=== adc_sar_controller ===
### Signal wires on met1, adc_sar_controller

Drawn at 4 px/um.
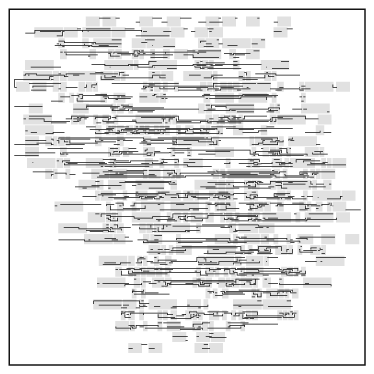
### src/rtl/adc_sar_pkg.sv
// Shared types and constants for the 12-bit SAR ADC sequencer.
package adc_sar_pkg;

  localparam int RES_BITS       = 12;
  localparam int TIMEOUT_CYCLES = 16;
  localparam int CNT_W          = 8;

  localparam logic [RES_BITS-1:0] MIDSCALE = 12'h800;

  typedef enum logic [2:0] {
    ST_IDLE,
    ST_SAMPLE,
    ST_SETTLE,
    ST_COMPARE,
    ST_DONE
  } state_e;

endpackage

### src/rtl/adc_sar_delay_cnt.sv
// Loadable down-counter with a terminal flag. One instance covers the
// sample, settle and comparator-timeout intervals, which never overlap.
module adc_sar_delay_cnt
  import adc_sar_pkg::*;
(
  input  logic             clk,
  input  logic             rst,
  input  logic             load_i,
  input  logic             dec_i,
  input  logic [CNT_W-1:0] load_val_i,
  output logic             term_o
);

  logic [CNT_W-1:0] count_q;

  // Load has priority over decrement; the counter rests at zero.
  always_ff @(posedge clk) begin
    if (rst) begin
      count_q <= '0;
    end else if (load_i) begin
      count_q <= load_val_i;
    end else if (dec_i && (count_q != '0)) begin
      count_q <= count_q - CNT_W'(1);
    end
  end

  // Terminal on the last cycle of an interval loaded with N (N >= 1).
  assign term_o = (count_q <= CNT_W'(1));

endmodule

### src/rtl/adc_sar_controller.sv
// Successive-approximation sequencer: sample phase, then 12 MSB-first
// trials with a clocked comparator handshake and a forced-zero timeout.
module adc_sar_controller
  import adc_sar_pkg::*;
(
  input  logic                clk,
  input  logic                rst,
  input  logic                start,
  input  logic [7:0]          cfg_sample_cycles,
  input  logic [1:0]          cfg_settle_cycles,
  input  logic                comp_done,
  input  logic                comp_result,
  output logic                sample_en,
  output logic [RES_BITS-1:0] dac_code,
  output logic                comp_trig,
  output logic                busy,
  output logic [RES_BITS-1:0] result,
  output logic                result_valid,
  output logic                overrun_err,
  output logic                timeout_err
);

  state_e              state_q;
  logic [3:0]          bit_idx_q;
  logic [1:0]          settle_q;
  logic [RES_BITS-1:0] dac_code_q;
  logic [RES_BITS-1:0] result_q;
  logic                sample_en_q;
  logic                comp_trig_q;
  logic                busy_q;
  logic                result_valid_q;
  logic                overrun_q;
  logic                timeout_q;

  logic             cnt_load;
  logic             cnt_dec;
  logic [CNT_W-1:0] cnt_val;
  logic             cnt_term;
  logic             decide;
  logic [RES_BITS-1:0] code_decided;

  adc_sar_delay_cnt u_cnt (
    .clk        (clk),
    .rst        (rst),
    .load_i     (cnt_load),
    .dec_i      (cnt_dec),
    .load_val_i (cnt_val),
    .term_o     (cnt_term)
  );

  // A trial resolves on the first comp_done after the trigger cycle, or on
  // timeout; comp_done in the trigger cycle itself is never accepted.
  assign decide = (state_q == ST_COMPARE) && !comp_trig_q && (comp_done || cnt_term);

  // Current trial bit is kept only on a real comparator "above" decision.
  assign code_decided = (comp_done && comp_result) ? dac_code_q
                        : (dac_code_q & ~(RES_BITS'(1) << bit_idx_q));

  // Counter control: load at the start of each interval, count down inside it.
  always_comb begin
    cnt_load = 1'b0;
    cnt_dec  = 1'b0;
    cnt_val  = '0;
    case (state_q)
      ST_IDLE: begin
        if (start) begin
          cnt_load = 1'b1;
          cnt_val  = (cfg_sample_cycles == 8'd0) ? 8'd1 : cfg_sample_cycles;
        end
      end
      ST_SAMPLE: begin
        if (!cnt_term) begin
          cnt_dec = 1'b1;
        end else if (settle_q != 2'd0) begin
          cnt_load = 1'b1;
          cnt_val  = CNT_W'(settle_q);
        end
      end
      ST_SETTLE: begin
        cnt_dec = !cnt_term;
      end
      ST_COMPARE: begin
        if (comp_trig_q) begin
          cnt_load = 1'b1;
          cnt_val  = CNT_W'(TIMEOUT_CYCLES);
        end else if (decide && (bit_idx_q != 4'd0) && (settle_q != 2'd0)) begin
          cnt_load = 1'b1;
          cnt_val  = CNT_W'(settle_q);
        end else begin
          cnt_dec = 1'b1;
        end
      end
      default: ;
    endcase
  end

  // Main sequencer with all outputs registered alongside the state.
  always_ff @(posedge clk) begin
    if (rst) begin
      state_q        <= ST_IDLE;
      bit_idx_q      <= '0;
      settle_q       <= '0;
      dac_code_q     <= '0;
      result_q       <= '0;
      sample_en_q    <= 1'b0;
      comp_trig_q    <= 1'b0;
      busy_q         <= 1'b0;
      result_valid_q <= 1'b0;
      overrun_q      <= 1'b0;
      timeout_q      <= 1'b0;
    end else begin
      comp_trig_q    <= 1'b0;
      result_valid_q <= 1'b0;
      if (start && (state_q != ST_IDLE)) begin
        overrun_q <= 1'b1;
      end
      case (state_q)
        ST_IDLE: begin
          dac_code_q <= '0;
          if (start) begin
            state_q     <= ST_SAMPLE;
            settle_q    <= cfg_settle_cycles;
            sample_en_q <= 1'b1;
            busy_q      <= 1'b1;
            overrun_q   <= 1'b0;
            timeout_q   <= 1'b0;
          end
        end
        ST_SAMPLE: begin
          if (cnt_term) begin
            sample_en_q <= 1'b0;
            dac_code_q  <= MIDSCALE;
            bit_idx_q   <= 4'(RES_BITS - 1);
            if (settle_q != 2'd0) begin
              state_q <= ST_SETTLE;
            end else begin
              state_q     <= ST_COMPARE;
              comp_trig_q <= 1'b1;
            end
          end
        end
        ST_SETTLE: begin
          if (cnt_term) begin
            state_q     <= ST_COMPARE;
            comp_trig_q <= 1'b1;
          end
        end
        ST_COMPARE: begin
          if (decide) begin
            if (!comp_done) begin
              timeout_q <= 1'b1;
            end
            if (bit_idx_q == 4'd0) begin
              state_q        <= ST_DONE;
              dac_code_q     <= code_decided;
              result_q       <= code_decided;
              result_valid_q <= 1'b1;
            end else begin
              dac_code_q <= code_decided | (RES_BITS'(1) << (bit_idx_q - 4'd1));
              bit_idx_q  <= bit_idx_q - 4'd1;
              if (settle_q != 2'd0) begin
                state_q <= ST_SETTLE;
              end else begin
                state_q     <= ST_COMPARE;
                comp_trig_q <= 1'b1;
              end
            end
          end
        end
        ST_DONE: begin
          state_q <= ST_IDLE;
          busy_q  <= 1'b0;
        end
        default: state_q <= ST_IDLE;
      endcase
    end
  end

  assign sample_en    = sample_en_q;
  assign dac_code     = dac_code_q;
  assign comp_trig    = comp_trig_q;
  assign busy         = busy_q;
  assign result       = result_q;
  assign result_valid = result_valid_q;
  assign overrun_err  = overrun_q;
  assign timeout_err  = timeout_q;

endmodule

### config.mk
export PLATFORM = sky130hd
export DESIGN_NAME = adc_sar_controller
export DESIGN_NICKNAME = d
export VERILOG_FILES = /design/src/rtl/adc_sar_pkg.sv /design/src/rtl/adc_sar_delay_cnt.sv /design/src/rtl/adc_sar_controller.sv
export SDC_FILE = /design/constraint.sdc
export NUM_CORES = 1
export LEC_CHECK = 0
export ABC_AREA = 1
export CAP_MARGIN = 20
export CORE_UTILIZATION = 35
export DETAILED_ROUTE_END_ITERATION = 12
export GPL_TIMING_DRIVEN = 0
export PLACE_DENSITY = 0.61
export SYNTH_ARGS = -nofsm -noshare
export SYNTH_HDL_FRONTEND = slang
export SYNTH_SLANG_ARGS = --single-unit
### constraint.sdc
create_clock -name clk -period 2.25 [get_ports clk]
set_input_delay 0.5625 -clock clk [delete_from_list [all_inputs] [get_ports clk]]
set_output_delay 0.5625 -clock clk [all_outputs]
set_load 0.005 [all_outputs]
==> results_dict.tcl <==
# place-and-route summary
set metrics [dict create \
    fin_util 0.456 \
    min_delay_path_depth 2 \
    clock-sinks 47 \
    criticalPathCategory "flip-flop to flip-flop" \
    worst-path-buf-inv 4 \
    drc 0 \
    nNetsFinal 446 \
    status "complete, no violations" \
    hold_path_class "flip-flop to flip-flop" \
    gr-total-overflow 0 \
    p_int_uw 2250 \
    p_seq_uw 1170 \
    r2r_end "dac_code[5]" \
    yosysMostFrequentCell "nand2_1" \
    ir_drop_uv 513 \
    n_all_buffers 54 \
    wire_per_inst_um 13.5 \
    startpoint_type "flip-flop" \
]
## Picture notes: 'Signal wires on met1' of adc_sar_controller
The wires run mostly horizontal. The layer carries 3460 um of wire.
final wirelength: 7050 um
via count: 2544
met1 usage: 0.274


=== button_reader ===
### Signal wires on met1, button_reader

Drawn at 3 px/um.
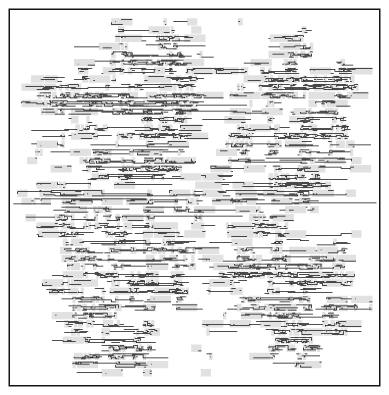
`config.mk`:
```
export PLATFORM = sky130hd
export DESIGN_NAME = button_reader
export DESIGN_NICKNAME = d
export VERILOG_FILES = /design/src/rtl/button_reader.sv
export SDC_FILE = /design/constraint.sdc
export NUM_CORES = 1
export LEC_CHECK = 0
export ABC_AREA = 1
export CORE_AREA = 2 2 121 123
export DETAILED_ROUTE_END_ITERATION = 10
export DIE_AREA = 0 0 123 125
export PLACE_DENSITY = 0.54
export SLEW_MARGIN = 0
export SYNTH_ARGS = -nofsm -noshare
export SYNTH_HDL_FRONTEND = slang
export SYNTH_SLANG_ARGS = --single-unit
```
`constraint.sdc`:
```
create_clock -name clkin -period 2.2 [get_ports clkin]
set_clock_uncertainty 0.15 [all_clocks]
set_input_delay 0.44 -clock clkin [delete_from_list [all_inputs] [get_ports clkin]]
set_output_delay 0.44 -clock clkin [all_outputs]
set_load 0.02 [all_outputs]
```
`src/rtl/button_reader.sv`:
```
// button_reader: four push-button front end. Each button is synchronized,
// debounced by its own four-state FSM and turned into a level plus a
// one-cycle press pulse; accepted presses are counted modulo 16.
// Optional auto-repeat while a button is held: define BUTTON_READER_REPEAT_EN.
module button_reader #(
    parameter int DEBOUNCE_MAX  = 250000,
    parameter int DEBOUNCE_BITS = 18,
    parameter int REPEAT_DELAY  = 12500000,
    parameter int REPEAT_PERIOD = 2500000
) (
    input  logic       clkin,
    input  logic       rst,
    input  logic [0:3] sw,
    output logic [0:3] level,
    output logic [0:3] pressed,
    output logic [0:3] press_count
);

    typedef enum logic [1:0] {
        RELEASED     = 2'd0,
        PRESS_WAIT   = 2'd1,
        PRESSED      = 2'd2,
        RELEASE_WAIT = 2'd3
    } btn_state_e;

    localparam logic [DEBOUNCE_BITS-1:0] DB_ZERO   = {DEBOUNCE_BITS{1'b0}};
    localparam logic [DEBOUNCE_BITS-1:0] DB_ONE    = DEBOUNCE_BITS'(1);
    localparam logic [DEBOUNCE_BITS-1:0] DB_MAX_M1 = DEBOUNCE_BITS'(DEBOUNCE_MAX - 1);

    // Reject parameter sets the counters cannot represent.
    if (DEBOUNCE_MAX < 1 || REPEAT_DELAY < 1 || REPEAT_PERIOD < 1 ||
        DEBOUNCE_BITS < $clog2(DEBOUNCE_MAX + 1)) begin : g_bad_cfg
        $error("button_reader: invalid parameter set");
    end

`ifdef BUTTON_READER_REPEAT_EN
    localparam int RPT_MAX  = (REPEAT_DELAY > REPEAT_PERIOD) ? REPEAT_DELAY : REPEAT_PERIOD;
    localparam int RPT_BITS = $clog2(RPT_MAX + 1);
    localparam logic [RPT_BITS-1:0] RPT_ZERO   = {RPT_BITS{1'b0}};
    localparam logic [RPT_BITS-1:0] RPT_ONE    = RPT_BITS'(1);
    localparam logic [RPT_BITS-1:0] RPT_DLY_M1 = RPT_BITS'(REPEAT_DELAY - 1);
    localparam logic [RPT_BITS-1:0] RPT_PER_M1 = RPT_BITS'(REPEAT_PERIOD - 1);
`endif

    // Number of set bits in a 4-bit event vector (0..4).
    function automatic logic [2:0] popcount4(input logic [0:3] v);
        logic [2:0] acc;
        acc = 3'd0;
        for (int k = 0; k < 4; k++) begin
            acc = acc + {2'b00, v[k]};
        end
        return acc;
    endfunction

    logic [0:3]               sync1_q;
    logic [0:3]               sync2_q;
    btn_state_e               state_q   [0:3];
    btn_state_e               state_d   [0:3];
    logic [DEBOUNCE_BITS-1:0] cnt_q     [0:3];
    logic [DEBOUNCE_BITS-1:0] cnt_d     [0:3];
    logic [0:3]               level_q;
    logic [0:3]               level_d;
    logic [0:3]               pressed_q;
    logic [0:3]               pressed_d;
    logic [3:0]               press_count_q;
    logic [3:0]               press_count_d;
`ifdef BUTTON_READER_REPEAT_EN
    logic [RPT_BITS-1:0]      rpt_cnt_q   [0:3];
    logic [RPT_BITS-1:0]      rpt_cnt_d   [0:3];
    logic [0:3]               rpt_first_q;
    logic [0:3]               rpt_first_d;
`endif

    // Per-button debounce FSM next-state, level and pulse computation.
    always_comb begin
        level_d   = level_q;
        pressed_d = 4'b0000;
`ifdef BUTTON_READER_REPEAT_EN
        rpt_first_d = rpt_first_q;
`endif
        for (int i = 0; i < 4; i++) begin
            state_d[i] = state_q[i];
            cnt_d[i]   = cnt_q[i];
`ifdef BUTTON_READER_REPEAT_EN
            rpt_cnt_d[i] = rpt_cnt_q[i];
`endif
            case (state_q[i])
                RELEASED: begin
                    if (sync2_q[i]) begin
                        state_d[i] = PRESS_WAIT;
                        cnt_d[i]   = DB_ZERO;
                    end else begin
                        state_d[i] = RELEASED;
                    end
                end
                PRESS_WAIT: begin
                    if (!sync2_q[i]) begin
                        state_d[i] = RELEASED;
                        cnt_d[i]   = DB_ZERO;
                    end else if (cnt_q[i] == DB_MAX_M1) begin
                        state_d[i]   = PRESSED;
                        cnt_d[i]     = DB_ZERO;
                        level_d[i]   = 1'b1;
                        pressed_d[i] = 1'b1;
`ifdef BUTTON_READER_REPEAT_EN
                        rpt_cnt_d[i]   = RPT_ZERO;
                        rpt_first_d[i] = 1'b1;
`endif
                    end else begin
                        cnt_d[i] = cnt_q[i] + DB_ONE;
                    end
                end
                PRESSED: begin
                    if (!sync2_q[i]) begin
                        state_d[i] = RELEASE_WAIT;
                        cnt_d[i]   = DB_ZERO;
                    end else begin
                        state_d[i] = PRESSED;
`ifdef BUTTON_READER_REPEAT_EN
                        // First repeat after REPEAT_DELAY, then every REPEAT_PERIOD.
                        if (rpt_cnt_q[i] == (rpt_first_q[i] ? RPT_DLY_M1 : RPT_PER_M1)) begin
                            pressed_d[i]   = 1'b1;
                            rpt_cnt_d[i]   = RPT_ZERO;
                            rpt_first_d[i] = 1'b0;
                        end else begin
                            rpt_cnt_d[i] = rpt_cnt_q[i] + RPT_ONE;
                        end
`endif
                    end
                end
                RELEASE_WAIT: begin
                    // A release bounce returns to PRESSED; the repeat timer is
                    // frozen meanwhile rather than restarted.
                    if (sync2_q[i]) begin
                        state_d[i] = PRESSED;
                        cnt_d[i]   = DB_ZERO;
                    end else if (cnt_q[i] == DB_MAX_M1) begin
                        state_d[i] = RELEASED;
                        cnt_d[i]   = DB_ZERO;
                        level_d[i] = 1'b0;
                    end else begin
                        cnt_d[i] = cnt_q[i] + DB_ONE;
                    end
                end
                default: begin
                    state_d[i] = RELEASED;
                    cnt_d[i]   = DB_ZERO;
                    level_d[i] = 1'b0;
                end
            endcase
        end
    end

    // Count last cycle's pulses; several simultaneous events add together.
    always_comb begin
        press_count_d = press_count_q + {1'b0, popcount4(pressed_q)};
    end

    // Synchronizers, FSM state, counters and registered outputs.
    always_ff @(posedge clkin) begin
        if (rst) begin
            sync1_q       <= 4'b0000;
            sync2_q       <= 4'b0000;
            level_q       <= 4'b0000;
            pressed_q     <= 4'b0000;
            press_count_q <= 4'd0;
            for (int i = 0; i < 4; i++) begin
                state_q[i] <= RELEASED;
                cnt_q[i]   <= DB_ZERO;
            end
`ifdef BUTTON_READER_REPEAT_EN
            rpt_first_q <= 4'b0000;
            for (int i = 0; i < 4; i++) begin
                rpt_cnt_q[i] <= RPT_ZERO;
            end
`endif
        end else begin
            sync1_q       <= sw;
            sync2_q       <= sync1_q;
            level_q       <= level_d;
            pressed_q     <= pressed_d;
            press_count_q <= press_count_d;
            for (int i = 0; i < 4; i++) begin
                state_q[i] <= state_d[i];
                cnt_q[i]   <= cnt_d[i];
            end
`ifdef BUTTON_READER_REPEAT_EN
            rpt_first_q <= rpt_first_d;
            for (int i = 0; i < 4; i++) begin
                rpt_cnt_q[i] <= rpt_cnt_d[i];
            end
`endif
        end
    end

    assign level       = level_q;
    assign pressed     = pressed_q;
    assign press_count = press_count_q;

endmodule
```
==> results_dict.tcl <==
# place-and-route summary
set metrics [dict create \
    p_clk_uw 1510 \
    finalSetupTns_ns 0 \
    power.share.clock 0.436 \
    max_slew_margin 0.661 \
    drt_iter0_drc 282 \
    cts_buffers 9 \
    criticalPathCategory "flip-flop to output pin" \
    maxCapViolations 0 \
    setup_violations 0 \
    place_ws_ns 0.174 \
    status "complete, no violations" \
    cts_htree_levels 3 \
    maxPowerGroup "registers" \
    finalHoldViolations 0 \
    cp_cell_sequence "clkdlybuf4s50_1" \
    largest_cell_class "logic gates" \
    inv_count 114 \
    placed_cell_area_um2 5640 \
    nFlopsAndLatches 100 \
    nNetsFinal 811 \
]
## Picture notes: 'Signal wires on met1' of button_reader
The wires run mostly horizontal. 767 nets have wire on it. The layer carries 5770 um of wire. The longest straight run is 35.0 um. The layer holds 50% of the routed length.
met1 usage: 0.211
final wirelength: 11600 um
via count: 4706


=== hazard_ctrl ===
### Signal wires on met1, hazard_ctrl

Drawn at 4 px/um.
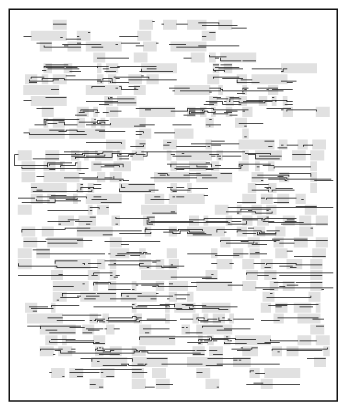
### M2 wires, hazard_ctrl

Drawn at 4 px/um.
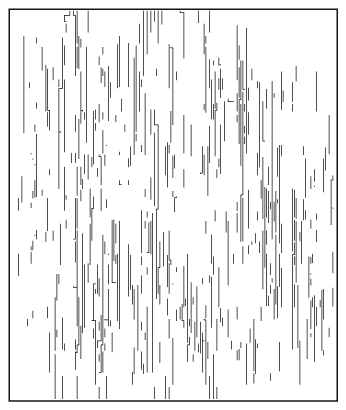
**config.mk**
```make
export PLATFORM = sky130hd
export DESIGN_NAME = hazard_ctrl
export DESIGN_NICKNAME = d
export VERILOG_FILES = /design/src/rtl/hazard_ctrl.sv
export SDC_FILE = /design/constraint.sdc
export NUM_CORES = 1
export LEC_CHECK = 0
export CELL_PAD_IN_SITES_DETAIL_PLACEMENT = 1
export CELL_PAD_IN_SITES_GLOBAL_PLACEMENT = 2
export CORE_ASPECT_RATIO = 1.2
export CORE_UTILIZATION = 29
export DETAILED_ROUTE_END_ITERATION = 10
export GPL_TIMING_DRIVEN = 1
export PLACE_DENSITY_LB_ADDON = 0.1
export SLEW_MARGIN = 20
export SYNTH_ARGS = -nofsm -noshare
export SYNTH_HDL_FRONTEND = slang
export SYNTH_SLANG_ARGS = --single-unit
```
**constraint.sdc**
```tcl
create_clock -name clk -period 2.53 [get_ports clk]
set_clock_uncertainty 0.05 [all_clocks]
set_input_delay 0.506 -clock clk [delete_from_list [all_inputs] [get_ports clk]]
set_output_delay 0.506 -clock clk [all_outputs]
set_load 0.005 [all_outputs]
```
**src/rtl/hazard_ctrl.sv**
```systemverilog
// ---------------------------------------------------------------------------
// hazard_ctrl -- pipeline sequencer for the 5-stage core.
//
// Each cycle it decides whether the pipeline freezes on a data-memory wait,
// flushes for a taken branch, or inserts a load-use bubble. It drives the
// per-stage write enables and flush requests for those cases. It also keeps
// saturating stall and flush statistics and a sticky memory-timeout flag.
//
// Ports
//   clk, rst                   clock (rising edge), async active-low reset
//   id_rs, id_rt               source register fields of the instruction in ID
//   id_uses_rs, id_uses_rt     ID instruction actually reads rs / rt
//   ex_Mread, ex_rt            EX holds a load, and the load's destination
//   mem_branch_taken           branch resolved taken in MEM
//   dmem_req, dmem_ready       MEM data access in progress / completes now
//   PC_Write .. MEMWB_Write    per-stage write enables (combinational)
//   IFID/IDEX/EXMEM_flush      clear that pipeline register at the next edge
//   state                      0=RUN, 1=MEMWAIT
//   stall_cnt, flush_cnt       saturating statistics
//   err_timeout                sticky: a memory wait lasted TIMEOUT cycles
// ---------------------------------------------------------------------------
module hazard_ctrl #(
    parameter int CNT_W   = 16,
    parameter int TIMEOUT = 64
) (
    input  logic             clk,
    input  logic             rst,
    input  logic [4:0]       id_rs,
    input  logic [4:0]       id_rt,
    input  logic             id_uses_rs,
    input  logic             id_uses_rt,
    input  logic             ex_Mread,
    input  logic [4:0]       ex_rt,
    input  logic             mem_branch_taken,
    input  logic             dmem_req,
    input  logic             dmem_ready,
    output logic             PC_Write,
    output logic             IFID_Write,
    output logic             IDEX_Write,
    output logic             EXMEM_Write,
    output logic             MEMWB_Write,
    output logic             IFID_flush,
    output logic             IDEX_flush,
    output logic             EXMEM_flush,
    output logic             state,
    output logic [CNT_W-1:0] stall_cnt,
    output logic [CNT_W-1:0] flush_cnt,
    output logic             err_timeout
);

    typedef enum logic {
        RUN     = 1'b0,
        MEMWAIT = 1'b1
    } state_e;

    localparam logic [7:0] WAIT_LAST = 8'(TIMEOUT - 1);

    state_e           state_q, state_d;
    logic [7:0]       wait_cnt_q, wait_cnt_d;
    logic [CNT_W-1:0] stall_cnt_q, stall_cnt_d;
    logic [CNT_W-1:0] flush_cnt_q, flush_cnt_d;
    logic             err_q, err_d;

    logic freeze;
    logic loaduse;
    logic stall_inc;
    logic flush_inc;

    // A request that drops mid-wait also counts as no freeze, so the FSM
    // releases on its own without a separate abort path.
    assign freeze  = dmem_req & ~dmem_ready;
    assign loaduse = ex_Mread & (ex_rt != 5'd0) &
                     ((id_uses_rs & (id_rs == ex_rt)) |
                      (id_uses_rt & (id_rt == ex_rt)));

    // State register and statistics
    always_ff @(posedge clk or negedge rst) begin
        if (!rst) begin
            state_q     <= RUN;
            wait_cnt_q  <= 8'd0;
            stall_cnt_q <= '0;
            flush_cnt_q <= '0;
            err_q       <= 1'b0;
        end else begin
            state_q     <= state_d;
            wait_cnt_q  <= wait_cnt_d;
            stall_cnt_q <= stall_cnt_d;
            flush_cnt_q <= flush_cnt_d;
            err_q       <= err_d;
        end
    end

    // Next state and Mealy control outputs, in priority order
    always_comb begin
        state_d     = freeze ? MEMWAIT : RUN;
        PC_Write    = 1'b1;
        IFID_Write  = 1'b1;
        IDEX_Write  = 1'b1;
        EXMEM_Write = 1'b1;
        MEMWB_Write = 1'b1;
        IFID_flush  = 1'b0;
        IDEX_flush  = 1'b0;
        EXMEM_flush = 1'b0;
        stall_inc   = 1'b0;
        flush_inc   = 1'b0;

        if (!rst) begin
            // Reset takes effect on the controls immediately, not at an edge.
            PC_Write    = 1'b0;
            IFID_Write  = 1'b0;
            IDEX_Write  = 1'b0;
            EXMEM_Write = 1'b0;
            MEMWB_Write = 1'b0;
            IFID_flush  = 1'b1;
            IDEX_flush  = 1'b1;
            EXMEM_flush = 1'b1;
        end else if (freeze) begin
            // Whole pipeline holds. A pending branch stays in EX/MEM and is
            // acted on in the release cycle.
            PC_Write    = 1'b0;
            IFID_Write  = 1'b0;
            IDEX_Write  = 1'b0;
            EXMEM_Write = 1'b0;
            MEMWB_Write = 1'b0;
            stall_inc   = 1'b1;
        end else if (mem_branch_taken) begin
            IFID_flush  = 1'b1;
            IDEX_flush  = 1'b1;
            EXMEM_flush = 1'b1;
            flush_inc   = 1'b1;
        end else if (loaduse) begin
            // One bubble into EX. It clears ex_Mread, so the hazard drops
            // after a single cycle.
            PC_Write    = 1'b0;
            IFID_Write  = 1'b0;
            IDEX_flush  = 1'b1;
            stall_inc   = 1'b1;
        end

        wait_cnt_d  = freeze ? ((wait_cnt_q == 8'hFF) ? wait_cnt_q : wait_cnt_q + 8'd1)
                             : 8'd0;
        err_d       = err_q | (freeze & (wait_cnt_q == WAIT_LAST));
        stall_cnt_d = (stall_inc && stall_cnt_q != '1) ? stall_cnt_q + 1'b1 : stall_cnt_q;
        flush_cnt_d = (flush_inc && flush_cnt_q != '1) ? flush_cnt_q + 1'b1 : flush_cnt_q;
    end

    assign state       = state_q;
    assign stall_cnt   = stall_cnt_q;
    assign flush_cnt   = flush_cnt_q;
    assign err_timeout = err_q;

endmodule

```
==> results_dict.tcl <==
# place-and-route summary
set metrics [dict create \
    n_clock_buffer 6 \
    finalHoldViolations 0 \
    cp.depth 5 \
    viasPerCell 4.77 \
    top_area_frac 0.476 \
    cts_buffers 5 \
    cts_tree "yes" \
    p_int_uw 1230 \
    layout_top_cells "clkdlybuf4s50_1 (45), dfrtp_1 (42), xnor2_1 (30)" \
    drt_iter0_drc 54 \
    buf_share 0.250 \
    fin_hold_ws_ns 0.301 \
    ys_chip_area_um2 2210 \
    met3WireLength_um 310 \
    wl_met2_um 2760 \
    maxPowerGroup "registers" \
    cts_resized 27 \
    hpwlAfterDp_um 4260 \
    cts_htree_levels 2 \
    largest_area_cell "dfrtp_1" \
    status "complete, no violations" \
    clk_latency_ns 0.30 \
]
About 'Signal wires on met1' of hazard_ctrl:
The longest straight run is 26.2 um. The layer holds 47% of the routed length. The layer carries 2740 um of wire.
met1 usage: 0.223
final wirelength: 5860 um
via count: 1836

About 'M2 wires' of hazard_ctrl:
The wires run mostly vertical. The longest straight run is 39.8 um. 288 nets have wire on it.
routing usage on met2: 0.247


=== hex_keypad_scanner_flat ===
File: config.mk
export PLATFORM = sky130hd
export DESIGN_NAME = hex_keypad_scanner_flat
export DESIGN_NICKNAME = d
export VERILOG_FILES = /design/src/rtl/hex_keypad_scanner_if.sv /design/src/rtl/hex_keypad_scanner.sv /design/src/flat_wrapper.sv
export SDC_FILE = /design/constraint.sdc
export NUM_CORES = 1
export LEC_CHECK = 0
export ABC_CLOCK_PERIOD_IN_PS = 3310
export CORE_MARGIN = 2
export CORE_UTILIZATION = 40
export CTS_BUF_LIST = sky130_fd_sc_hd__clkbuf_2
export CTS_CLUSTER_SIZE = 14
export DETAILED_ROUTE_END_ITERATION = 8
export SLEW_MARGIN = 10
export SYNTH_ARGS = -nofsm -noshare
export SYNTH_HDL_FRONTEND = slang
export SYNTH_SLANG_ARGS = --single-unit
File: constraint.sdc
create_clock -name clk -period 3.31 [get_ports clk]
set_input_delay 0.331 -clock clk [delete_from_list [all_inputs] [get_ports clk]]
set_output_delay 0.331 -clock clk [all_outputs]
set_load 0.03 [all_outputs]
File: src/rtl/hex_keypad_scanner_if.sv
// rtl/hex_keypad_scanner_if.sv - CPU-side read handshake between the keypad scanner and the bus decode
interface hex_keypad_scanner_if;
    logic       rd;
    logic [3:0] key;
    logic       key_ready;
    logic       overrun;

    modport master (output rd, input key, input key_ready, input overrun);
    modport slave  (input rd, output key, output key_ready, output overrun);
endinterface

File: src/rtl/hex_keypad_scanner.sv
// rtl/hex_keypad_scanner.sv - 4x4 keypad column scanner, debouncer and one-code-per-press read latch
// Optional auto-repeat while a key is held: KEYPAD_REPEAT_EN
module hex_keypad_scanner #(
    parameter int unsigned SCAN_DIV     = 1000,
    parameter int unsigned DEBOUNCE     = 4,
    parameter int unsigned REPEAT_SCANS = 64
) (
    input  logic                  clk,
    input  logic                  rst_n,
    input  logic [3:0]            row_n,
    output logic [3:0]            col_n,
    hex_keypad_scanner_if.slave   bus
);
    localparam int unsigned DIV_W = $clog2(SCAN_DIV);

    if (SCAN_DIV < 4) begin : g_bad_div
        $error("SCAN_DIV must be at least 4");
    end
    if (DEBOUNCE < 1 || DEBOUNCE > 15) begin : g_bad_deb
        $error("DEBOUNCE must be in 1..15");
    end
    if (REPEAT_SCANS < 1) begin : g_bad_rep
        $error("REPEAT_SCANS must be at least 1");
    end

    typedef enum logic [1:0] {S_IDLE, S_DEBOUNCE, S_HELD, S_RELEASE} state_t;

    // Per-scan contact tally: 0 none, 1 single, 2 two or more
    localparam logic [1:0] HITS_NONE   = 2'd0;
    localparam logic [1:0] HITS_SINGLE = 2'd1;
    localparam logic [1:0] HITS_MULTI  = 2'd2;

    logic [3:0]       row_s1_q, row_s2_q;
    logic [DIV_W-1:0] div_q, div_d;
    logic [3:0]       col_n_q, col_n_d;
    logic [1:0]       col_idx_q, col_idx_d;
    logic [1:0]       acc_hits_q, acc_hits_d;
    logic [3:0]       acc_code_q, acc_code_d;
    logic             res_valid_q, res_valid_d;
    logic [1:0]       res_hits_q, res_hits_d;
    logic [3:0]       res_code_q, res_code_d;
    state_t           state_q, state_d;
    logic [3:0]       cand_q, cand_d;
    logic [3:0]       cnt_q, cnt_d;
    logic [3:0]       key_q, key_d;
    logic             key_ready_q, key_ready_d;
    logic             overrun_q, overrun_d;
`ifdef KEYPAD_REPEAT_EN
    localparam int unsigned REP_W = $clog2(REPEAT_SCANS + 1);
    logic [REP_W-1:0] rep_q, rep_d;
`endif

    logic             accept;
    logic [3:0]       accept_code;
    logic [1:0]       hits;
    logic [3:0]       code;

    always_comb begin
        div_d       = div_q;
        col_n_d     = col_n_q;
        col_idx_d   = col_idx_q;
        acc_hits_d  = acc_hits_q;
        acc_code_d  = acc_code_q;
        res_valid_d = 1'b0;
        res_hits_d  = res_hits_q;
        res_code_d  = res_code_q;
        state_d     = state_q;
        cand_d      = cand_q;
        cnt_d       = cnt_q;
        key_d       = key_q;
        key_ready_d = key_ready_q;
        overrun_d   = overrun_q;
        accept      = 1'b0;
        accept_code = cand_q;
        hits        = acc_hits_q;
        code        = acc_code_q;
`ifdef KEYPAD_REPEAT_EN
        rep_d       = rep_q;
`endif

        if (div_q == DIV_W'(SCAN_DIV - 1)) begin
            div_d     = '0;
            col_n_d   = {col_n_q[2:0], col_n_q[3]};
            col_idx_d = col_idx_q + 2'd1;
            for (int r = 0; r < 4; r++) begin
                if (!row_s2_q[r]) begin
                    if (hits == HITS_NONE) begin
                        code = {2'(r), col_idx_q};
                    end
                    if (hits != HITS_MULTI) begin
                        hits = hits + 2'd1;
                    end
                end
            end
            if (col_idx_q == 2'd3) begin
                res_valid_d = 1'b1;
                res_hits_d  = hits;
                res_code_d  = code;
                acc_hits_d  = HITS_NONE;
                acc_code_d  = 4'h0;
            end else begin
                acc_hits_d  = hits;
                acc_code_d  = code;
            end
        end else begin
            div_d = div_q + DIV_W'(1);
        end

        // The FSM consumes the scan result one cycle after the column-3 sample
        if (res_valid_q) begin
            unique case (state_q)
                S_IDLE: begin
                    if (res_hits_q == HITS_SINGLE) begin
                        cand_d = res_code_q;
                        cnt_d  = 4'd1;
                        if (DEBOUNCE == 1) begin
                            accept      = 1'b1;
                            accept_code = res_code_q;
                            state_d     = S_HELD;
`ifdef KEYPAD_REPEAT_EN
                            rep_d       = '0;
`endif
                        end else begin
                            state_d = S_DEBOUNCE;
                        end
                    end
                end
                S_DEBOUNCE: begin
                    if (res_hits_q == HITS_SINGLE && res_code_q == cand_q) begin
                        cnt_d = cnt_q + 4'd1;
                        if (cnt_q + 4'd1 >= 4'(DEBOUNCE)) begin
                            accept  = 1'b1;
                            state_d = S_HELD;
`ifdef KEYPAD_REPEAT_EN
                            rep_d   = '0;
`endif
                        end
                    end else begin
                        state_d = S_IDLE;
                        cnt_d   = 4'd0;
                    end
                end
                S_HELD: begin
                    if (res_hits_q == HITS_NONE) begin
                        cnt_d   = 4'd1;
                        state_d = (DEBOUNCE == 1) ? S_IDLE : S_RELEASE;
                    end else begin
`ifdef KEYPAD_REPEAT_EN
                        if (rep_q + REP_W'(1) >= REP_W'(REPEAT_SCANS)) begin
                            accept = 1'b1;
                            rep_d  = '0;
                        end else begin
                            rep_d  = rep_q + REP_W'(1);
                        end
`endif
                    end
                end
                S_RELEASE: begin
                    if (res_hits_q == HITS_NONE) begin
                        cnt_d = cnt_q + 4'd1;
                        if (cnt_q + 4'd1 >= 4'(DEBOUNCE)) begin
                            state_d = S_IDLE;
                            cnt_d   = 4'd0;
                        end
                    end else begin
                        state_d = S_HELD;
`ifdef KEYPAD_REPEAT_EN
                        rep_d   = '0;
`endif
                    end
                end
                default: state_d = S_IDLE;
            endcase
        end

        // An accept in the same cycle as rd wins; rd only acknowledges the old code
        if (accept) begin
            key_d       = accept_code;
            key_ready_d = 1'b1;
            overrun_d   = key_ready_q && !bus.rd;
        end else if (bus.rd && key_ready_q) begin
            key_ready_d = 1'b0;
            overrun_d   = 1'b0;
        end
    end

    always_ff @(posedge clk or negedge rst_n) begin
        if (!rst_n) begin
            row_s1_q    <= 4'hF;
            row_s2_q    <= 4'hF;
            div_q       <= '0;
            col_n_q     <= 4'b1110;
            col_idx_q   <= 2'd0;
            acc_hits_q  <= HITS_NONE;
            acc_code_q  <= 4'h0;
            res_valid_q <= 1'b0;
            res_hits_q  <= HITS_NONE;
            res_code_q  <= 4'h0;
            state_q     <= S_IDLE;
            cand_q      <= 4'h0;
            cnt_q       <= 4'd0;
            key_q       <= 4'h0;
            key_ready_q <= 1'b0;
            overrun_q   <= 1'b0;
`ifdef KEYPAD_REPEAT_EN
            rep_q       <= '0;
`endif
        end else begin
            row_s1_q    <= row_n;
            row_s2_q    <= row_s1_q;
            div_q       <= div_d;
            col_n_q     <= col_n_d;
            col_idx_q   <= col_idx_d;
            acc_hits_q  <= acc_hits_d;
            acc_code_q  <= acc_code_d;
            res_valid_q <= res_valid_d;
            res_hits_q  <= res_hits_d;
            res_code_q  <= res_code_d;
            state_q     <= state_d;
            cand_q      <= cand_d;
            cnt_q       <= cnt_d;
            key_q       <= key_d;
            key_ready_q <= key_ready_d;
            overrun_q   <= overrun_d;
`ifdef KEYPAD_REPEAT_EN
            rep_q       <= rep_d;
`endif
        end
    end

    assign col_n         = col_n_q;
    assign bus.key       = key_q;
    assign bus.key_ready = key_ready_q;
    assign bus.overrun   = overrun_q;
endmodule

File: src/flat_wrapper.sv
// flat-port wrapper written by rule: the top's interface ports become plain ports
module hex_keypad_scanner_flat 
#(
    parameter int unsigned SCAN_DIV     = 1000,
    parameter int unsigned DEBOUNCE     = 4,
    parameter int unsigned REPEAT_SCANS = 64
)
  (clk, rst_n, row_n, col_n, bus_rd, bus_key, bus_key_ready, bus_overrun);
  hex_keypad_scanner_if bus_i ();
  input  logic clk;
  input  logic rst_n;
  input  logic [3:0] row_n;
  output logic [3:0] col_n;
  input wire logic [$bits(bus_i.rd)-1:0] bus_rd;
  output wire logic [$bits(bus_i.key)-1:0] bus_key;
  output wire logic [$bits(bus_i.key_ready)-1:0] bus_key_ready;
  output wire logic [$bits(bus_i.overrun)-1:0] bus_overrun;
  assign bus_i.rd = bus_rd;
  assign bus_key = bus_i.key;
  assign bus_key_ready = bus_i.key_ready;
  assign bus_overrun = bus_i.overrun;
  hex_keypad_scanner #(.SCAN_DIV(SCAN_DIV), .DEBOUNCE(DEBOUNCE), .REPEAT_SCANS(REPEAT_SCANS)) u_core (.clk(clk), .rst_n(rst_n), .row_n(row_n), .col_n(col_n), .bus(bus_i));
endmodule
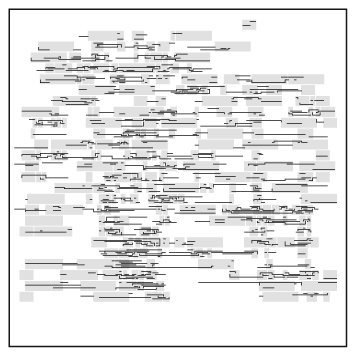
*Signal wires on met1, hex_keypad_scanner_flat*
Drawn at 4 px/um.
The layer holds 47% of the routed length. 247 nets have wire on it. The longest straight run is 25.8 um. The layer carries 2130 um of wire.
met1 usage: 0.182
final wirelength: 4550 um

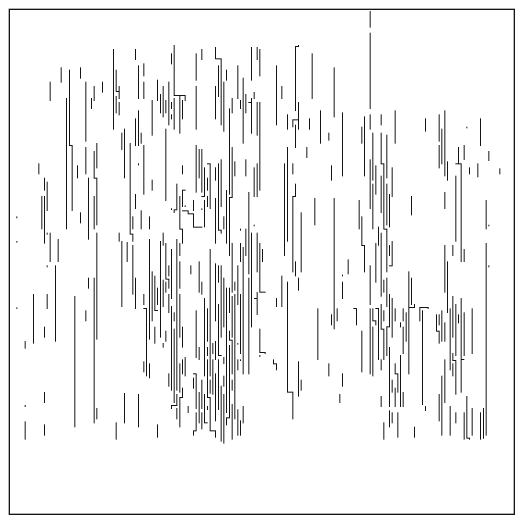
*M2 wires, hex_keypad_scanner_flat*
Drawn at 6 px/um.
The layer carries 2170 um of wire. The layer holds 48% of the routed length. 240 nets have wire on it. The wires run mostly vertical. The longest straight run is 32.0 um.
via count: 1861
routing usage on met2: 0.231

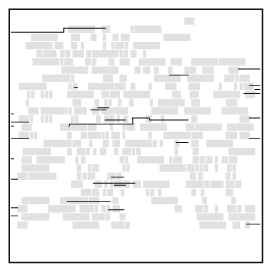
*Met3 routing, hex_keypad_scanner_flat*
Drawn at 3 px/um.
The longest straight run is 21.2 um. The layer holds 4.2% of the routed length. The layer carries 192 um of wire.
met3 global-route usage: 0.0396

==> results_dict.tcl <==
# place-and-route summary
set metrics [dict create \
    status "complete, no violations" \
    clock-sinks 53 \
    place_ws_ns 0.516 \
    n_clock_buffer 5 \
    stdcell_count 347 \
    seqPwrFrac 0.691 \
    ys_cells 248 \
    p_leak_uw 0.00132 \
    syn_area_um2 2560 \
    p_clk_uw 241 \
    netlist_logic_family_top "simple AND/OR/NAND/NOR gates" \
    comb.multi_input.count 179 \
    area_growth_pct 11.2 \
    viasPerCell 5.36 \
    r2r_slack_ns 0.51 \
    nNetsFinal 282 \
]

=== sfx_scheduler ===
### The metal 4 layer, sfx_scheduler

Drawn at 2 px/um.
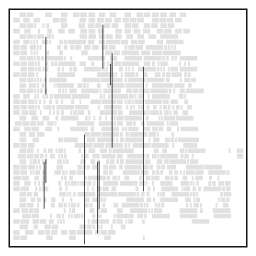
### Routing congestion map, sfx_scheduler

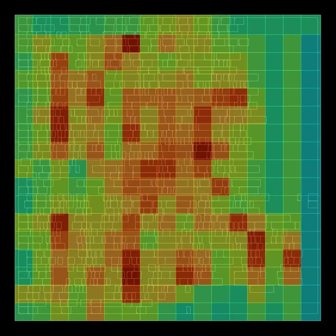
File: src/rtl/sfx_scheduler.sv
// Four-slot sound-effect scheduler: latches triggers, grants the highest-priority pending effect and
// plays it as a gated square wave for len*PRESCALE cycles, emitting a PWM duty value.
module sfx_scheduler #(
   parameter int BIT_WIDTH = 8,
   parameter int PRESCALE  = 1024
) (
   input  logic                 clk,
   input  logic                 rst,
   input  logic [3:0]           sfx_trig,
   input  logic [63:0]          cfg_half_period,
   input  logic [31:0]          cfg_len,
   input  logic [31:0]          cfg_volume,
   output logic [BIT_WIDTH:0]   duty,
   output logic                 active,
   output logic [1:0]           cur_id,
   output logic                 done
);

   localparam int PW = $clog2(PRESCALE + 1);
   localparam logic [PW-1:0] PRE_LOAD = PW'(PRESCALE);

   localparam logic [0:0] IDLE = 1'b0;
   localparam logic [0:0] PLAY = 1'b1;

   logic [0:0]    state_q, state_d;
   logic [3:0]    pend_q, pend_d;
   logic [1:0]    id_q;
   logic [15:0]   hp_q;
   logic [7:0]    vol_q;
   logic [15:0]   hp_cnt_q;
   logic [7:0]    len_cnt_q;
   logic [PW-1:0] pre_cnt_q;
   logic          phase_q;
   logic          done_q, done_d;

   logic [3:0]    pend_clr;
   logic [3:0]    trig_mask;
   logic [3:0]    pend_hi;
   logic          load;
   logic [1:0]    sel;
   logic [15:0]   sel_hp;
   logic [7:0]    sel_len;
   logic [7:0]    sel_vol;

   function automatic logic [1:0] lowest(input logic [3:0] v);
      if (v[0])      return 2'd0;
      else if (v[1]) return 2'd1;
      else if (v[2]) return 2'd2;
      else           return 2'd3;
   endfunction

   // Only effects strictly more important than the playing one may preempt it.
   assign pend_hi = pend_q & ((4'b0001 << id_q) - 4'd1);

   always_comb begin
      state_d   = state_q;
      pend_clr  = 4'b0000;
      trig_mask = 4'b1111;
      load      = 1'b0;
      sel       = id_q;
      done_d    = 1'b0;
      case (state_q)
         IDLE: begin
            if (pend_q != 4'b0000) begin
               sel           = lowest(pend_q);
               pend_clr[sel] = 1'b1;
               if (cfg_len[{sel, 3'b000} +: 8] != 8'd0) begin
                  load    = 1'b1;
                  state_d = PLAY;
               end
            end
         end
         PLAY: begin
            if (pend_hi != 4'b0000) begin
               sel           = lowest(pend_hi);
               pend_clr[sel] = 1'b1;
               if (cfg_len[{sel, 3'b000} +: 8] != 8'd0) begin
                  load = 1'b1;
               end else begin
                  state_d = IDLE;
               end
            end else if (sfx_trig[id_q]) begin
               load            = 1'b1;
               trig_mask[id_q] = 1'b0;
            end else if (len_cnt_q == 8'd1 && pre_cnt_q == PW'(1)) begin
               state_d = IDLE;
               done_d  = 1'b1;
            end
         end
         default: state_d = IDLE;
      endcase
      // Clear first, then set, so a trigger coinciding with a grant stays pending.
      pend_d = (pend_q & ~pend_clr) | (sfx_trig & trig_mask);
   end

   assign sel_hp  = cfg_half_period[{sel, 4'b0000} +: 16];
   assign sel_len = cfg_len[{sel, 3'b000} +: 8];
   assign sel_vol = cfg_volume[{sel, 3'b000} +: 8];

   always_ff @(posedge clk or posedge rst) begin
      if (rst) begin
         state_q <= IDLE;
         pend_q  <= 4'b0000;
         done_q  <= 1'b0;
      end else begin
         state_q <= state_d;
         pend_q  <= pend_d;
         done_q  <= done_d;
      end
   end

   always_ff @(posedge clk or posedge rst) begin
      if (rst) begin
         id_q      <= 2'd0;
         hp_q      <= 16'd0;
         vol_q     <= 8'd0;
         hp_cnt_q  <= 16'd0;
         len_cnt_q <= 8'd0;
         pre_cnt_q <= '0;
         phase_q   <= 1'b0;
      end else if (load) begin
         id_q      <= sel;
         hp_q      <= sel_hp;
         vol_q     <= sel_vol;
         hp_cnt_q  <= sel_hp;
         len_cnt_q <= sel_len;
         pre_cnt_q <= PRE_LOAD;
         // A zero half-period keeps the output silent for the whole effect.
         phase_q   <= (sel_hp != 16'd0);
      end else if (state_d == IDLE) begin
         hp_cnt_q  <= 16'd0;
         len_cnt_q <= 8'd0;
         pre_cnt_q <= '0;
         phase_q   <= 1'b0;
      end else begin
         if (hp_cnt_q == 16'd1) begin
            phase_q  <= ~phase_q;
            hp_cnt_q <= hp_q;
         end else if (hp_cnt_q != 16'd0) begin
            hp_cnt_q <= hp_cnt_q - 16'd1;
         end
         if (pre_cnt_q == PW'(1)) begin
            pre_cnt_q <= PRE_LOAD;
            if (len_cnt_q != 8'd0) begin
               len_cnt_q <= len_cnt_q - 8'd1;
            end
         end else if (pre_cnt_q != '0) begin
            pre_cnt_q <= pre_cnt_q - PW'(1);
         end
      end
   end

   assign active = (state_q == PLAY);
   assign cur_id = id_q;
   assign done   = done_q;
   assign duty   = (active && phase_q) ? (BIT_WIDTH + 1)'(vol_q) : '0;

endmodule

File: config.mk
export PLATFORM = sky130hd
export DESIGN_NAME = sfx_scheduler
export DESIGN_NICKNAME = d
export VERILOG_FILES = /design/src/rtl/sfx_scheduler.sv
export SDC_FILE = /design/constraint.sdc
export NUM_CORES = 1
export LEC_CHECK = 0
export CORE_UTILIZATION = 36
export DETAILED_ROUTE_END_ITERATION = 8
export HOLD_SLACK_MARGIN = 0.03
export PLACE_DENSITY = 0.67
export SYNTH_ARGS = -nofsm -noshare
export SYNTH_HDL_FRONTEND = slang
export SYNTH_SLANG_ARGS = --single-unit
File: constraint.sdc
create_clock -name clk -period 2.7 [get_ports clk]
set_clock_uncertainty 0.15 [all_clocks]
set_input_delay 0.54 -clock clk [delete_from_list [all_inputs] [get_ports clk]]
set_output_delay 0.54 -clock clk [all_outputs]
set_load 0.01 [all_outputs]
==> results_dict.tcl <==
# place-and-route summary
set metrics [dict create \
    sh_comb_area 0.411 \
    num-fill-cells 1157 \
    r2r_start "hp_cnt_q[1]" \
    p_seq_uw 1840 \
    rows 42 \
    netlist_logic_family_top "simple AND/OR/NAND/NOR gates" \
    status "complete, no violations" \
    place_ws_ns -0.491 \
    n_clock_buffer 12 \
    viasPerCell 5.29 \
    yosys-top-cells-count "nand2_1 (126), dfrtp_1 (68), o21ai_0 (55)" \
    pin_count 147 \
    drc 0 \
    yosys_warnings 0 \
    cp_max_fo 8 \
    initial_core_util 0.367 \
    edf_count 0 \
    taps 176 \
    p_per_area_nw_per_um2 980 \
    ant_nets 0 \
    timing.final.ws_setup_ns 0.0715 \
    path_delay_family "simple AND/OR/NAND/NOR gates" \
    die-width_um 118 \
]
About 'The metal 4 layer' of sfx_scheduler:
The layer carries 318 um of wire. 10 nets have wire on it. The longest straight run is 61.9 um.
via count: 5103
final wirelength: 15500 um

About 'Routing congestion map' of sfx_scheduler:
routing usage on met2: 0.367
GR peak layer: met2


=== mux_nch_scan ===
### Signal wires on met1, mux_nch_scan

Drawn at 4 px/um.
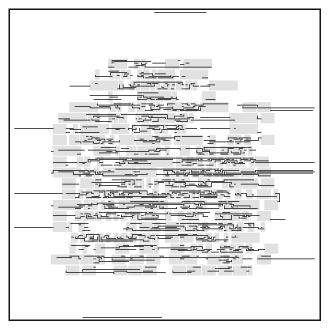
### M2 wires, mux_nch_scan

Drawn at 6 px/um.
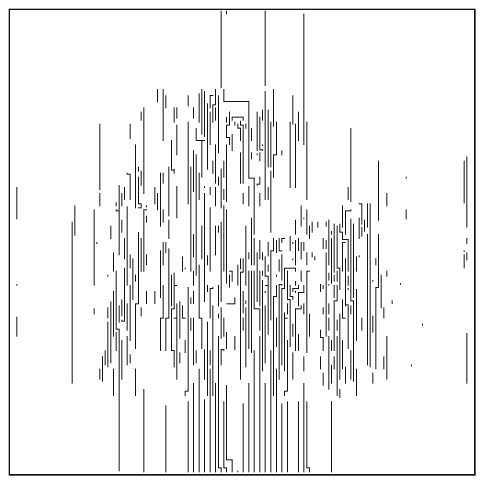
$ cat config.mk
export PLATFORM = sky130hd
export DESIGN_NAME = mux_nch_scan
export DESIGN_NICKNAME = d
export VERILOG_FILES = /design/src/rtl/mux_nch_scan.sv
export SDC_FILE = /design/constraint.sdc
export NUM_CORES = 1
export LEC_CHECK = 0
export ABC_AREA = 1
export ABC_CLOCK_PERIOD_IN_PS = 2300
export CAP_MARGIN = 20
export CORE_MARGIN = 10
export CORE_UTILIZATION = 46
export DETAILED_ROUTE_END_ITERATION = 6
export PLACE_DENSITY = 0.85
export SYNTH_ARGS = -nofsm -noshare
export SYNTH_HDL_FRONTEND = slang
export SYNTH_SLANG_ARGS = --single-unit
export TNS_END_PERCENT = 1
$ cat constraint.sdc
create_clock -name clk -period 2.3 [get_ports clk]
set_input_delay 0.46 -clock clk [delete_from_list [all_inputs] [get_ports clk]]
set_output_delay 0.46 -clock clk [all_outputs]
set_load 0.02 [all_outputs]
$ cat src/rtl/mux_nch_scan.sv
// mux_nch_scan: N-channel, WIDTH-bit registered multiplexer with MANUAL and
// SCAN modes. SCAN steps channels 0..NCH-1, spending DWELL cycles on each,
// and pulses scan_wrap on the NCH-1 -> 0 step.
// Optional build macro: MUX_SCAN_PARITY_EN adds the registered parity output y_par.
module mux_nch_scan #(
  parameter int WIDTH = 8,
  parameter int NCH   = 4,
  parameter int SEL_W = 2,
  parameter int DWELL = 10
) (
  input  logic                   clk,
  input  logic                   rst_n,
  input  logic [NCH*WIDTH-1:0]   din,
  input  logic                   en,
  input  logic                   mode,
  input  logic [SEL_W-1:0]       sel_in,
  output logic [WIDTH-1:0]       y,
  output logic                   y_valid,
  output logic [SEL_W-1:0]       sel_out,
  output logic                   scan_wrap
`ifdef MUX_SCAN_PARITY_EN
  ,
  output logic                   y_par
`endif
);

  localparam int CNT_W = (DWELL > 1) ? $clog2(DWELL) : 1;
  localparam logic [SEL_W:0]   NCH_L    = (SEL_W+1)'(NCH);
  localparam logic [SEL_W-1:0] LAST_SEL = SEL_W'(NCH - 1);
  localparam logic [CNT_W-1:0] LAST_CNT = CNT_W'(DWELL - 1);

  typedef enum logic [1:0] {
    ST_IDLE   = 2'd0,
    ST_MANUAL = 2'd1,
    ST_SCAN   = 2'd2
  } state_t;

  state_t           state, state_nxt;
  logic [SEL_W-1:0] sel, sel_nxt;
  logic [CNT_W-1:0] cnt, cnt_nxt;
  logic [SEL_W-1:0] scan_sel;
  logic [CNT_W-1:0] scan_cnt;

  logic [WIDTH-1:0] y_p1, y_p0;
  logic             vld_p1, vld_p0;
  logic [SEL_W-1:0] sel_p1, sel_p0;
  logic             wrap_p1, wrap_p0;
  logic             par_p1, par_p0;

  // Channel select without X: an out-of-range index yields zero.
  function automatic logic [WIDTH-1:0] pick(input logic [NCH*WIDTH-1:0] d,
                                            input logic [SEL_W-1:0] s);
    logic [WIDTH-1:0] r;
    r = '0;
    for (int k = 0; k < NCH; k++) begin
      if (s == SEL_W'(k)) r = d[k*WIDTH +: WIDTH];
    end
    return r;
  endfunction

  function automatic logic legal(input logic [SEL_W-1:0] s);
    return ({1'b0, s} < NCH_L);
  endfunction

  function automatic logic parity(input logic [WIDTH-1:0] v, input logic ok);
    return ok & (^v);
  endfunction

  // Next-state, scan counters and next output sample.
  always_comb begin
    state_nxt = state;
    sel_nxt   = sel;
    cnt_nxt   = cnt;
    scan_sel  = '0;
    scan_cnt  = '0;
    y_p0      = y_p1;
    sel_p0    = sel_p1;
    vld_p0    = 1'b0;
    wrap_p0   = 1'b0;
    if (en) begin
      case (state)
        ST_IDLE: begin
          // Mode is latched into the state; no sample this cycle.
          state_nxt = mode ? ST_SCAN : ST_MANUAL;
          sel_nxt   = '0;
          cnt_nxt   = '0;
        end
        ST_MANUAL, ST_SCAN: begin
          if (!mode) begin
            // Leaving SCAN here overrides any dwell expiry this cycle.
            state_nxt = ST_MANUAL;
            sel_nxt   = '0;
            cnt_nxt   = '0;
            sel_p0    = sel_in;
            if (legal(sel_in)) begin
              y_p0   = pick(din, sel_in);
              vld_p0 = 1'b1;
            end else begin
              y_p0   = '0;
              vld_p0 = 1'b0;
            end
          end else begin
            // Entering SCAN from MANUAL starts at channel 0 with a fresh dwell.
            scan_sel  = (state == ST_SCAN) ? sel : '0;
            scan_cnt  = (state == ST_SCAN) ? cnt : '0;
            state_nxt = ST_SCAN;
            y_p0      = pick(din, scan_sel);
            sel_p0    = scan_sel;
            vld_p0    = 1'b1;
            if (scan_cnt == LAST_CNT) begin
              cnt_nxt = '0;
              if (scan_sel == LAST_SEL) begin
                sel_nxt = '0;
                wrap_p0 = 1'b1;
              end else begin
                sel_nxt = scan_sel + 1'b1;
              end
            end else begin
              cnt_nxt = scan_cnt + 1'b1;
              sel_nxt = scan_sel;
            end
          end
        end
        default: begin
          state_nxt = ST_IDLE;
          sel_nxt   = '0;
          cnt_nxt   = '0;
        end
      endcase
    end
    par_p0 = parity(y_p0, vld_p0);
  end

  // Stage p0 -> p1: FSM state, scan counters and registered outputs.
  always_ff @(posedge clk) begin
    if (!rst_n) begin
      state   <= ST_IDLE;
      sel     <= '0;
      cnt     <= '0;
      y_p1    <= '0;
      vld_p1  <= 1'b0;
      sel_p1  <= '0;
      wrap_p1 <= 1'b0;
      par_p1  <= 1'b0;
    end else begin
      state   <= state_nxt;
      sel     <= sel_nxt;
      cnt     <= cnt_nxt;
      y_p1    <= y_p0;
      vld_p1  <= vld_p0;
      sel_p1  <= sel_p0;
      wrap_p1 <= wrap_p0;
      par_p1  <= par_p0;
    end
  end

  assign y         = y_p1;
  assign y_valid   = vld_p1;
  assign sel_out   = sel_p1;
  assign scan_wrap = wrap_p1;

`ifdef MUX_SCAN_PARITY_EN
  assign y_par = par_p1;
`else
  logic unused_par;
  assign unused_par = par_p1;
`endif

endmodule
==> results_dict.tcl <==
# place-and-route summary
set metrics [dict create \
    status "complete, no violations" \
    max_freq_mhz 490 \
    clock-sinks 20 \
    p_comb_uw 262 \
    ys_sh_simple 0.320 \
    synth.avg_cell_area_um2 6.20 \
    required_ns 2.51 \
    met3WireLength_um 406 \
    ir_drop_uv 428 \
    p_leak_uw 0.000888 \
    area_growth_pct 37.7 \
    startpoint "state[0]" \
    wire_per_inst_um 14.0 \
    postCtsSetupBuffers 0 \
    syn_inst 244 \
    netlist_logic_family_top "simple AND/OR/NAND/NOR gates" \
]
Notes on 'Signal wires on met1' of mux_nch_scan above:
The longest straight run is 36.3 um. The layer holds 44% of the routed length. The wires run mostly horizontal.
final wirelength: 4710 um
via count: 1755
met1 usage: 0.194

Notes on 'M2 wires' of mux_nch_scan above:
The wires run mostly vertical. The layer holds 47% of the routed length. The layer carries 2220 um of wire.
routing usage on met2: 0.252


=== xadc_drp_arbiter ===
### Signal wires on met1, xadc_drp_arbiter

Drawn at 4 px/um.
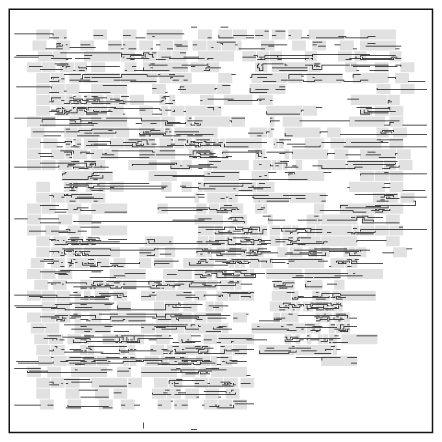
File: src/rtl/xadc_drp_arbiter.sv
// Round-robin arbiter sharing one XADC DRP port between N_REQ requesters.
// Issues a single DRP transaction at a time, with a watchdog for missing DRDY.
module xadc_drp_arbiter #(
    parameter int unsigned N_REQ       = 4,
    parameter int unsigned TIMEOUT_CYC = 255
) (
    input  logic                 clk,
    input  logic                 reset,
    input  logic [N_REQ-1:0]     req_valid,
    input  logic [N_REQ-1:0]     req_we,
    input  logic [7*N_REQ-1:0]   req_addr,
    input  logic [16*N_REQ-1:0]  req_wdata,
    output logic [N_REQ-1:0]     req_ready,
    output logic [N_REQ-1:0]     rsp_valid,
    output logic [15:0]          rsp_data,
    output logic                 rsp_err,
    output logic                 busy,
    output logic                 drp_den,
    output logic                 drp_dwe,
    output logic [6:0]           drp_daddr,
    output logic [15:0]          drp_di,
    input  logic                 drp_drdy,
    input  logic [15:0]          drp_do
);

    localparam int unsigned IW = (N_REQ > 1) ? $clog2(N_REQ) : 1;
    localparam int unsigned CW = $clog2(TIMEOUT_CYC);
    localparam logic [CW-1:0] CNT_LAST = CW'(TIMEOUT_CYC - 1);

    typedef enum logic [1:0] {IDLE, ISSUE, WAIT, RESP} state_t;

    state_t            state, state_n;
    logic [IW-1:0]     rr_ptr, rr_ptr_n;
    logic [IW-1:0]     gnt, gnt_n;
    logic [CW-1:0]     cnt, cnt_n;
    logic              lat_we, lat_we_n;
    logic [6:0]        daddr_n;
    logic [15:0]       di_n;
    logic [N_REQ-1:0]  req_ready_n, rsp_valid_n;
    logic [15:0]       rsp_data_n;
    logic              rsp_err_n, busy_n, drp_den_n, drp_dwe_n;

    logic [6:0]        addr_arr  [N_REQ];
    logic [15:0]       wdata_arr [N_REQ];
    logic              found;
    logic [IW-1:0]     pick;

    for (genvar g = 0; g < N_REQ; g++) begin : g_unpack
        assign addr_arr[g]  = req_addr[7*g +: 7];
        assign wdata_arr[g] = req_wdata[16*g +: 16];
    end

    // Index arithmetic modulo N_REQ for any (non power-of-two) N_REQ.
    function automatic logic [IW-1:0] wrap_add(input logic [IW-1:0] base, input int unsigned off);
        int unsigned s;
        s = 32'(base) + off;
        if (s >= N_REQ) s = s - N_REQ;
        return IW'(s);
    endfunction

    // Round-robin search starting at rr_ptr.
    always_comb begin
        found = 1'b0;
        pick  = '0;
        for (int unsigned i = 0; i < N_REQ; i++) begin
            if (!found && req_valid[wrap_add(rr_ptr, i)]) begin
                found = 1'b1;
                pick  = wrap_add(rr_ptr, i);
            end
        end
    end

    always_comb begin
        state_n     = state;
        rr_ptr_n    = rr_ptr;
        gnt_n       = gnt;
        cnt_n       = cnt;
        lat_we_n    = lat_we;
        daddr_n     = drp_daddr;
        di_n        = drp_di;
        req_ready_n = '0;
        rsp_valid_n = '0;
        rsp_data_n  = rsp_data;
        rsp_err_n   = rsp_err;
        drp_den_n   = 1'b0;
        drp_dwe_n   = 1'b0;

        case (state)
            IDLE: begin
                if (found) begin
                    gnt_n             = pick;
                    lat_we_n          = req_we[pick];
                    daddr_n           = addr_arr[pick];
                    di_n              = wdata_arr[pick];
                    req_ready_n[pick] = 1'b1;
                    drp_den_n         = 1'b1;
                    drp_dwe_n         = req_we[pick];
                    state_n           = ISSUE;
                end
            end
            ISSUE: begin
                cnt_n   = '0;
                state_n = WAIT;
            end
            WAIT: begin
                // DRDY takes precedence over an expiring watchdog.
                if (drp_drdy) begin
                    rsp_data_n       = lat_we ? 16'h0000 : drp_do;
                    rsp_err_n        = 1'b0;
                    rsp_valid_n[gnt] = 1'b1;
                    state_n          = RESP;
                end else if (cnt == CNT_LAST) begin
                    rsp_data_n       = 16'h0000;
                    rsp_err_n        = 1'b1;
                    rsp_valid_n[gnt] = 1'b1;
                    state_n          = RESP;
                end else begin
                    cnt_n = cnt + CW'(1);
                end
            end
            RESP: begin
                rr_ptr_n = wrap_add(gnt, 1);
                state_n  = IDLE;
            end
            default: state_n = IDLE;
        endcase

        busy_n = (state_n != IDLE);
    end

    always_ff @(posedge clk or posedge reset) begin
        if (reset) begin
            state     <= IDLE;
            rr_ptr    <= '0;
            gnt       <= '0;
            cnt       <= '0;
            lat_we    <= 1'b0;
            drp_daddr <= '0;
            drp_di    <= '0;
            req_ready <= '0;
            rsp_valid <= '0;
            rsp_data  <= '0;
            rsp_err   <= 1'b0;
            busy      <= 1'b0;
            drp_den   <= 1'b0;
            drp_dwe   <= 1'b0;
        end else begin
            state     <= state_n;
            rr_ptr    <= rr_ptr_n;
            gnt       <= gnt_n;
            cnt       <= cnt_n;
            lat_we    <= lat_we_n;
            drp_daddr <= daddr_n;
            drp_di    <= di_n;
            req_ready <= req_ready_n;
            rsp_valid <= rsp_valid_n;
            rsp_data  <= rsp_data_n;
            rsp_err   <= rsp_err_n;
            busy      <= busy_n;
            drp_den   <= drp_den_n;
            drp_dwe   <= drp_dwe_n;
        end
    end

endmodule

File: config.mk
export PLATFORM = sky130hd
export DESIGN_NAME = xadc_drp_arbiter
export DESIGN_NICKNAME = d
export VERILOG_FILES = /design/src/rtl/xadc_drp_arbiter.sv
export SDC_FILE = /design/constraint.sdc
export NUM_CORES = 1
export LEC_CHECK = 0
export CAP_MARGIN = 20
export CORE_MARGIN = 4
export CORE_UTILIZATION = 37
export CTS_CLUSTER_SIZE = 28
export DETAILED_ROUTE_END_ITERATION = 8
export PLACE_DENSITY = 0.77
export SLEW_MARGIN = 15
export SYNTH_ARGS = -nofsm -noshare
export SYNTH_HDL_FRONTEND = slang
export SYNTH_SLANG_ARGS = --single-unit
File: constraint.sdc
create_clock -name clk -period 2.2 [get_ports clk]
set_input_delay 0.44 -clock clk [delete_from_list [all_inputs] [get_ports clk]]
set_output_delay 0.44 -clock clk [all_outputs]
set_load 0.03 [all_outputs]
==> results_dict.tcl <==
# place-and-route summary
set metrics [dict create \
    sh_comb_area 0.293 \
    worst-path-buf-inv 2 \
    warning_count 30 \
    num-fill-cells 753 \
    cp.depth 7 \
    comb_power_share 0.584 \
    r2r_end "drp_daddr[5]" \
    track_usage 0.203 \
    drive_gt1_frac 0.148 \
    fp_nets 466 \
    firstDrtPassIters 4 \
    finalHoldViolations 0 \
    status "complete, no violations" \
    comb.multi_input.count 236 \
    clock_area_frac 0.0349 \
    endpoint "lat_we" \
    gr-total-overflow 0 \
    cts_resized 0 \
    p_seq_uw 2050 \
    criticalPathCategory "primary input to flip-flop" \
    nNetsFinal 652 \
    largest_area_cell "dfrtp_1" \
    r2r_slack_ns 0.23 \
    yosys.stat.seqShare 0.470 \
    cts_tree "yes" \
    required_ns 2.42 \
]
About 'Signal wires on met1' of xadc_drp_arbiter:
557 nets have wire on it. The layer holds 38% of the routed length. The layer carries 4260 um of wire. The wires run mostly horizontal.
met1 usage: 0.230
final wirelength: 11100 um
via count: 3484


=== instr_fetch_stage ===
**src/rtl/fetch_pkg.sv**
```systemverilog
// Shared constants and the IF/ID payload type for the LEGv8 fetch stage.
// Optional feature macro: FETCH_EARLY_BRANCH_EN (B/BL redirected inside fetch).
package fetch_pkg;

  localparam int unsigned FETCH_ADDR_W  = 64;
  localparam int unsigned INSTR_W       = 32;
  localparam logic [INSTR_W-1:0] FETCH_NOP_WORD = 32'hD503201F;

  // Primary opcodes of the unconditional immediate branches.
  localparam logic [5:0] OPC_B  = 6'b000101;
  localparam logic [5:0] OPC_BL = 6'b100101;

  // One IF/ID latch entry.
  typedef struct packed {
    logic [INSTR_W-1:0]      instr;
    logic [FETCH_ADDR_W-1:0] pc;
    logic [FETCH_ADDR_W-1:0] pc4;
    logic                    valid;
    logic                    pred;
  } if_id_t;

  // True for B and BL, which carry a 26-bit word offset.
  function automatic logic is_uncond_branch(input logic [INSTR_W-1:0] word);
    return (word[31:26] == OPC_B) || (word[31:26] == OPC_BL);
  endfunction

endpackage

```
**src/rtl/if_id_reg.sv**
```systemverilog
// IF/ID pipeline latch: reset/bubble beats hold, hold beats load.
module if_id_reg
  import fetch_pkg::*;
#(
  parameter logic [INSTR_W-1:0] NOP_WORD = FETCH_NOP_WORD
) (
  input  logic   clk,
  input  logic   reset,
  input  logic   i_bubble,
  input  logic   i_hold,
  input  if_id_t i_load_data,
  output if_id_t o_if_id
);

  if_id_t r_if_id;
  if_id_t w_bubble_data;

  // Bubble entry: the NOP encoding, never valid, never predicted.
  always_comb begin
    w_bubble_data       = '0;
    w_bubble_data.instr = NOP_WORD;
  end

  // Latch update with synchronous reset.
  always_ff @(posedge clk) begin
    if (reset || i_bubble) begin
      r_if_id <= w_bubble_data;
    end else if (!i_hold) begin
      r_if_id <= i_load_data;
    end
  end

  assign o_if_id = r_if_id;

endmodule

```
**src/rtl/instr_fetch_stage.sv**
```systemverilog
// LEGv8 fetch stage: PC register, next-PC selection and the IF/ID latch.
// Optional feature macro: FETCH_EARLY_BRANCH_EN (B/BL targets taken in fetch).
// The IF/ID payload type is sized by fetch_pkg::FETCH_ADDR_W; keep ADDR_W equal to it.
module instr_fetch_stage
  import fetch_pkg::*;
#(
  parameter int unsigned         ADDR_W   = FETCH_ADDR_W,
  parameter logic [ADDR_W-1:0]   RESET_PC = '0,
  parameter logic [INSTR_W-1:0]  NOP_WORD = FETCH_NOP_WORD
) (
  input  logic                clk,
  input  logic                reset,
  output logic [ADDR_W-1:0]   imem_addr,
  input  logic [INSTR_W-1:0]  imem_data,
  input  logic                stall,
  input  logic                flush,
  input  logic                redirect,
  input  logic [ADDR_W-1:0]   redirect_pc,
  output logic [INSTR_W-1:0]  instr_id,
  output logic [ADDR_W-1:0]   pc_id,
  output logic [ADDR_W-1:0]   pc4_id,
  output logic                valid_id,
  output logic                pred_id
);

  logic [ADDR_W-1:0] r_pc;
  logic [ADDR_W-1:0] w_next_pc;
  logic [ADDR_W-1:0] w_pc_plus4;
  logic              w_bubble;
  logic              w_load;
  logic              w_early_take;
  if_id_t            w_load_data;
  if_id_t            w_if_id;

  assign imem_addr  = r_pc;
  assign w_pc_plus4 = r_pc + ADDR_W'(4);
  assign w_bubble   = flush | redirect;
  assign w_load     = ~(w_bubble | stall);

`ifdef FETCH_EARLY_BRANCH_EN
  logic [ADDR_W-1:0] w_br_target;

  // Word offset is sign-extended after the <<2 so negative targets wrap correctly.
  assign w_br_target  = r_pc + ADDR_W'($signed({imem_data[25:0], 2'b00}));
  assign w_early_take = w_load & is_uncond_branch(imem_data);
`else
  assign w_early_take = 1'b0;
`endif

  // Next-PC select: reset, redirect (ignores stall), stall hold, early branch, sequential.
  always_comb begin
    w_next_pc = w_pc_plus4;
    if (reset) begin
      w_next_pc = RESET_PC;
    end else if (redirect) begin
      w_next_pc = redirect_pc;
    end else if (stall) begin
      w_next_pc = r_pc;
`ifdef FETCH_EARLY_BRANCH_EN
    end else if (w_early_take) begin
      w_next_pc = w_br_target;
`endif
    end
  end

  // PC register.
  always_ff @(posedge clk) begin
    r_pc <= w_next_pc;
  end

  // Entry captured into IF/ID when neither bubbling nor holding.
  always_comb begin
    w_load_data       = '0;
    w_load_data.instr = imem_data;
    w_load_data.pc    = FETCH_ADDR_W'(r_pc);
    w_load_data.pc4   = FETCH_ADDR_W'(w_pc_plus4);
    w_load_data.valid = 1'b1;
    w_load_data.pred  = w_early_take;
  end

  if_id_reg #(
    .NOP_WORD (NOP_WORD)
  ) u_if_id_reg (
    .clk         (clk),
    .reset       (reset),
    .i_bubble    (w_bubble),
    .i_hold      (stall),
    .i_load_data (w_load_data),
    .o_if_id     (w_if_id)
  );

  assign instr_id = w_if_id.instr;
  assign pc_id    = ADDR_W'(w_if_id.pc);
  assign pc4_id   = ADDR_W'(w_if_id.pc4);
  assign valid_id = w_if_id.valid;
  assign pred_id  = w_if_id.pred;

endmodule
```
**config.mk**
```make
export PLATFORM = sky130hd
export DESIGN_NAME = instr_fetch_stage
export DESIGN_NICKNAME = d
export VERILOG_FILES = /design/src/rtl/fetch_pkg.sv /design/src/rtl/if_id_reg.sv /design/src/rtl/instr_fetch_stage.sv
export SDC_FILE = /design/constraint.sdc
export NUM_CORES = 1
export LEC_CHECK = 0
export ABC_AREA = 1
export CAP_MARGIN = 10
export CORE_MARGIN = 5
export CORE_UTILIZATION = 50
export DETAILED_ROUTE_END_ITERATION = 7
export PLACE_DENSITY = 0.86
export SLEW_MARGIN = 20
export SYNTH_ARGS = -nofsm -noshare
export SYNTH_HDL_FRONTEND = slang
export SYNTH_SLANG_ARGS = --single-unit
```
**constraint.sdc**
```tcl
create_clock -name clk -period 3.7 [get_ports clk]
set_clock_uncertainty 0.2 [all_clocks]
set_input_delay 0.74 -clock clk [delete_from_list [all_inputs] [get_ports clk]]
set_output_delay 0.74 -clock clk [all_outputs]
set_load 0.1 [all_outputs]
```
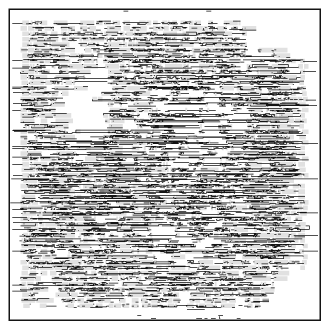
*Signal wires on met1, instr_fetch_stage*
Drawn at 2 px/um.
1718 nets have wire on it. The layer carries 14700 um of wire.
final wirelength: 37100 um
via count: 11200

==> results_dict.tcl <==
# place-and-route summary
set metrics [dict create \
    status "complete, no violations" \
    power.share.switching 0.312 \
    ys_cells 1584 \
    diodes 1 \
    met3_usage 0.0834 \
    finalSetupTns_ns 0 \
    clock_area_frac 0.0523 \
    drc 0 \
    min_to "u_if_id_reg.o_if_id[152]" \
    gr-total-overflow 0 \
    edf_count 0 \
    p_clk_uw 2240 \
    sh_comb_area 0.350 \
    startpoint "imem_addr[7]" \
    seqPwrFrac 0.436 \
    fin_util 0.660 \
    place_inst 2050 \
    cts_tree "yes" \
]
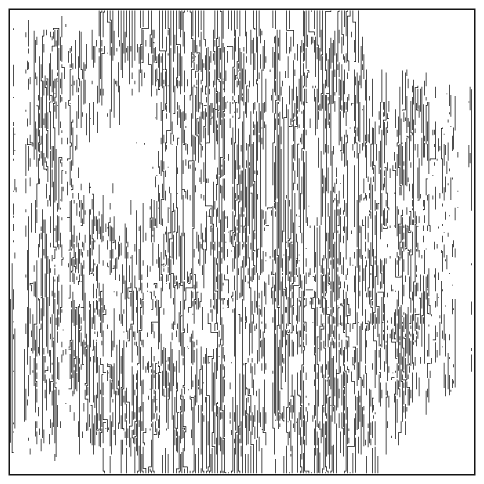
*M2 wires, instr_fetch_stage*
Drawn at 3 px/um.
The layer holds 47% of the routed length. The wires run mostly vertical. 1578 nets have wire on it. The layer carries 17300 um of wire.
routing usage on met2: 0.496


=== weight_row_reader_flat ===
### Signal wires on met1, weight_row_reader_flat

Drawn at 2 px/um.
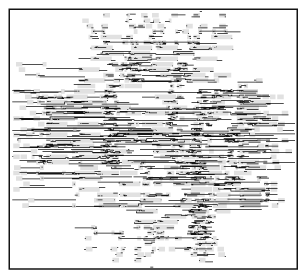
### M2 wires, weight_row_reader_flat

Drawn at 3 px/um.
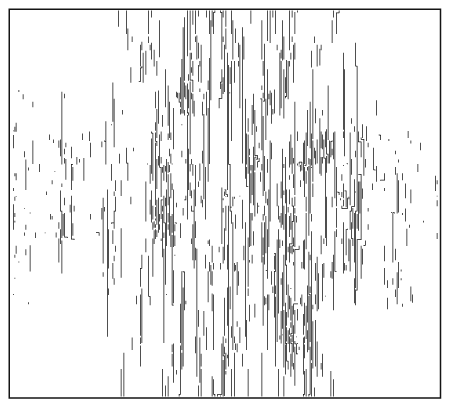
==> config.mk <==
export PLATFORM = sky130hd
export DESIGN_NAME = weight_row_reader_flat
export DESIGN_NICKNAME = d
export VERILOG_FILES = /design/src/rtl/weight_row_reader_if.sv /design/src/rtl/weight_row_reader.sv /design/src/flat_wrapper.sv
export SDC_FILE = /design/constraint.sdc
export NUM_CORES = 1
export LEC_CHECK = 0
export CORE_ASPECT_RATIO = 0.9
export CORE_MARGIN = 1
export CORE_UTILIZATION = 25
export DETAILED_ROUTE_END_ITERATION = 16
export PLACE_DENSITY = 0.5
export SYNTH_ARGS = -nofsm -noshare
export SYNTH_HDL_FRONTEND = slang
export SYNTH_SLANG_ARGS = --single-unit
==> constraint.sdc <==
create_clock -name clk -period 2.3 [get_ports clk]
set_clock_uncertainty 0.15 [all_clocks]
set_input_delay 0.23 -clock clk [delete_from_list [all_inputs] [get_ports clk]]
set_output_delay 0.23 -clock clk [all_outputs]
set_load 0.005 [all_outputs]
==> src/rtl/weight_row_reader_if.sv <==
// Output beat channel of weight_row_reader: valid/ready handshake carrying one
// row or column of four weights per beat.
interface weight_row_reader_if #(
   parameter int unsigned WIDTH = 5
) ();
   logic                   out_valid;
   logic                   out_ready;
   logic [4*WIDTH-1:0]     out_data;
   logic [1:0]             out_idx;
   logic                   out_last;

   modport master (
      output out_valid,
      output out_data,
      output out_idx,
      output out_last,
      input  out_ready
   );

   modport slave (
      input  out_valid,
      input  out_data,
      input  out_idx,
      input  out_last,
      output out_ready
   );
endinterface

==> src/rtl/weight_row_reader.sv <==
// Snapshots a 4x4 weight matrix on start and streams it out as four beats,
// row-major or column-major, over a valid/ready channel.
module weight_row_reader #(
   parameter int unsigned WIDTH = 5
) (
   input  logic             clk,
   input  logic             rst,
   input  logic [WIDTH-1:0] W0,
   input  logic [WIDTH-1:0] W1,
   input  logic [WIDTH-1:0] W2,
   input  logic [WIDTH-1:0] W3,
   input  logic [WIDTH-1:0] W4,
   input  logic [WIDTH-1:0] W5,
   input  logic [WIDTH-1:0] W6,
   input  logic [WIDTH-1:0] W7,
   input  logic [WIDTH-1:0] W8,
   input  logic [WIDTH-1:0] W9,
   input  logic [WIDTH-1:0] W10,
   input  logic [WIDTH-1:0] W11,
   input  logic [WIDTH-1:0] W12,
   input  logic [WIDTH-1:0] W13,
   input  logic [WIDTH-1:0] W14,
   input  logic [WIDTH-1:0] W15,
   input  logic             start,
   input  logic             col_mode,
   weight_row_reader_if.master bus,
   output logic             busy,
   output logic             done
);

   localparam logic [1:0] IDLE = 2'd0;
   localparam logic [1:0] SEND = 2'd1;
   localparam logic [1:0] DONE = 2'd2;

   logic [1:0]         state;
   logic [1:0]         idx;
   logic               mode;
   logic [WIDTH-1:0]   snap [16];
   logic [WIDTH-1:0]   w_in [16];
   logic [4*WIDTH-1:0] lanes;

   assign w_in[0]  = W0;
   assign w_in[1]  = W1;
   assign w_in[2]  = W2;
   assign w_in[3]  = W3;
   assign w_in[4]  = W4;
   assign w_in[5]  = W5;
   assign w_in[6]  = W6;
   assign w_in[7]  = W7;
   assign w_in[8]  = W8;
   assign w_in[9]  = W9;
   assign w_in[10] = W10;
   assign w_in[11] = W11;
   assign w_in[12] = W12;
   assign w_in[13] = W13;
   assign w_in[14] = W14;
   assign w_in[15] = W15;

   always_ff @(posedge clk) begin
      if (rst) begin
         state <= IDLE;
         idx   <= '0;
         mode  <= 1'b0;
         for (int unsigned i = 0; i < 16; i++) snap[i] <= '0;
      end else begin
         case (state)
            IDLE: begin
               if (start) begin
                  for (int unsigned i = 0; i < 16; i++) snap[i] <= w_in[i];
                  mode  <= col_mode;
                  idx   <= '0;
                  state <= SEND;
               end
            end
            SEND: begin
               if (bus.out_ready) begin
                  // idx wraps to 0 on the last beat, but the state leaves SEND
                  idx <= idx + 2'd1;
                  if (idx == 2'd3) state <= DONE;
               end
            end
            DONE:    state <= IDLE;
            default: state <= IDLE;
         endcase
      end
   end

   // Row-major selects snapshot element 4*idx+j, column-major 4*j+idx.
   always_comb begin
      lanes = '0;
      for (int unsigned j = 0; j < 4; j++) begin
         lanes[j*WIDTH +: WIDTH] = mode ? snap[{2'(j), idx}] : snap[{idx, 2'(j)}];
      end
   end

   always_comb begin
      bus.out_valid = (state == SEND);
      bus.out_data  = (state == SEND) ? lanes : '0;
      bus.out_idx   = (state == SEND) ? idx : '0;
      bus.out_last  = (state == SEND) && (idx == 2'd3);
      busy          = (state != IDLE);
      done          = (state == DONE);
   end

endmodule
==> src/flat_wrapper.sv <==
// flat-port wrapper written by rule: the top's interface ports become plain ports
module weight_row_reader_flat 
#(
   parameter int unsigned WIDTH = 5
)
  (clk, rst, W0, W1, W2, W3, W4, W5, W6, W7, W8, W9, W10, W11, W12, W13, W14, W15, start, col_mode, busy, done, bus_out_valid, bus_out_data, bus_out_idx, bus_out_last, bus_out_ready);
  weight_row_reader_if #(.WIDTH(WIDTH)) bus_i ();
  input  logic clk;
  input  logic rst;
  input  logic [WIDTH-1:0] W0;
  input  logic [WIDTH-1:0] W1;
  input  logic [WIDTH-1:0] W2;
  input  logic [WIDTH-1:0] W3;
  input  logic [WIDTH-1:0] W4;
  input  logic [WIDTH-1:0] W5;
  input  logic [WIDTH-1:0] W6;
  input  logic [WIDTH-1:0] W7;
  input  logic [WIDTH-1:0] W8;
  input  logic [WIDTH-1:0] W9;
  input  logic [WIDTH-1:0] W10;
  input  logic [WIDTH-1:0] W11;
  input  logic [WIDTH-1:0] W12;
  input  logic [WIDTH-1:0] W13;
  input  logic [WIDTH-1:0] W14;
  input  logic [WIDTH-1:0] W15;
  input  logic start;
  input  logic col_mode;
  output logic busy;
  output logic done;
  output wire logic [$bits(bus_i.out_valid)-1:0] bus_out_valid;
  output wire logic [$bits(bus_i.out_data)-1:0] bus_out_data;
  output wire logic [$bits(bus_i.out_idx)-1:0] bus_out_idx;
  output wire logic [$bits(bus_i.out_last)-1:0] bus_out_last;
  input wire logic [$bits(bus_i.out_ready)-1:0] bus_out_ready;
  assign bus_out_valid = bus_i.out_valid;
  assign bus_out_data = bus_i.out_data;
  assign bus_out_idx = bus_i.out_idx;
  assign bus_out_last = bus_i.out_last;
  assign bus_i.out_ready = bus_out_ready;
  weight_row_reader #(.WIDTH(WIDTH)) u_core (.clk(clk), .rst(rst), .W0(W0), .W1(W1), .W2(W2), .W3(W3), .W4(W4), .W5(W5), .W6(W6), .W7(W7), .W8(W8), .W9(W9), .W10(W10), .W11(W11), .W12(W12), .W13(W13), .W14(W14), .W15(W15), .start(start), .col_mode(col_mode), .bus(bus_i), .busy(busy), .done(done));
endmodule
==> results_dict.tcl <==
# place-and-route summary
set metrics [dict create \
    status "complete, but fails checks" \
    violations "negative setup slack" \
    ys_chip_area_um2 4490 \
    regMostFlops "u_core.snap" \
    pin_count 111 \
    timing.final.ws_setup_ns -0.00807 \
    timing.final.crit_share 1.00 \
    seq_share 0.388 \
    design_area_um2 6580 \
    firstDrtPassIters 6 \
    num-fill-cells 1746 \
    largest_area_cell "edfxtp_1" \
    buf_share 0.235 \
    worst_pin_slew_ns 0.343 \
    nNetsFinal 582 \
    area_growth_pct 46.7 \
    met3WireLength_um 771 \
    die-width_um 143 \
    initial_core_util 0.255 \
    cp.depth 5 \
    finalSetupTns_ns -0.00807 \
    sh_comb_area 0.288 \
    worstPathArrival_ns 1.93 \
    setup_violations 1 \
    top_area_frac 0.535 \
    largest_cell_class "flip-flops and latches" \
    port_buffers 110 \
    clkTransAtPathRegs_ns 0.06 \
    max_slew_margin 0.771 \
]
Notes on 'Signal wires on met1' of weight_row_reader_flat above:
The wires run mostly horizontal. The layer carries 5720 um of wire. The longest straight run is 46.5 um. 508 nets have wire on it. The layer holds 46% of the routed length.
met1 usage: 0.177
via count: 3278
final wirelength: 12400 um

Notes on 'M2 wires' of weight_row_reader_flat above:
509 nets have wire on it. The wires run mostly vertical. The layer holds 46% of the routed length. The layer carries 5730 um of wire. The longest straight run is 53.4 um.
routing usage on met2: 0.226


=== counting_gen_flat ===
[config.mk]
export PLATFORM = sky130hd
export DESIGN_NAME = counting_gen_flat
export DESIGN_NICKNAME = d
export VERILOG_FILES = /design/src/rtl/counting_gen_if.sv /design/src/rtl/counting_gen.sv /design/src/flat_wrapper.sv
export SDC_FILE = /design/constraint.sdc
export NUM_CORES = 1
export LEC_CHECK = 0
export CORE_ASPECT_RATIO = 0.8
export CORE_MARGIN = 2
export CORE_UTILIZATION = 51
export CTS_BUF_LIST = sky130_fd_sc_hd__clkbuf_16
export CTS_CLUSTER_DIAMETER = 30
export DETAILED_ROUTE_END_ITERATION = 6
export PLACE_DENSITY = 0.84
export SLEW_MARGIN = 15
export SYNTH_ARGS = -nofsm -noshare
export SYNTH_HDL_FRONTEND = slang
export SYNTH_SLANG_ARGS = --single-unit
export TNS_END_PERCENT = 10
[constraint.sdc]
create_clock -name clk -period 1.9 [get_ports clk]
set_input_delay 0.38 -clock clk [delete_from_list [all_inputs] [get_ports clk]]
set_output_delay 0.38 -clock clk [all_outputs]
set_load 0.005 [all_outputs]
[src/rtl/counting_gen_if.sv]
// Request/stream bundle between a counting_gen and whoever commands it.
// The commander drives the request side; the generator drives the symbol stream and status.
interface counting_gen_if #(
  parameter int CNT_W = 4
) ();
  logic             start;
  logic             abort;
  logic [CNT_W-1:0] n_two;
  logic [CNT_W-1:0] n_three;
  logic [CNT_W-1:0] n_frame;
  logic [1:0]       num;
  logic             busy;
  logic             frame_done;
  logic             done;

  modport master (
    output start, abort, n_two, n_three, n_frame,
    input  num, busy, frame_done, done
  );

  modport slave (
    input  start, abort, n_two, n_three, n_frame,
    output num, busy, frame_done, done
  );
endinterface

[src/rtl/counting_gen.sv]
// Emits frames of 1, a run of 2s and a run of 3s, with a 0 between frames.
// All outputs are registered and are computed from the state being entered.
module counting_gen #(
  parameter int CNT_W = 4
) (
  input  logic          clk,
  input  logic          rst_n,
  counting_gen_if.slave bus
);

  typedef enum logic [2:0] {
    IDLE  = 3'd0,
    ONE   = 3'd1,
    TWO   = 3'd2,
    THREE = 3'd3,
    SEP   = 3'd4
  } state_t;

  localparam logic [CNT_W-1:0] CNT_ONE = {{(CNT_W-1){1'b0}}, 1'b1};

  state_t           state_r, state_s;
  logic [CNT_W-1:0] cnt_r, cnt_s;
  logic [CNT_W-1:0] frm_r, frm_s;
  logic [CNT_W-1:0] n2_r, n2_s;
  logic [CNT_W-1:0] n3_r, n3_s;
  logic [1:0]       num_r, num_s;
  logic             busy_r, busy_s;
  logic             fd_r, fd_s;
  logic             done_r, done_s;

  function automatic logic [CNT_W-1:0] promote(input logic [CNT_W-1:0] v);
    promote = (v == {CNT_W{1'b0}}) ? CNT_ONE : v;
  endfunction

  // Next state, counters and the output values for the cycle being entered
  always_comb begin
    state_s = state_r;
    cnt_s   = cnt_r;
    frm_s   = frm_r;
    n2_s    = n2_r;
    n3_s    = n3_r;
    num_s   = 2'd0;
    busy_s  = 1'b0;
    fd_s    = 1'b0;
    done_s  = 1'b0;
    if ((state_r != IDLE) && bus.abort) begin
      state_s = IDLE;
    end else begin
      case (state_r)
        IDLE: begin
          if (bus.start) begin
            n2_s    = promote(bus.n_two);
            n3_s    = promote(bus.n_three);
            frm_s   = promote(bus.n_frame);
            state_s = ONE;
            num_s   = 2'd1;
            busy_s  = 1'b1;
          end else begin
            state_s = IDLE;
          end
        end
        ONE: begin
          state_s = TWO;
          cnt_s   = n2_r;
          num_s   = 2'd2;
          busy_s  = 1'b1;
        end
        TWO: begin
          busy_s = 1'b1;
          if (cnt_r == CNT_ONE) begin
            state_s = THREE;
            cnt_s   = n3_r;
            num_s   = 2'd3;
            fd_s    = (n3_r == CNT_ONE);
          end else begin
            cnt_s = cnt_r - CNT_ONE;
            num_s = 2'd2;
          end
        end
        THREE: begin
          if (cnt_r != CNT_ONE) begin
            cnt_s  = cnt_r - CNT_ONE;
            num_s  = 2'd3;
            busy_s = 1'b1;
            fd_s   = (cnt_r == (CNT_ONE + CNT_ONE));
          end else if (frm_r > CNT_ONE) begin
            // the frame that just ended is retired here; the separator keeps busy high
            frm_s   = frm_r - CNT_ONE;
            state_s = SEP;
            busy_s  = 1'b1;
          end else begin
            frm_s   = {CNT_W{1'b0}};
            state_s = IDLE;
            done_s  = 1'b1;
          end
        end
        SEP: begin
          state_s = ONE;
          num_s   = 2'd1;
          busy_s  = 1'b1;
        end
        default: begin
          state_s = IDLE;
        end
      endcase
    end
  end

  // State, counters and registered outputs with synchronous reset
  always_ff @(posedge clk) begin
    if (!rst_n) begin
      state_r <= IDLE;
      cnt_r   <= {CNT_W{1'b0}};
      frm_r   <= {CNT_W{1'b0}};
      n2_r    <= {CNT_W{1'b0}};
      n3_r    <= {CNT_W{1'b0}};
      num_r   <= 2'd0;
      busy_r  <= 1'b0;
      fd_r    <= 1'b0;
      done_r  <= 1'b0;
    end else begin
      state_r <= state_s;
      cnt_r   <= cnt_s;
      frm_r   <= frm_s;
      n2_r    <= n2_s;
      n3_r    <= n3_s;
      num_r   <= num_s;
      busy_r  <= busy_s;
      fd_r    <= fd_s;
      done_r  <= done_s;
    end
  end

  assign bus.num        = num_r;
  assign bus.busy       = busy_r;
  assign bus.frame_done = fd_r;
  assign bus.done       = done_r;

endmodule

[src/flat_wrapper.sv]
// flat-port wrapper written by rule: the top's interface ports become plain ports
module counting_gen_flat 
#(
  parameter int CNT_W = 4
)
  (clk, rst_n, bus_start, bus_abort, bus_n_two, bus_n_three, bus_n_frame, bus_num, bus_busy, bus_frame_done, bus_done);
  counting_gen_if #(.CNT_W(CNT_W)) bus_i ();
  input  logic clk;
  input  logic rst_n;
  input wire logic [$bits(bus_i.start)-1:0] bus_start;
  input wire logic [$bits(bus_i.abort)-1:0] bus_abort;
  input wire logic [$bits(bus_i.n_two)-1:0] bus_n_two;
  input wire logic [$bits(bus_i.n_three)-1:0] bus_n_three;
  input wire logic [$bits(bus_i.n_frame)-1:0] bus_n_frame;
  output wire logic [$bits(bus_i.num)-1:0] bus_num;
  output wire logic [$bits(bus_i.busy)-1:0] bus_busy;
  output wire logic [$bits(bus_i.frame_done)-1:0] bus_frame_done;
  output wire logic [$bits(bus_i.done)-1:0] bus_done;
  assign bus_i.start = bus_start;
  assign bus_i.abort = bus_abort;
  assign bus_i.n_two = bus_n_two;
  assign bus_i.n_three = bus_n_three;
  assign bus_i.n_frame = bus_n_frame;
  assign bus_num = bus_i.num;
  assign bus_busy = bus_i.busy;
  assign bus_frame_done = bus_i.frame_done;
  assign bus_done = bus_i.done;
  counting_gen #(.CNT_W(CNT_W)) u_core (.clk(clk), .rst_n(rst_n), .bus(bus_i));
endmodule
==> results_dict.tcl <==
# place-and-route summary
set metrics [dict create \
    p_leak_uw 0.000605 \
    top_layer "met4" \
    drc 0 \
    p_clk_uw 445 \
    mux_area_frac 0.0514 \
    ys_cells 144 \
    busiest_layer "met2" \
    r2r_start "u_core.cnt_r[0]" \
    n_all_buffers 27 \
    area_growth_pct 29.0 \
    hold_path_class "flip-flop to flip-flop" \
    ff_type "dfxtp_1" \
    status "complete, no violations" \
    yosys-top-cells-area "dfxtp_1 (39%), nand2_1 (6.4%), nor3_1 (5.2%)" \
    antenna_found_initial 0 \
    place_inst 189 \
    drive_gt1_frac 0.129 \
    maxCapViolations 0 \
    met3_usage 0.0584 \
    p_total_uw 1230 \
    syn_inst 144 \
    fp.dieH_um 48.1 \
    wl_met2_um 1350 \
    max_freq_mhz 542 \
]
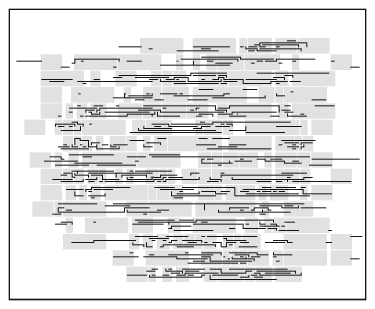
*Signal wires on met1, counting_gen_flat*
Drawn at 6 px/um.
The wires run mostly horizontal. The layer holds 47% of the routed length.
met1 usage: 0.267
via count: 1108
final wirelength: 2830 um

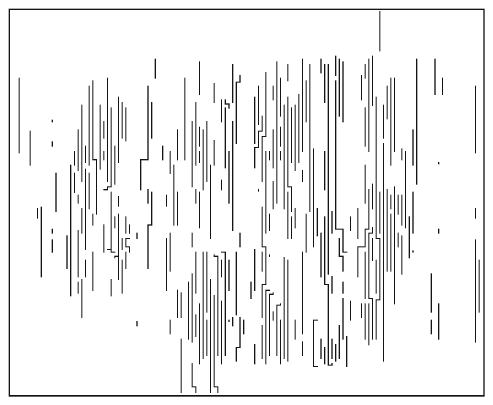
*M2 wires, counting_gen_flat*
Drawn at 8 px/um.
The longest straight run is 27.2 um. 164 nets have wire on it. The layer carries 1350 um of wire. The wires run mostly vertical.
routing usage on met2: 0.376


=== flag_stack ===
## src/rtl/flag_stack_pkg.sv

```systemverilog
// Shared flag indices, default widths and sizing helpers for the flag register
// and its save/restore LIFO.
package flag_stack_pkg;

  localparam int FLAG_CARRY     = 0;
  localparam int FLAG_SCARRY    = 1;
  localparam int FLAG_GT        = 2;
  localparam int NFLAGS_DEFAULT = 3;

  typedef logic [NFLAGS_DEFAULT-1:0] flag_vec_t;

  // A single-entry LIFO still needs a one-bit address.
  function automatic int idx_width(input int depth);
    return (depth > 1) ? $clog2(depth) : 1;
  endfunction

endpackage

```

## src/rtl/flag_stack_lifo.sv

```systemverilog
// Flag save/restore storage: push/pop LIFO with an in-place exchange when push
// and pop coincide on a non-empty stack.
module flag_lifo
  import flag_stack_pkg::*;
#(
  parameter  int W     = NFLAGS_DEFAULT,
  parameter  int DEPTH = 4,
  localparam int DW    = $clog2(DEPTH + 1)
) (
  input  logic          Clk,
  input  logic          Res,
  input  logic          push,
  input  logic          pop,
  input  logic [W-1:0]  wdata,
  output logic [W-1:0]  rdata,
  output logic [DW-1:0] depth,
  output logic          full,
  output logic          empty
);

  localparam int AW = idx_width(DEPTH);

  logic [W-1:0]  mem_r [DEPTH];
  logic [DW-1:0] count_r;
  logic [DW-1:0] count_nxt_s;
  logic          full_r;
  logic          empty_r;
  logic [AW-1:0] top_idx_s;
  logic [AW-1:0] wr_idx_s;
  logic          xchg_s;
  logic          push_only_s;
  logic          pop_only_s;

  // Decode the operation; push+pop on an empty stack degrades to a plain push.
  always_comb begin
    xchg_s      = push & pop & ~empty_r;
    push_only_s = push & ~xchg_s & ~full_r;
    pop_only_s  = pop & ~push & ~empty_r;
    top_idx_s   = AW'(count_r - DW'(1));
    wr_idx_s    = AW'(count_r);
  end

  // Occupancy update; saturation comes from the full/empty gating above.
  always_comb begin
    count_nxt_s = count_r;
    case ({push_only_s, pop_only_s})
      2'b10:   count_nxt_s = count_r + DW'(1);
      2'b01:   count_nxt_s = count_r - DW'(1);
      default: count_nxt_s = count_r;
    endcase
  end

  // Occupancy and status registers.
  always_ff @(posedge Clk) begin
    if (Res) begin
      count_r <= {DW{1'b0}};
      full_r  <= 1'b0;
      empty_r <= 1'b1;
    end else begin
      count_r <= count_nxt_s;
      full_r  <= (count_nxt_s == DW'(DEPTH));
      empty_r <= (count_nxt_s == {DW{1'b0}});
    end
  end

  // Entry storage; contents are deliberately left unreset.
  always_ff @(posedge Clk) begin
    if (xchg_s) begin
      mem_r[top_idx_s] <= wdata;
    end else if (push_only_s) begin
      mem_r[wr_idx_s] <= wdata;
    end
  end

  // Top-of-stack read.
  always_comb begin
    if (empty_r) begin
      rdata = {W{1'b0}};
    end else begin
      rdata = mem_r[top_idx_s];
    end
  end

  assign depth = count_r;
  assign full  = full_r;
  assign empty = empty_r;

endmodule

```

## src/rtl/flag_stack.sv

```systemverilog
// Live ALU condition-flag register with masked clear, optional sticky bits and
// a save/restore LIFO for calls and interrupts.
module flag_stack
  import flag_stack_pkg::*;
#(
  parameter  int                DEPTH       = 4,
  parameter  int                NFLAGS      = NFLAGS_DEFAULT,
  parameter  logic [NFLAGS-1:0] CLEAR_MASK  = 3'b011,
  parameter  logic [NFLAGS-1:0] STICKY_MASK = 3'b000,
  localparam int                DW          = $clog2(DEPTH + 1)
) (
  input  logic              Clk,
  input  logic              Res,
  input  logic [NFLAGS-1:0] FlagIn,
  input  logic [NFLAGS-1:0] FlagWe,
  input  logic              Clear,
  input  logic              Push,
  input  logic              Pop,
  output logic [NFLAGS-1:0] Flags,
  output logic [DW-1:0]     Depth,
  output logic              Full,
  output logic              Empty,
  output logic              Ovf,
  output logic              Unf
);

  logic [NFLAGS-1:0] flags_r;
  logic [NFLAGS-1:0] flags_nxt_s;
  logic [NFLAGS-1:0] top_s;
  logic              full_s;
  logic              empty_s;
  logic              pop_ok_s;
  logic              ovf_r;
  logic              unf_r;

  // The stack always saves the registered flags, before this cycle's update.
  flag_lifo #(
    .W     (NFLAGS),
    .DEPTH (DEPTH)
  ) u_lifo (
    .Clk   (Clk),
    .Res   (Res),
    .push  (Push),
    .pop   (Pop),
    .wdata (flags_r),
    .rdata (top_s),
    .depth (Depth),
    .full  (full_s),
    .empty (empty_s)
  );

  // Next live value: restore beats clear, clear beats write, else hold.
  always_comb begin
    pop_ok_s    = Pop & ~empty_s;
    flags_nxt_s = flags_r;
    if (pop_ok_s) begin
      flags_nxt_s = top_s;
    end else begin
      for (int i = 0; i < NFLAGS; i++) begin
        if (Clear && CLEAR_MASK[i]) begin
          flags_nxt_s[i] = 1'b0;
        end else if (FlagWe[i]) begin
          flags_nxt_s[i] = STICKY_MASK[i] ? (flags_r[i] | FlagIn[i]) : FlagIn[i];
        end else begin
          flags_nxt_s[i] = flags_r[i];
        end
      end
    end
  end

  // Live flags and sticky error bits.
  always_ff @(posedge Clk) begin
    if (Res) begin
      flags_r <= {NFLAGS{1'b0}};
      ovf_r   <= 1'b0;
      unf_r   <= 1'b0;
    end else begin
      flags_r <= flags_nxt_s;
      ovf_r   <= ovf_r | (Push & ~Pop & full_s);
      unf_r   <= unf_r | (Pop & ~Push & empty_s);
    end
  end

  assign Flags = flags_r;
  assign Full  = full_s;
  assign Empty = empty_s;
  assign Ovf   = ovf_r;
  assign Unf   = unf_r;

endmodule

```

## config.mk

```make
export PLATFORM = sky130hd
export DESIGN_NAME = flag_stack
export DESIGN_NICKNAME = d
export VERILOG_FILES = /design/src/rtl/flag_stack_pkg.sv /design/src/rtl/flag_stack_lifo.sv /design/src/rtl/flag_stack.sv
export SDC_FILE = /design/constraint.sdc
export NUM_CORES = 1
export LEC_CHECK = 0
export CORE_AREA = 2 2 47 49
export CTS_BUF_LIST = sky130_fd_sc_hd__clkbuf_2
export CTS_CLUSTER_DIAMETER = 120
export DETAILED_ROUTE_END_ITERATION = 8
export DIE_AREA = 0 0 49 51
export PLACE_DENSITY = 0.86
export SETUP_SLACK_MARGIN = 0.02
export SYNTH_ARGS = -nofsm -noshare
export SYNTH_HDL_FRONTEND = slang
export SYNTH_SLANG_ARGS = --single-unit
```

## constraint.sdc

```tcl
create_clock -name Clk -period 5.9 [get_ports Clk]
set_input_delay 0.885 -clock Clk [delete_from_list [all_inputs] [get_ports Clk]]
set_output_delay 0.885 -clock Clk [all_outputs]
set_load 0.02 [all_outputs]
```

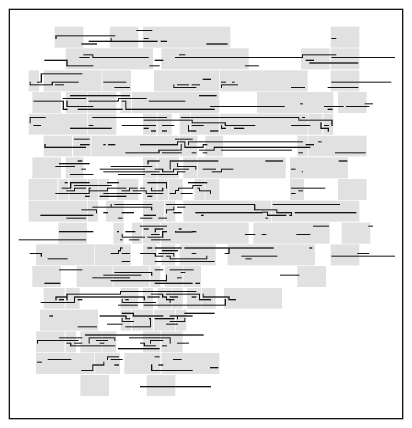
*Signal wires on met1, flag_stack*
Drawn at 8 px/um.
110 nets have wire on it. The longest straight run is 15.9 um. The wires run mostly horizontal. The layer holds 42% of the routed length.
met1 usage: 0.236
final wirelength: 2040 um
via count: 790

==> results_dict.tcl <==
# place-and-route summary
set metrics [dict create \
    status "complete, no violations" \
    design_area_um2 1270 \
    antenna_found_initial 0 \
    synthAoiAreaFrac 0.106 \
    port_buffers 20 \
    power.share.switching 0.299 \
    setup_violations 0 \
    hold_path_class "flip-flop to flip-flop" \
    rsz0062_at_grt "false" \
    warning_count 29 \
    die-width_um 49 \
    p_per_area_nw_per_um2 260 \
    postCtsSetupBuffers 0 \
    layout_top_cells "clkdlybuf4s50_1 (20), edfxtp_1 (12), dfxtp_1 (10)" \
    fin_skew_ns 0.00487 \
    drt_iter0_drc 17 \
    p_clk_uw 59.1 \
    rows 17 \
    cpMaxStageDelayCell "clkdlybuf4s50_1" \
    startpoint "Push" \
]

=== reg_file_mp_flat ===
### Signal wires on met1, reg_file_mp_flat

Drawn at 1 px/um.
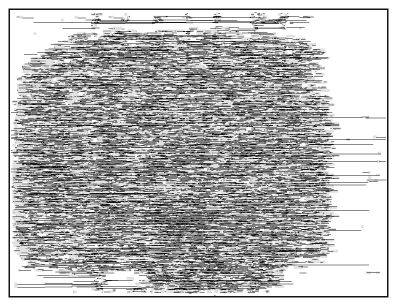
### M2 wires, reg_file_mp_flat

Drawn at 1 px/um.
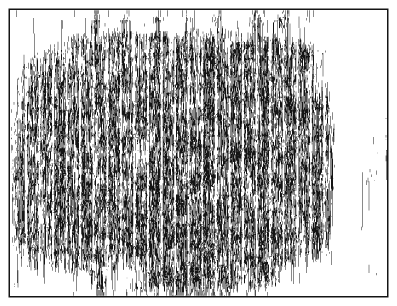
--- config.mk ---
export PLATFORM = sky130hd
export DESIGN_NAME = reg_file_mp_flat
export DESIGN_NICKNAME = d
export VERILOG_FILES = /design/src/rtl/reg_file_mp_if.sv /design/src/rtl/reg_file_mp.sv /design/src/flat_wrapper.sv
export SDC_FILE = /design/constraint.sdc
export NUM_CORES = 2
export LEC_CHECK = 0
export CORE_AREA = 2 2 375 284
export CTS_CLUSTER_SIZE = 14
export DETAILED_ROUTE_END_ITERATION = 16
export DIE_AREA = 0 0 377 286
export PLACE_DENSITY = 0.84
export SLEW_MARGIN = 20
export SYNTH_ARGS = -nofsm -noshare
export SYNTH_HDL_FRONTEND = slang
export SYNTH_SLANG_ARGS = --single-unit
--- constraint.sdc ---
create_clock -name clock -period 3.3 [get_ports clock]
set_input_delay 0.495 -clock clock [delete_from_list [all_inputs] [get_ports clock]]
set_output_delay 0.495 -clock clock [all_outputs]
set_load 0.02 [all_outputs]
--- src/rtl/reg_file_mp_if.sv ---
// reg_file_mp_if
// Bus bundle for the multi-port register file.
//   rs        : packed read addresses, port i at rs[i*AW +: AW]
//   val       : packed read data, port i at val[i*XLEN +: XLEN]
//   pending   : per read port, addressed register has an outstanding producer
//   rd        : packed write addresses, port j at rd[j*AW +: AW]
//   valR      : packed write data, port j at valR[j*XLEN +: XLEN]
//   write_en  : per write port enable
//   claim_en  : mark claim_rd busy (issue)
//   claim_rd  : register to claim
//   busy_mask : raw busy flop per register
// master = decode/issue/writeback side, slave = register file.
interface reg_file_mp_if #(
    parameter int XLEN      = 32,
    parameter int NREGS     = 32,
    parameter int NUM_READ  = 2,
    parameter int NUM_WRITE = 1
);
    localparam int AW = $clog2(NREGS);

    logic [NUM_READ*AW-1:0]    rs;
    logic [NUM_READ*XLEN-1:0]  val;
    logic [NUM_READ-1:0]       pending;
    logic [NUM_WRITE*AW-1:0]   rd;
    logic [NUM_WRITE*XLEN-1:0] valR;
    logic [NUM_WRITE-1:0]      write_en;
    logic                      claim_en;
    logic [AW-1:0]             claim_rd;
    logic [NREGS-1:0]          busy_mask;

    modport master (
        output rs, rd, valR, write_en, claim_en, claim_rd,
        input  val, pending, busy_mask
    );

    modport slave (
        input  rs, rd, valR, write_en, claim_en, claim_rd,
        output val, pending, busy_mask
    );
endinterface

--- src/rtl/reg_file_mp.sv ---
// reg_file_mp
// Parametrised register file with NUM_READ combinational read ports,
// NUM_WRITE registered write ports, optional hardwired zero register,
// optional same-cycle write-to-read bypass and per-register busy bits.
// Ports:
//   clock   : rising-edge clock
//   reset_n : asynchronous active-low reset, clears data and busy bits
//   bus     : reg_file_mp_if slave modport (reads, writes, claims, busy_mask)
module reg_file_mp #(
    parameter int XLEN      = 32,
    parameter int NREGS     = 32,
    parameter int NUM_READ  = 2,
    parameter int NUM_WRITE = 1,
    parameter int BYPASS    = 1,
    parameter int ZERO_REG0 = 1
) (
    input  logic          clock,
    input  logic          reset_n,
    reg_file_mp_if.slave  bus
);
    localparam int AW = $clog2(NREGS);

    logic [XLEN-1:0]          regs_q [NREGS];
    logic [XLEN-1:0]          regs_d [NREGS];
    logic [NREGS-1:0]         busy_q;
    logic [NREGS-1:0]         busy_d;

    logic [NUM_READ*XLEN-1:0] val_c;
    logic [NUM_READ-1:0]      pend_c;
    logic [AW-1:0]            ra;
    logic [XLEN-1:0]          rv;
    logic                     rp;

    // An address is usable when it names an implemented register and is not
    // the hardwired zero register.
    function automatic logic addr_ok(input logic [AW-1:0] a);
        return (int'(a) < NREGS) && !((ZERO_REG0 != 0) && (a == '0));
    endfunction

    // Write and busy update. Ports are walked in ascending order so the
    // highest-numbered port wins a same-register collision; the claim is
    // applied last so a new producer supersedes a retiring one.
    always_comb begin
        regs_d = regs_q;
        busy_d = busy_q;
        for (int j = 0; j < NUM_WRITE; j++) begin
            if (bus.write_en[j] && addr_ok(bus.rd[j*AW +: AW])) begin
                regs_d[bus.rd[j*AW +: AW]] = bus.valR[j*XLEN +: XLEN];
                busy_d[bus.rd[j*AW +: AW]] = 1'b0;
            end
        end
        if (bus.claim_en && addr_ok(bus.claim_rd)) begin
            busy_d[bus.claim_rd] = 1'b1;
        end
    end

    always_ff @(posedge clock or negedge reset_n) begin
        if (!reset_n) begin
            for (int r = 0; r < NREGS; r++) begin
                regs_q[r] <= '0;
            end
            busy_q <= '0;
        end else begin
            regs_q <= regs_d;
            busy_q <= busy_d;
        end
    end

    // Read path. Gated by reset_n so bypassed write data cannot leak out
    // while the array is held in reset.
    always_comb begin
        val_c  = '0;
        pend_c = '0;
        ra     = '0;
        rv     = '0;
        rp     = 1'b0;
        for (int i = 0; i < NUM_READ; i++) begin
            ra = bus.rs[i*AW +: AW];
            rv = '0;
            rp = 1'b0;
            if (reset_n && addr_ok(ra)) begin
                rv = regs_q[ra];
                rp = busy_q[ra];
                if (BYPASS != 0) begin
                    for (int j = 0; j < NUM_WRITE; j++) begin
                        if (bus.write_en[j] && (bus.rd[j*AW +: AW] == ra)) begin
                            rv = bus.valR[j*XLEN +: XLEN];
                            rp = 1'b0;
                        end
                    end
                end
            end
            val_c[i*XLEN +: XLEN] = rv;
            pend_c[i]             = rp;
        end
    end

    assign bus.val       = val_c;
    assign bus.pending   = pend_c;
    assign bus.busy_mask = busy_q;

endmodule

--- src/flat_wrapper.sv ---
// flat-port wrapper written by rule: the top's interface ports become plain ports
module reg_file_mp_flat 
#(
    parameter int XLEN      = 32,
    parameter int NREGS     = 32,
    parameter int NUM_READ  = 2,
    parameter int NUM_WRITE = 1,
    parameter int BYPASS    = 1,
    parameter int ZERO_REG0 = 1
)
  (clock, reset_n, bus_rs, bus_rd, bus_valR, bus_write_en, bus_claim_en, bus_claim_rd, bus_val, bus_pending, bus_busy_mask);
  reg_file_mp_if #(.XLEN(XLEN), .NREGS(NREGS), .NUM_READ(NUM_READ), .NUM_WRITE(NUM_WRITE)) bus_i ();
  input  logic clock;
  input  logic reset_n;
  input wire logic [$bits(bus_i.rs)-1:0] bus_rs;
  input wire logic [$bits(bus_i.rd)-1:0] bus_rd;
  input wire logic [$bits(bus_i.valR)-1:0] bus_valR;
  input wire logic [$bits(bus_i.write_en)-1:0] bus_write_en;
  input wire logic [$bits(bus_i.claim_en)-1:0] bus_claim_en;
  input wire logic [$bits(bus_i.claim_rd)-1:0] bus_claim_rd;
  output wire logic [$bits(bus_i.val)-1:0] bus_val;
  output wire logic [$bits(bus_i.pending)-1:0] bus_pending;
  output wire logic [$bits(bus_i.busy_mask)-1:0] bus_busy_mask;
  assign bus_i.rs = bus_rs;
  assign bus_i.rd = bus_rd;
  assign bus_i.valR = bus_valR;
  assign bus_i.write_en = bus_write_en;
  assign bus_i.claim_en = bus_claim_en;
  assign bus_i.claim_rd = bus_claim_rd;
  assign bus_val = bus_i.val;
  assign bus_pending = bus_i.pending;
  assign bus_busy_mask = bus_i.busy_mask;
  reg_file_mp #(.XLEN(XLEN), .NREGS(NREGS), .NUM_READ(NUM_READ), .NUM_WRITE(NUM_WRITE), .BYPASS(BYPASS), .ZERO_REG0(ZERO_REG0)) u_core (.clock(clock), .reset_n(reset_n), .bus(bus_i));
endmodule
==> results_dict.tcl <==
# place-and-route summary
set metrics [dict create \
    gr-total-overflow 0 \
    timing.final.ws_setup_ns 0.0353 \
    setup_violations 0 \
    clkTransAtPathRegs_ns 0.06 \
    clock-sinks 1056 \
    p_seq_uw 17400 \
    status "complete, no violations" \
    fp_nets 3864 \
    r2r_slack_ns 2.38 \
    yosysMostFrequentCell "dfrtp_1" \
    diodes 1 \
    num-fill-cells 6944 \
    largest_area_cell "dfrtp_1" \
    seq_share 0.397 \
    min_delay_path_depth 0 \
    ys_chip_area_um2 56900 \
    synth.avg_cell_area_um2 14.9 \
    ys.flops 1056 \
    busiest_layer "met2" \
    max_stage_delay_ns 0.49 \
    nFlopsAndLatches 1056 \
]
## Picture notes: 'Signal wires on met1' of reg_file_mp_flat
The layer holds 37% of the routed length. The longest straight run is 94.3 um.
via count: 39000
final wirelength: 177000 um
met1 usage: 0.447

## Picture notes: 'M2 wires' of reg_file_mp_flat
The layer carries 79.7 mm of wire. The layer holds 45% of the routed length. The longest straight run is 100 um. 3825 nets have wire on it. The wires run mostly vertical.
routing usage on met2: 0.495


=== bpm_mux_sequencer_flat ===
**config.mk**
```make
export PLATFORM = sky130hd
export DESIGN_NAME = bpm_mux_sequencer_flat
export DESIGN_NICKNAME = d
export VERILOG_FILES = /design/src/rtl/bpm_mux_sequencer_if.sv /design/src/rtl/bpm_mux_sequencer.sv /design/src/flat_wrapper.sv
export SDC_FILE = /design/constraint.sdc
export NUM_CORES = 1
export LEC_CHECK = 0
export CAP_MARGIN = 20
export CORE_MARGIN = 2
export CORE_UTILIZATION = 44
export CTS_BUF_LIST = sky130_fd_sc_hd__clkbuf_4
export DETAILED_ROUTE_END_ITERATION = 12
export GPL_TIMING_DRIVEN = 0
export PLACE_DENSITY = 0.74
export SYNTH_ARGS = -nofsm -noshare
export SYNTH_HDL_FRONTEND = slang
export SYNTH_SLANG_ARGS = --single-unit
export TNS_END_PERCENT = 20
```
**constraint.sdc**
```tcl
create_clock -name clk -period 7 [get_ports clk]
set_input_delay 2.1 -clock clk [delete_from_list [all_inputs] [get_ports clk]]
set_output_delay 2.1 -clock clk [all_outputs]
set_load 0.01 [all_outputs]
```
**src/rtl/bpm_mux_sequencer_if.sv**
```systemverilog
// Control, configuration and status bundle for bpm_mux_sequencer.
// Defining MUXSEQ_MISSED_TRIG_EN adds the o_missedTrigCnt status counter.
interface bpm_mux_sequencer_if #(
   parameter int MAX_BUNCH = 8
);
   logic                   i_enable;
   logic                   i_trig;
   logic [15:0]            i_cfgDelay;
   logic [7:0]             i_cfgIntLen;
   logic [7:0]             i_cfgGap;
   logic [3:0]             i_cfgNbunch;
   logic [2*MAX_BUNCH-1:0] i_cfgSelSeq;
   logic                   o_bunchStrb;
   logic [1:0]             o_sel;
   logic                   o_capValid;
   logic [3:0]             o_capBunch;
   logic                   o_busy;
   logic                   o_done;
   logic                   o_errCfg;

`ifdef MUXSEQ_MISSED_TRIG_EN
   logic [15:0]            o_missedTrigCnt;

   modport master (
      output i_enable, i_trig, i_cfgDelay, i_cfgIntLen, i_cfgGap, i_cfgNbunch, i_cfgSelSeq,
      input  o_bunchStrb, o_sel, o_capValid, o_capBunch, o_busy, o_done, o_errCfg, o_missedTrigCnt
   );
   modport slave (
      input  i_enable, i_trig, i_cfgDelay, i_cfgIntLen, i_cfgGap, i_cfgNbunch, i_cfgSelSeq,
      output o_bunchStrb, o_sel, o_capValid, o_capBunch, o_busy, o_done, o_errCfg, o_missedTrigCnt
   );
`else
   modport master (
      output i_enable, i_trig, i_cfgDelay, i_cfgIntLen, i_cfgGap, i_cfgNbunch, i_cfgSelSeq,
      input  o_bunchStrb, o_sel, o_capValid, o_capBunch, o_busy, o_done, o_errCfg
   );
   modport slave (
      input  i_enable, i_trig, i_cfgDelay, i_cfgIntLen, i_cfgGap, i_cfgNbunch, i_cfgSelSeq,
      output o_bunchStrb, o_sel, o_capValid, o_capBunch, o_busy, o_done, o_errCfg
   );
`endif
endinterface

```
**src/rtl/bpm_mux_sequencer.sv**
```systemverilog
// Drives the BPM integrator strobe/mux select per bunch and flags when each result is valid.
// Optional feature macro: MUXSEQ_MISSED_TRIG_EN (saturating count of triggers dropped while busy).
module bpm_mux_sequencer #(
   parameter int MAX_BUNCH = 8,
   parameter int GAP_MIN   = 10,
   parameter int CAP_LAT   = 2
) (
   input  logic               clk,
   input  logic               rst,
   bpm_mux_sequencer_if.slave bus
);

   typedef enum logic [2:0] {ST_IDLE, ST_DELAY, ST_INTEG, ST_GAP, ST_FLUSH} state_t;

   state_t                 r_state;
   logic [15:0]            r_cnt;
   logic [3:0]             r_bunch;
   logic [3:0]             r_nbunch;
   logic [7:0]             r_len;
   logic [7:0]             r_gap;
   logic [2*MAX_BUNCH-1:0] r_seq;
   logic [1:0]             r_sel;
   logic                   r_done;
   logic                   r_errCfg;
   logic [CAP_LAT-1:0]     r_capPipe;
   logic [3:0]             r_capIdx [CAP_LAT];

   state_t      w_stateNxt;
   logic [15:0] w_cntNxt;
   logic [3:0]  w_bunchNxt;
   logic [3:0]  w_bunchInc;
   logic [1:0]  w_selNxt;
   logic [1:0]  w_seqSel;
   logic        w_doneNxt;
   logic        w_errNxt;
   logic        w_capStart;
   logic        w_latch;
   logic        w_trigOk;
   logic        w_cfgValid;
   logic [7:0]  w_lenIn;
   logic [7:0]  w_gapIn;

   assign w_trigOk   = bus.i_trig & bus.i_enable;
   assign w_cfgValid = (bus.i_cfgNbunch != 4'd0) && (bus.i_cfgNbunch <= 4'(MAX_BUNCH));
   assign w_lenIn    = (bus.i_cfgIntLen == 8'd0) ? 8'd1 : bus.i_cfgIntLen;
   assign w_gapIn    = (bus.i_cfgGap < 8'(GAP_MIN)) ? 8'(GAP_MIN) : bus.i_cfgGap;
   assign w_bunchInc = r_bunch + 4'd1;

   always_comb begin
      w_seqSel = 2'b00;
      for (int n = 0; n < MAX_BUNCH; n++) begin
         if (w_bunchInc == 4'(n)) w_seqSel = r_seq[2*n +: 2];
      end
   end

   // r_cnt holds the cycles left in the current state after this one.
   // A trigger landing in the done cycle is dropped: the sequence is not yet considered idle.
   always_comb begin
      w_stateNxt = r_state;
      w_cntNxt   = r_cnt;
      w_bunchNxt = r_bunch;
      w_selNxt   = r_sel;
      w_doneNxt  = 1'b0;
      w_errNxt   = 1'b0;
      w_capStart = 1'b0;
      w_latch    = 1'b0;
      case (r_state)
         ST_IDLE: begin
            if (w_trigOk && !r_done) begin
               if (!w_cfgValid) begin
                  w_errNxt = 1'b1;
               end else begin
                  w_latch    = 1'b1;
                  w_bunchNxt = 4'd0;
                  if (bus.i_cfgDelay == 16'd0) begin
                     w_stateNxt = ST_INTEG;
                     w_cntNxt   = {8'd0, w_lenIn - 8'd1};
                     w_selNxt   = bus.i_cfgSelSeq[1:0];
                  end else begin
                     w_stateNxt = ST_DELAY;
                     w_cntNxt   = bus.i_cfgDelay - 16'd1;
                  end
               end
            end
         end
         ST_DELAY: begin
            if (r_cnt == 16'd0) begin
               w_stateNxt = ST_INTEG;
               w_cntNxt   = {8'd0, r_len - 8'd1};
               w_selNxt   = r_seq[1:0];
            end else begin
               w_cntNxt = r_cnt - 16'd1;
            end
         end
         ST_INTEG: begin
            if (r_cnt == 16'd0) begin
               w_capStart = 1'b1;
               if (r_bunch == r_nbunch - 4'd1) begin
                  w_stateNxt = ST_FLUSH;
                  w_cntNxt   = 16'(GAP_MIN - 1);
               end else begin
                  w_stateNxt = ST_GAP;
                  w_cntNxt   = {8'd0, r_gap - 8'd1};
               end
            end else begin
               w_cntNxt = r_cnt - 16'd1;
            end
         end
         ST_GAP: begin
            if (r_cnt == 16'd0) begin
               w_stateNxt = ST_INTEG;
               w_cntNxt   = {8'd0, r_len - 8'd1};
               w_bunchNxt = w_bunchInc;
               w_selNxt   = w_seqSel;
            end else begin
               w_cntNxt = r_cnt - 16'd1;
            end
         end
         ST_FLUSH: begin
            if (r_cnt == 16'd0) begin
               w_stateNxt = ST_IDLE;
               w_doneNxt  = 1'b1;
            end else begin
               w_cntNxt = r_cnt - 16'd1;
            end
         end
         default: w_stateNxt = ST_IDLE;
      endcase
   end

   // The capture pipeline delays the end-of-strobe marker by CAP_LAT cycles with its bunch index.
   always_ff @(posedge clk) begin
      if (rst) begin
         r_state   <= ST_IDLE;
         r_cnt     <= '0;
         r_bunch   <= '0;
         r_nbunch  <= '0;
         r_len     <= '0;
         r_gap     <= '0;
         r_seq     <= '0;
         r_sel     <= '0;
         r_done    <= 1'b0;
         r_errCfg  <= 1'b0;
         r_capPipe <= '0;
         for (int i = 0; i < CAP_LAT; i++) r_capIdx[i] <= '0;
      end else begin
         r_state  <= w_stateNxt;
         r_cnt    <= w_cntNxt;
         r_bunch  <= w_bunchNxt;
         r_sel    <= w_selNxt;
         r_done   <= w_doneNxt;
         r_errCfg <= w_errNxt;
         if (w_latch) begin
            r_nbunch <= bus.i_cfgNbunch;
            r_len    <= w_lenIn;
            r_gap    <= w_gapIn;
            r_seq    <= bus.i_cfgSelSeq;
         end
         r_capPipe[0] <= w_capStart;
         r_capIdx[0]  <= r_bunch;
         for (int i = 1; i < CAP_LAT; i++) begin
            r_capPipe[i] <= r_capPipe[i-1];
            r_capIdx[i]  <= r_capIdx[i-1];
         end
      end
   end

   assign bus.o_bunchStrb = (r_state == ST_INTEG);
   assign bus.o_busy      = (r_state != ST_IDLE);
   assign bus.o_sel       = r_sel;
   assign bus.o_capValid  = r_capPipe[CAP_LAT-1];
   assign bus.o_capBunch  = r_capIdx[CAP_LAT-1];
   assign bus.o_done      = r_done;
   assign bus.o_errCfg    = r_errCfg;

`ifdef MUXSEQ_MISSED_TRIG_EN
   logic [15:0] r_missedCnt;

   always_ff @(posedge clk) begin
      if (rst) begin
         r_missedCnt <= '0;
      end else if (w_trigOk && (r_state != ST_IDLE) && (r_missedCnt != 16'hFFFF)) begin
         r_missedCnt <= r_missedCnt + 16'd1;
      end
   end

   assign bus.o_missedTrigCnt = r_missedCnt;
`endif

endmodule
```
**src/flat_wrapper.sv**
```systemverilog
// flat-port wrapper written by rule: the top's interface ports become plain ports
module bpm_mux_sequencer_flat 
#(
   parameter int MAX_BUNCH = 8,
   parameter int GAP_MIN   = 10,
   parameter int CAP_LAT   = 2
)
  (clk, rst, bus_i_enable, bus_i_trig, bus_i_cfgDelay, bus_i_cfgIntLen, bus_i_cfgGap, bus_i_cfgNbunch, bus_i_cfgSelSeq, bus_o_bunchStrb, bus_o_sel, bus_o_capValid, bus_o_capBunch, bus_o_busy, bus_o_done, bus_o_errCfg);
  bpm_mux_sequencer_if #(.MAX_BUNCH(MAX_BUNCH)) bus_i ();
  input  logic clk;
  input  logic rst;
  input wire logic [$bits(bus_i.i_enable)-1:0] bus_i_enable;
  input wire logic [$bits(bus_i.i_trig)-1:0] bus_i_trig;
  input wire logic [$bits(bus_i.i_cfgDelay)-1:0] bus_i_cfgDelay;
  input wire logic [$bits(bus_i.i_cfgIntLen)-1:0] bus_i_cfgIntLen;
  input wire logic [$bits(bus_i.i_cfgGap)-1:0] bus_i_cfgGap;
  input wire logic [$bits(bus_i.i_cfgNbunch)-1:0] bus_i_cfgNbunch;
  input wire logic [$bits(bus_i.i_cfgSelSeq)-1:0] bus_i_cfgSelSeq;
  output wire logic [$bits(bus_i.o_bunchStrb)-1:0] bus_o_bunchStrb;
  output wire logic [$bits(bus_i.o_sel)-1:0] bus_o_sel;
  output wire logic [$bits(bus_i.o_capValid)-1:0] bus_o_capValid;
  output wire logic [$bits(bus_i.o_capBunch)-1:0] bus_o_capBunch;
  output wire logic [$bits(bus_i.o_busy)-1:0] bus_o_busy;
  output wire logic [$bits(bus_i.o_done)-1:0] bus_o_done;
  output wire logic [$bits(bus_i.o_errCfg)-1:0] bus_o_errCfg;
  assign bus_i.i_enable = bus_i_enable;
  assign bus_i.i_trig = bus_i_trig;
  assign bus_i.i_cfgDelay = bus_i_cfgDelay;
  assign bus_i.i_cfgIntLen = bus_i_cfgIntLen;
  assign bus_i.i_cfgGap = bus_i_cfgGap;
  assign bus_i.i_cfgNbunch = bus_i_cfgNbunch;
  assign bus_i.i_cfgSelSeq = bus_i_cfgSelSeq;
  assign bus_o_bunchStrb = bus_i.o_bunchStrb;
  assign bus_o_sel = bus_i.o_sel;
  assign bus_o_capValid = bus_i.o_capValid;
  assign bus_o_capBunch = bus_i.o_capBunch;
  assign bus_o_busy = bus_i.o_busy;
  assign bus_o_done = bus_i.o_done;
  assign bus_o_errCfg = bus_i.o_errCfg;
  bpm_mux_sequencer #(.MAX_BUNCH(MAX_BUNCH), .GAP_MIN(GAP_MIN), .CAP_LAT(CAP_LAT)) u_core (.clk(clk), .rst(rst), .bus(bus_i));
endmodule
```
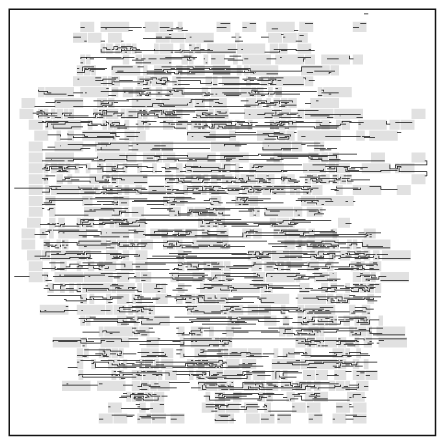
*Signal wires on met1, bpm_mux_sequencer_flat*
Drawn at 4 px/um.
The layer carries 6030 um of wire. The wires run mostly horizontal.
via count: 4752
final wirelength: 13300 um
met1 usage: 0.324

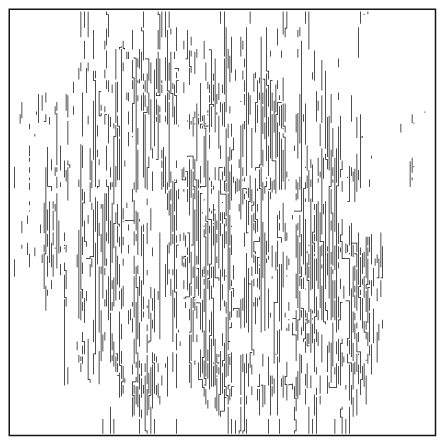
*M2 wires, bpm_mux_sequencer_flat*
Drawn at 4 px/um.
The layer carries 6120 um of wire. 612 nets have wire on it.
routing usage on met2: 0.384

==> results_dict.tcl <==
# place-and-route summary
set metrics [dict create \
    worst-path-buf-inv 2 \
    firstDrtPassIters 5 \
    ys_chip_area_um2 4600 \
    yosys.stat.seqShare 0.318 \
    cts_root_buf "clkbuf_4" \
    timing.final.crit_share 0.629 \
    layout_top_cell "nand2_1" \
    cts_htree_levels 3 \
    cts_tree "yes" \
    clk_latency_ns 0.43 \
    track_usage 0.237 \
    nFlopsAndLatches 73 \
    design_area_um2 5560 \
    wire_per_inst_um 16.3 \
    nNetsFinal 745 \
    viasPerCell 5.82 \
    min_to "u_core.r_capIdx[0][6]" \
    seqCellArea_um2 1460 \
    max_stage_delay_ns 0.63 \
    status "complete, no violations" \
    comb_area_um2 2880 \
    cp_max_fo 10 \
    core_um2 10200 \
    fin_skew_ns 0.0171 \
    place_inst 801 \
    worstPathArrival_ns 2.30 \
    netlist_logic_family_top "simple AND/OR/NAND/NOR gates" \
    clkTransAtPathRegs_ns 0.13 \
]
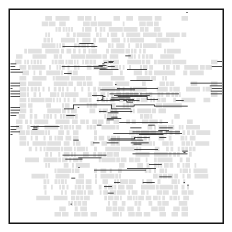
*Met3 routing, bpm_mux_sequencer_flat*
Drawn at 2 px/um.
81 nets have wire on it. The wires run mostly horizontal. The layer holds 6.2% of the routed length.
met3 global-route usage: 0.0294



==> screenshots <==
The metal 4 layer.
(a)
Drawn at 2 px/um.
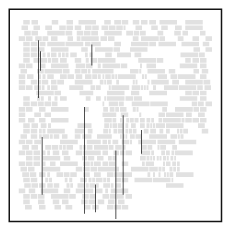
(b)
Drawn at 2 px/um.
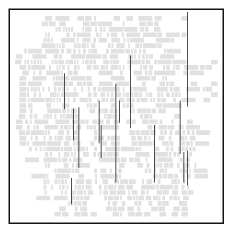
(c)
Drawn at 2 px/um.
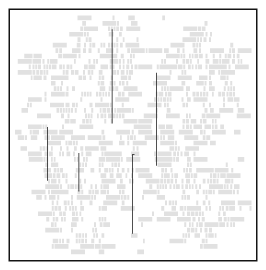
(d)
Drawn at 2 px/um.
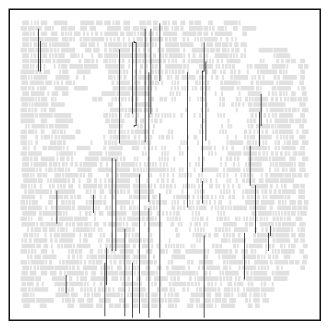
(e)
Drawn at 1 px/um.
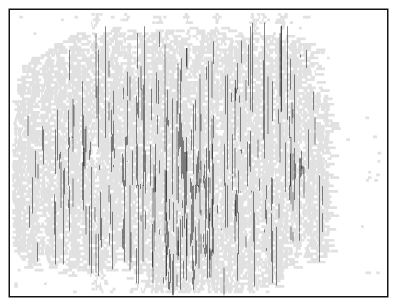
- instr_fetch_stage = (d)
- xadc_drp_arbiter = (a)
- reg_file_mp_flat = (e)
- bpm_mux_sequencer_flat = (b)
- button_reader = (c)
The one with the largest die is (e).


## Gallery

Routing congestion map.
panel A
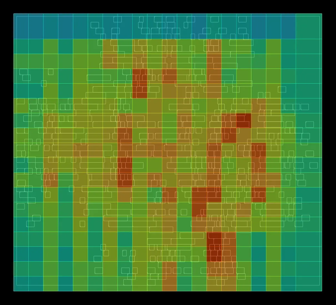
panel B
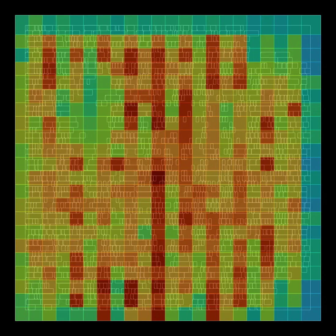
panel C
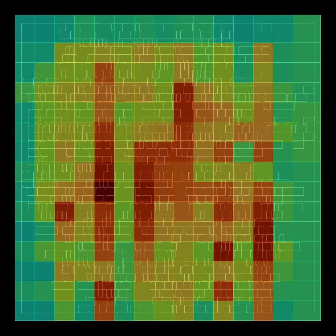
panel D
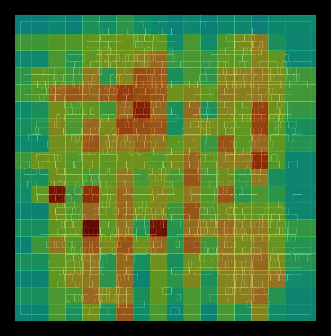
panel E
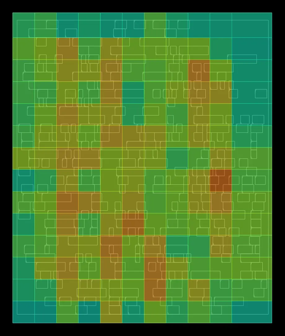
panel F
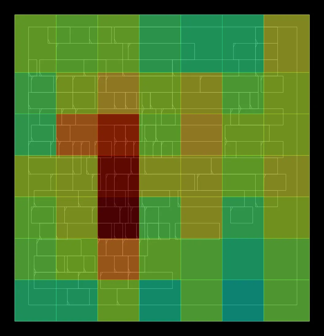
Of these, least wire per cell: panel D
Of these, highest track usage: panel B
For hazard_ctrl, see panel E.
For weight_row_reader_flat, see panel A.
For flag_stack, see panel F.
For button_reader, see panel D.
For instr_fetch_stage, see panel B.
For bpm_mux_sequencer_flat, see panel C.

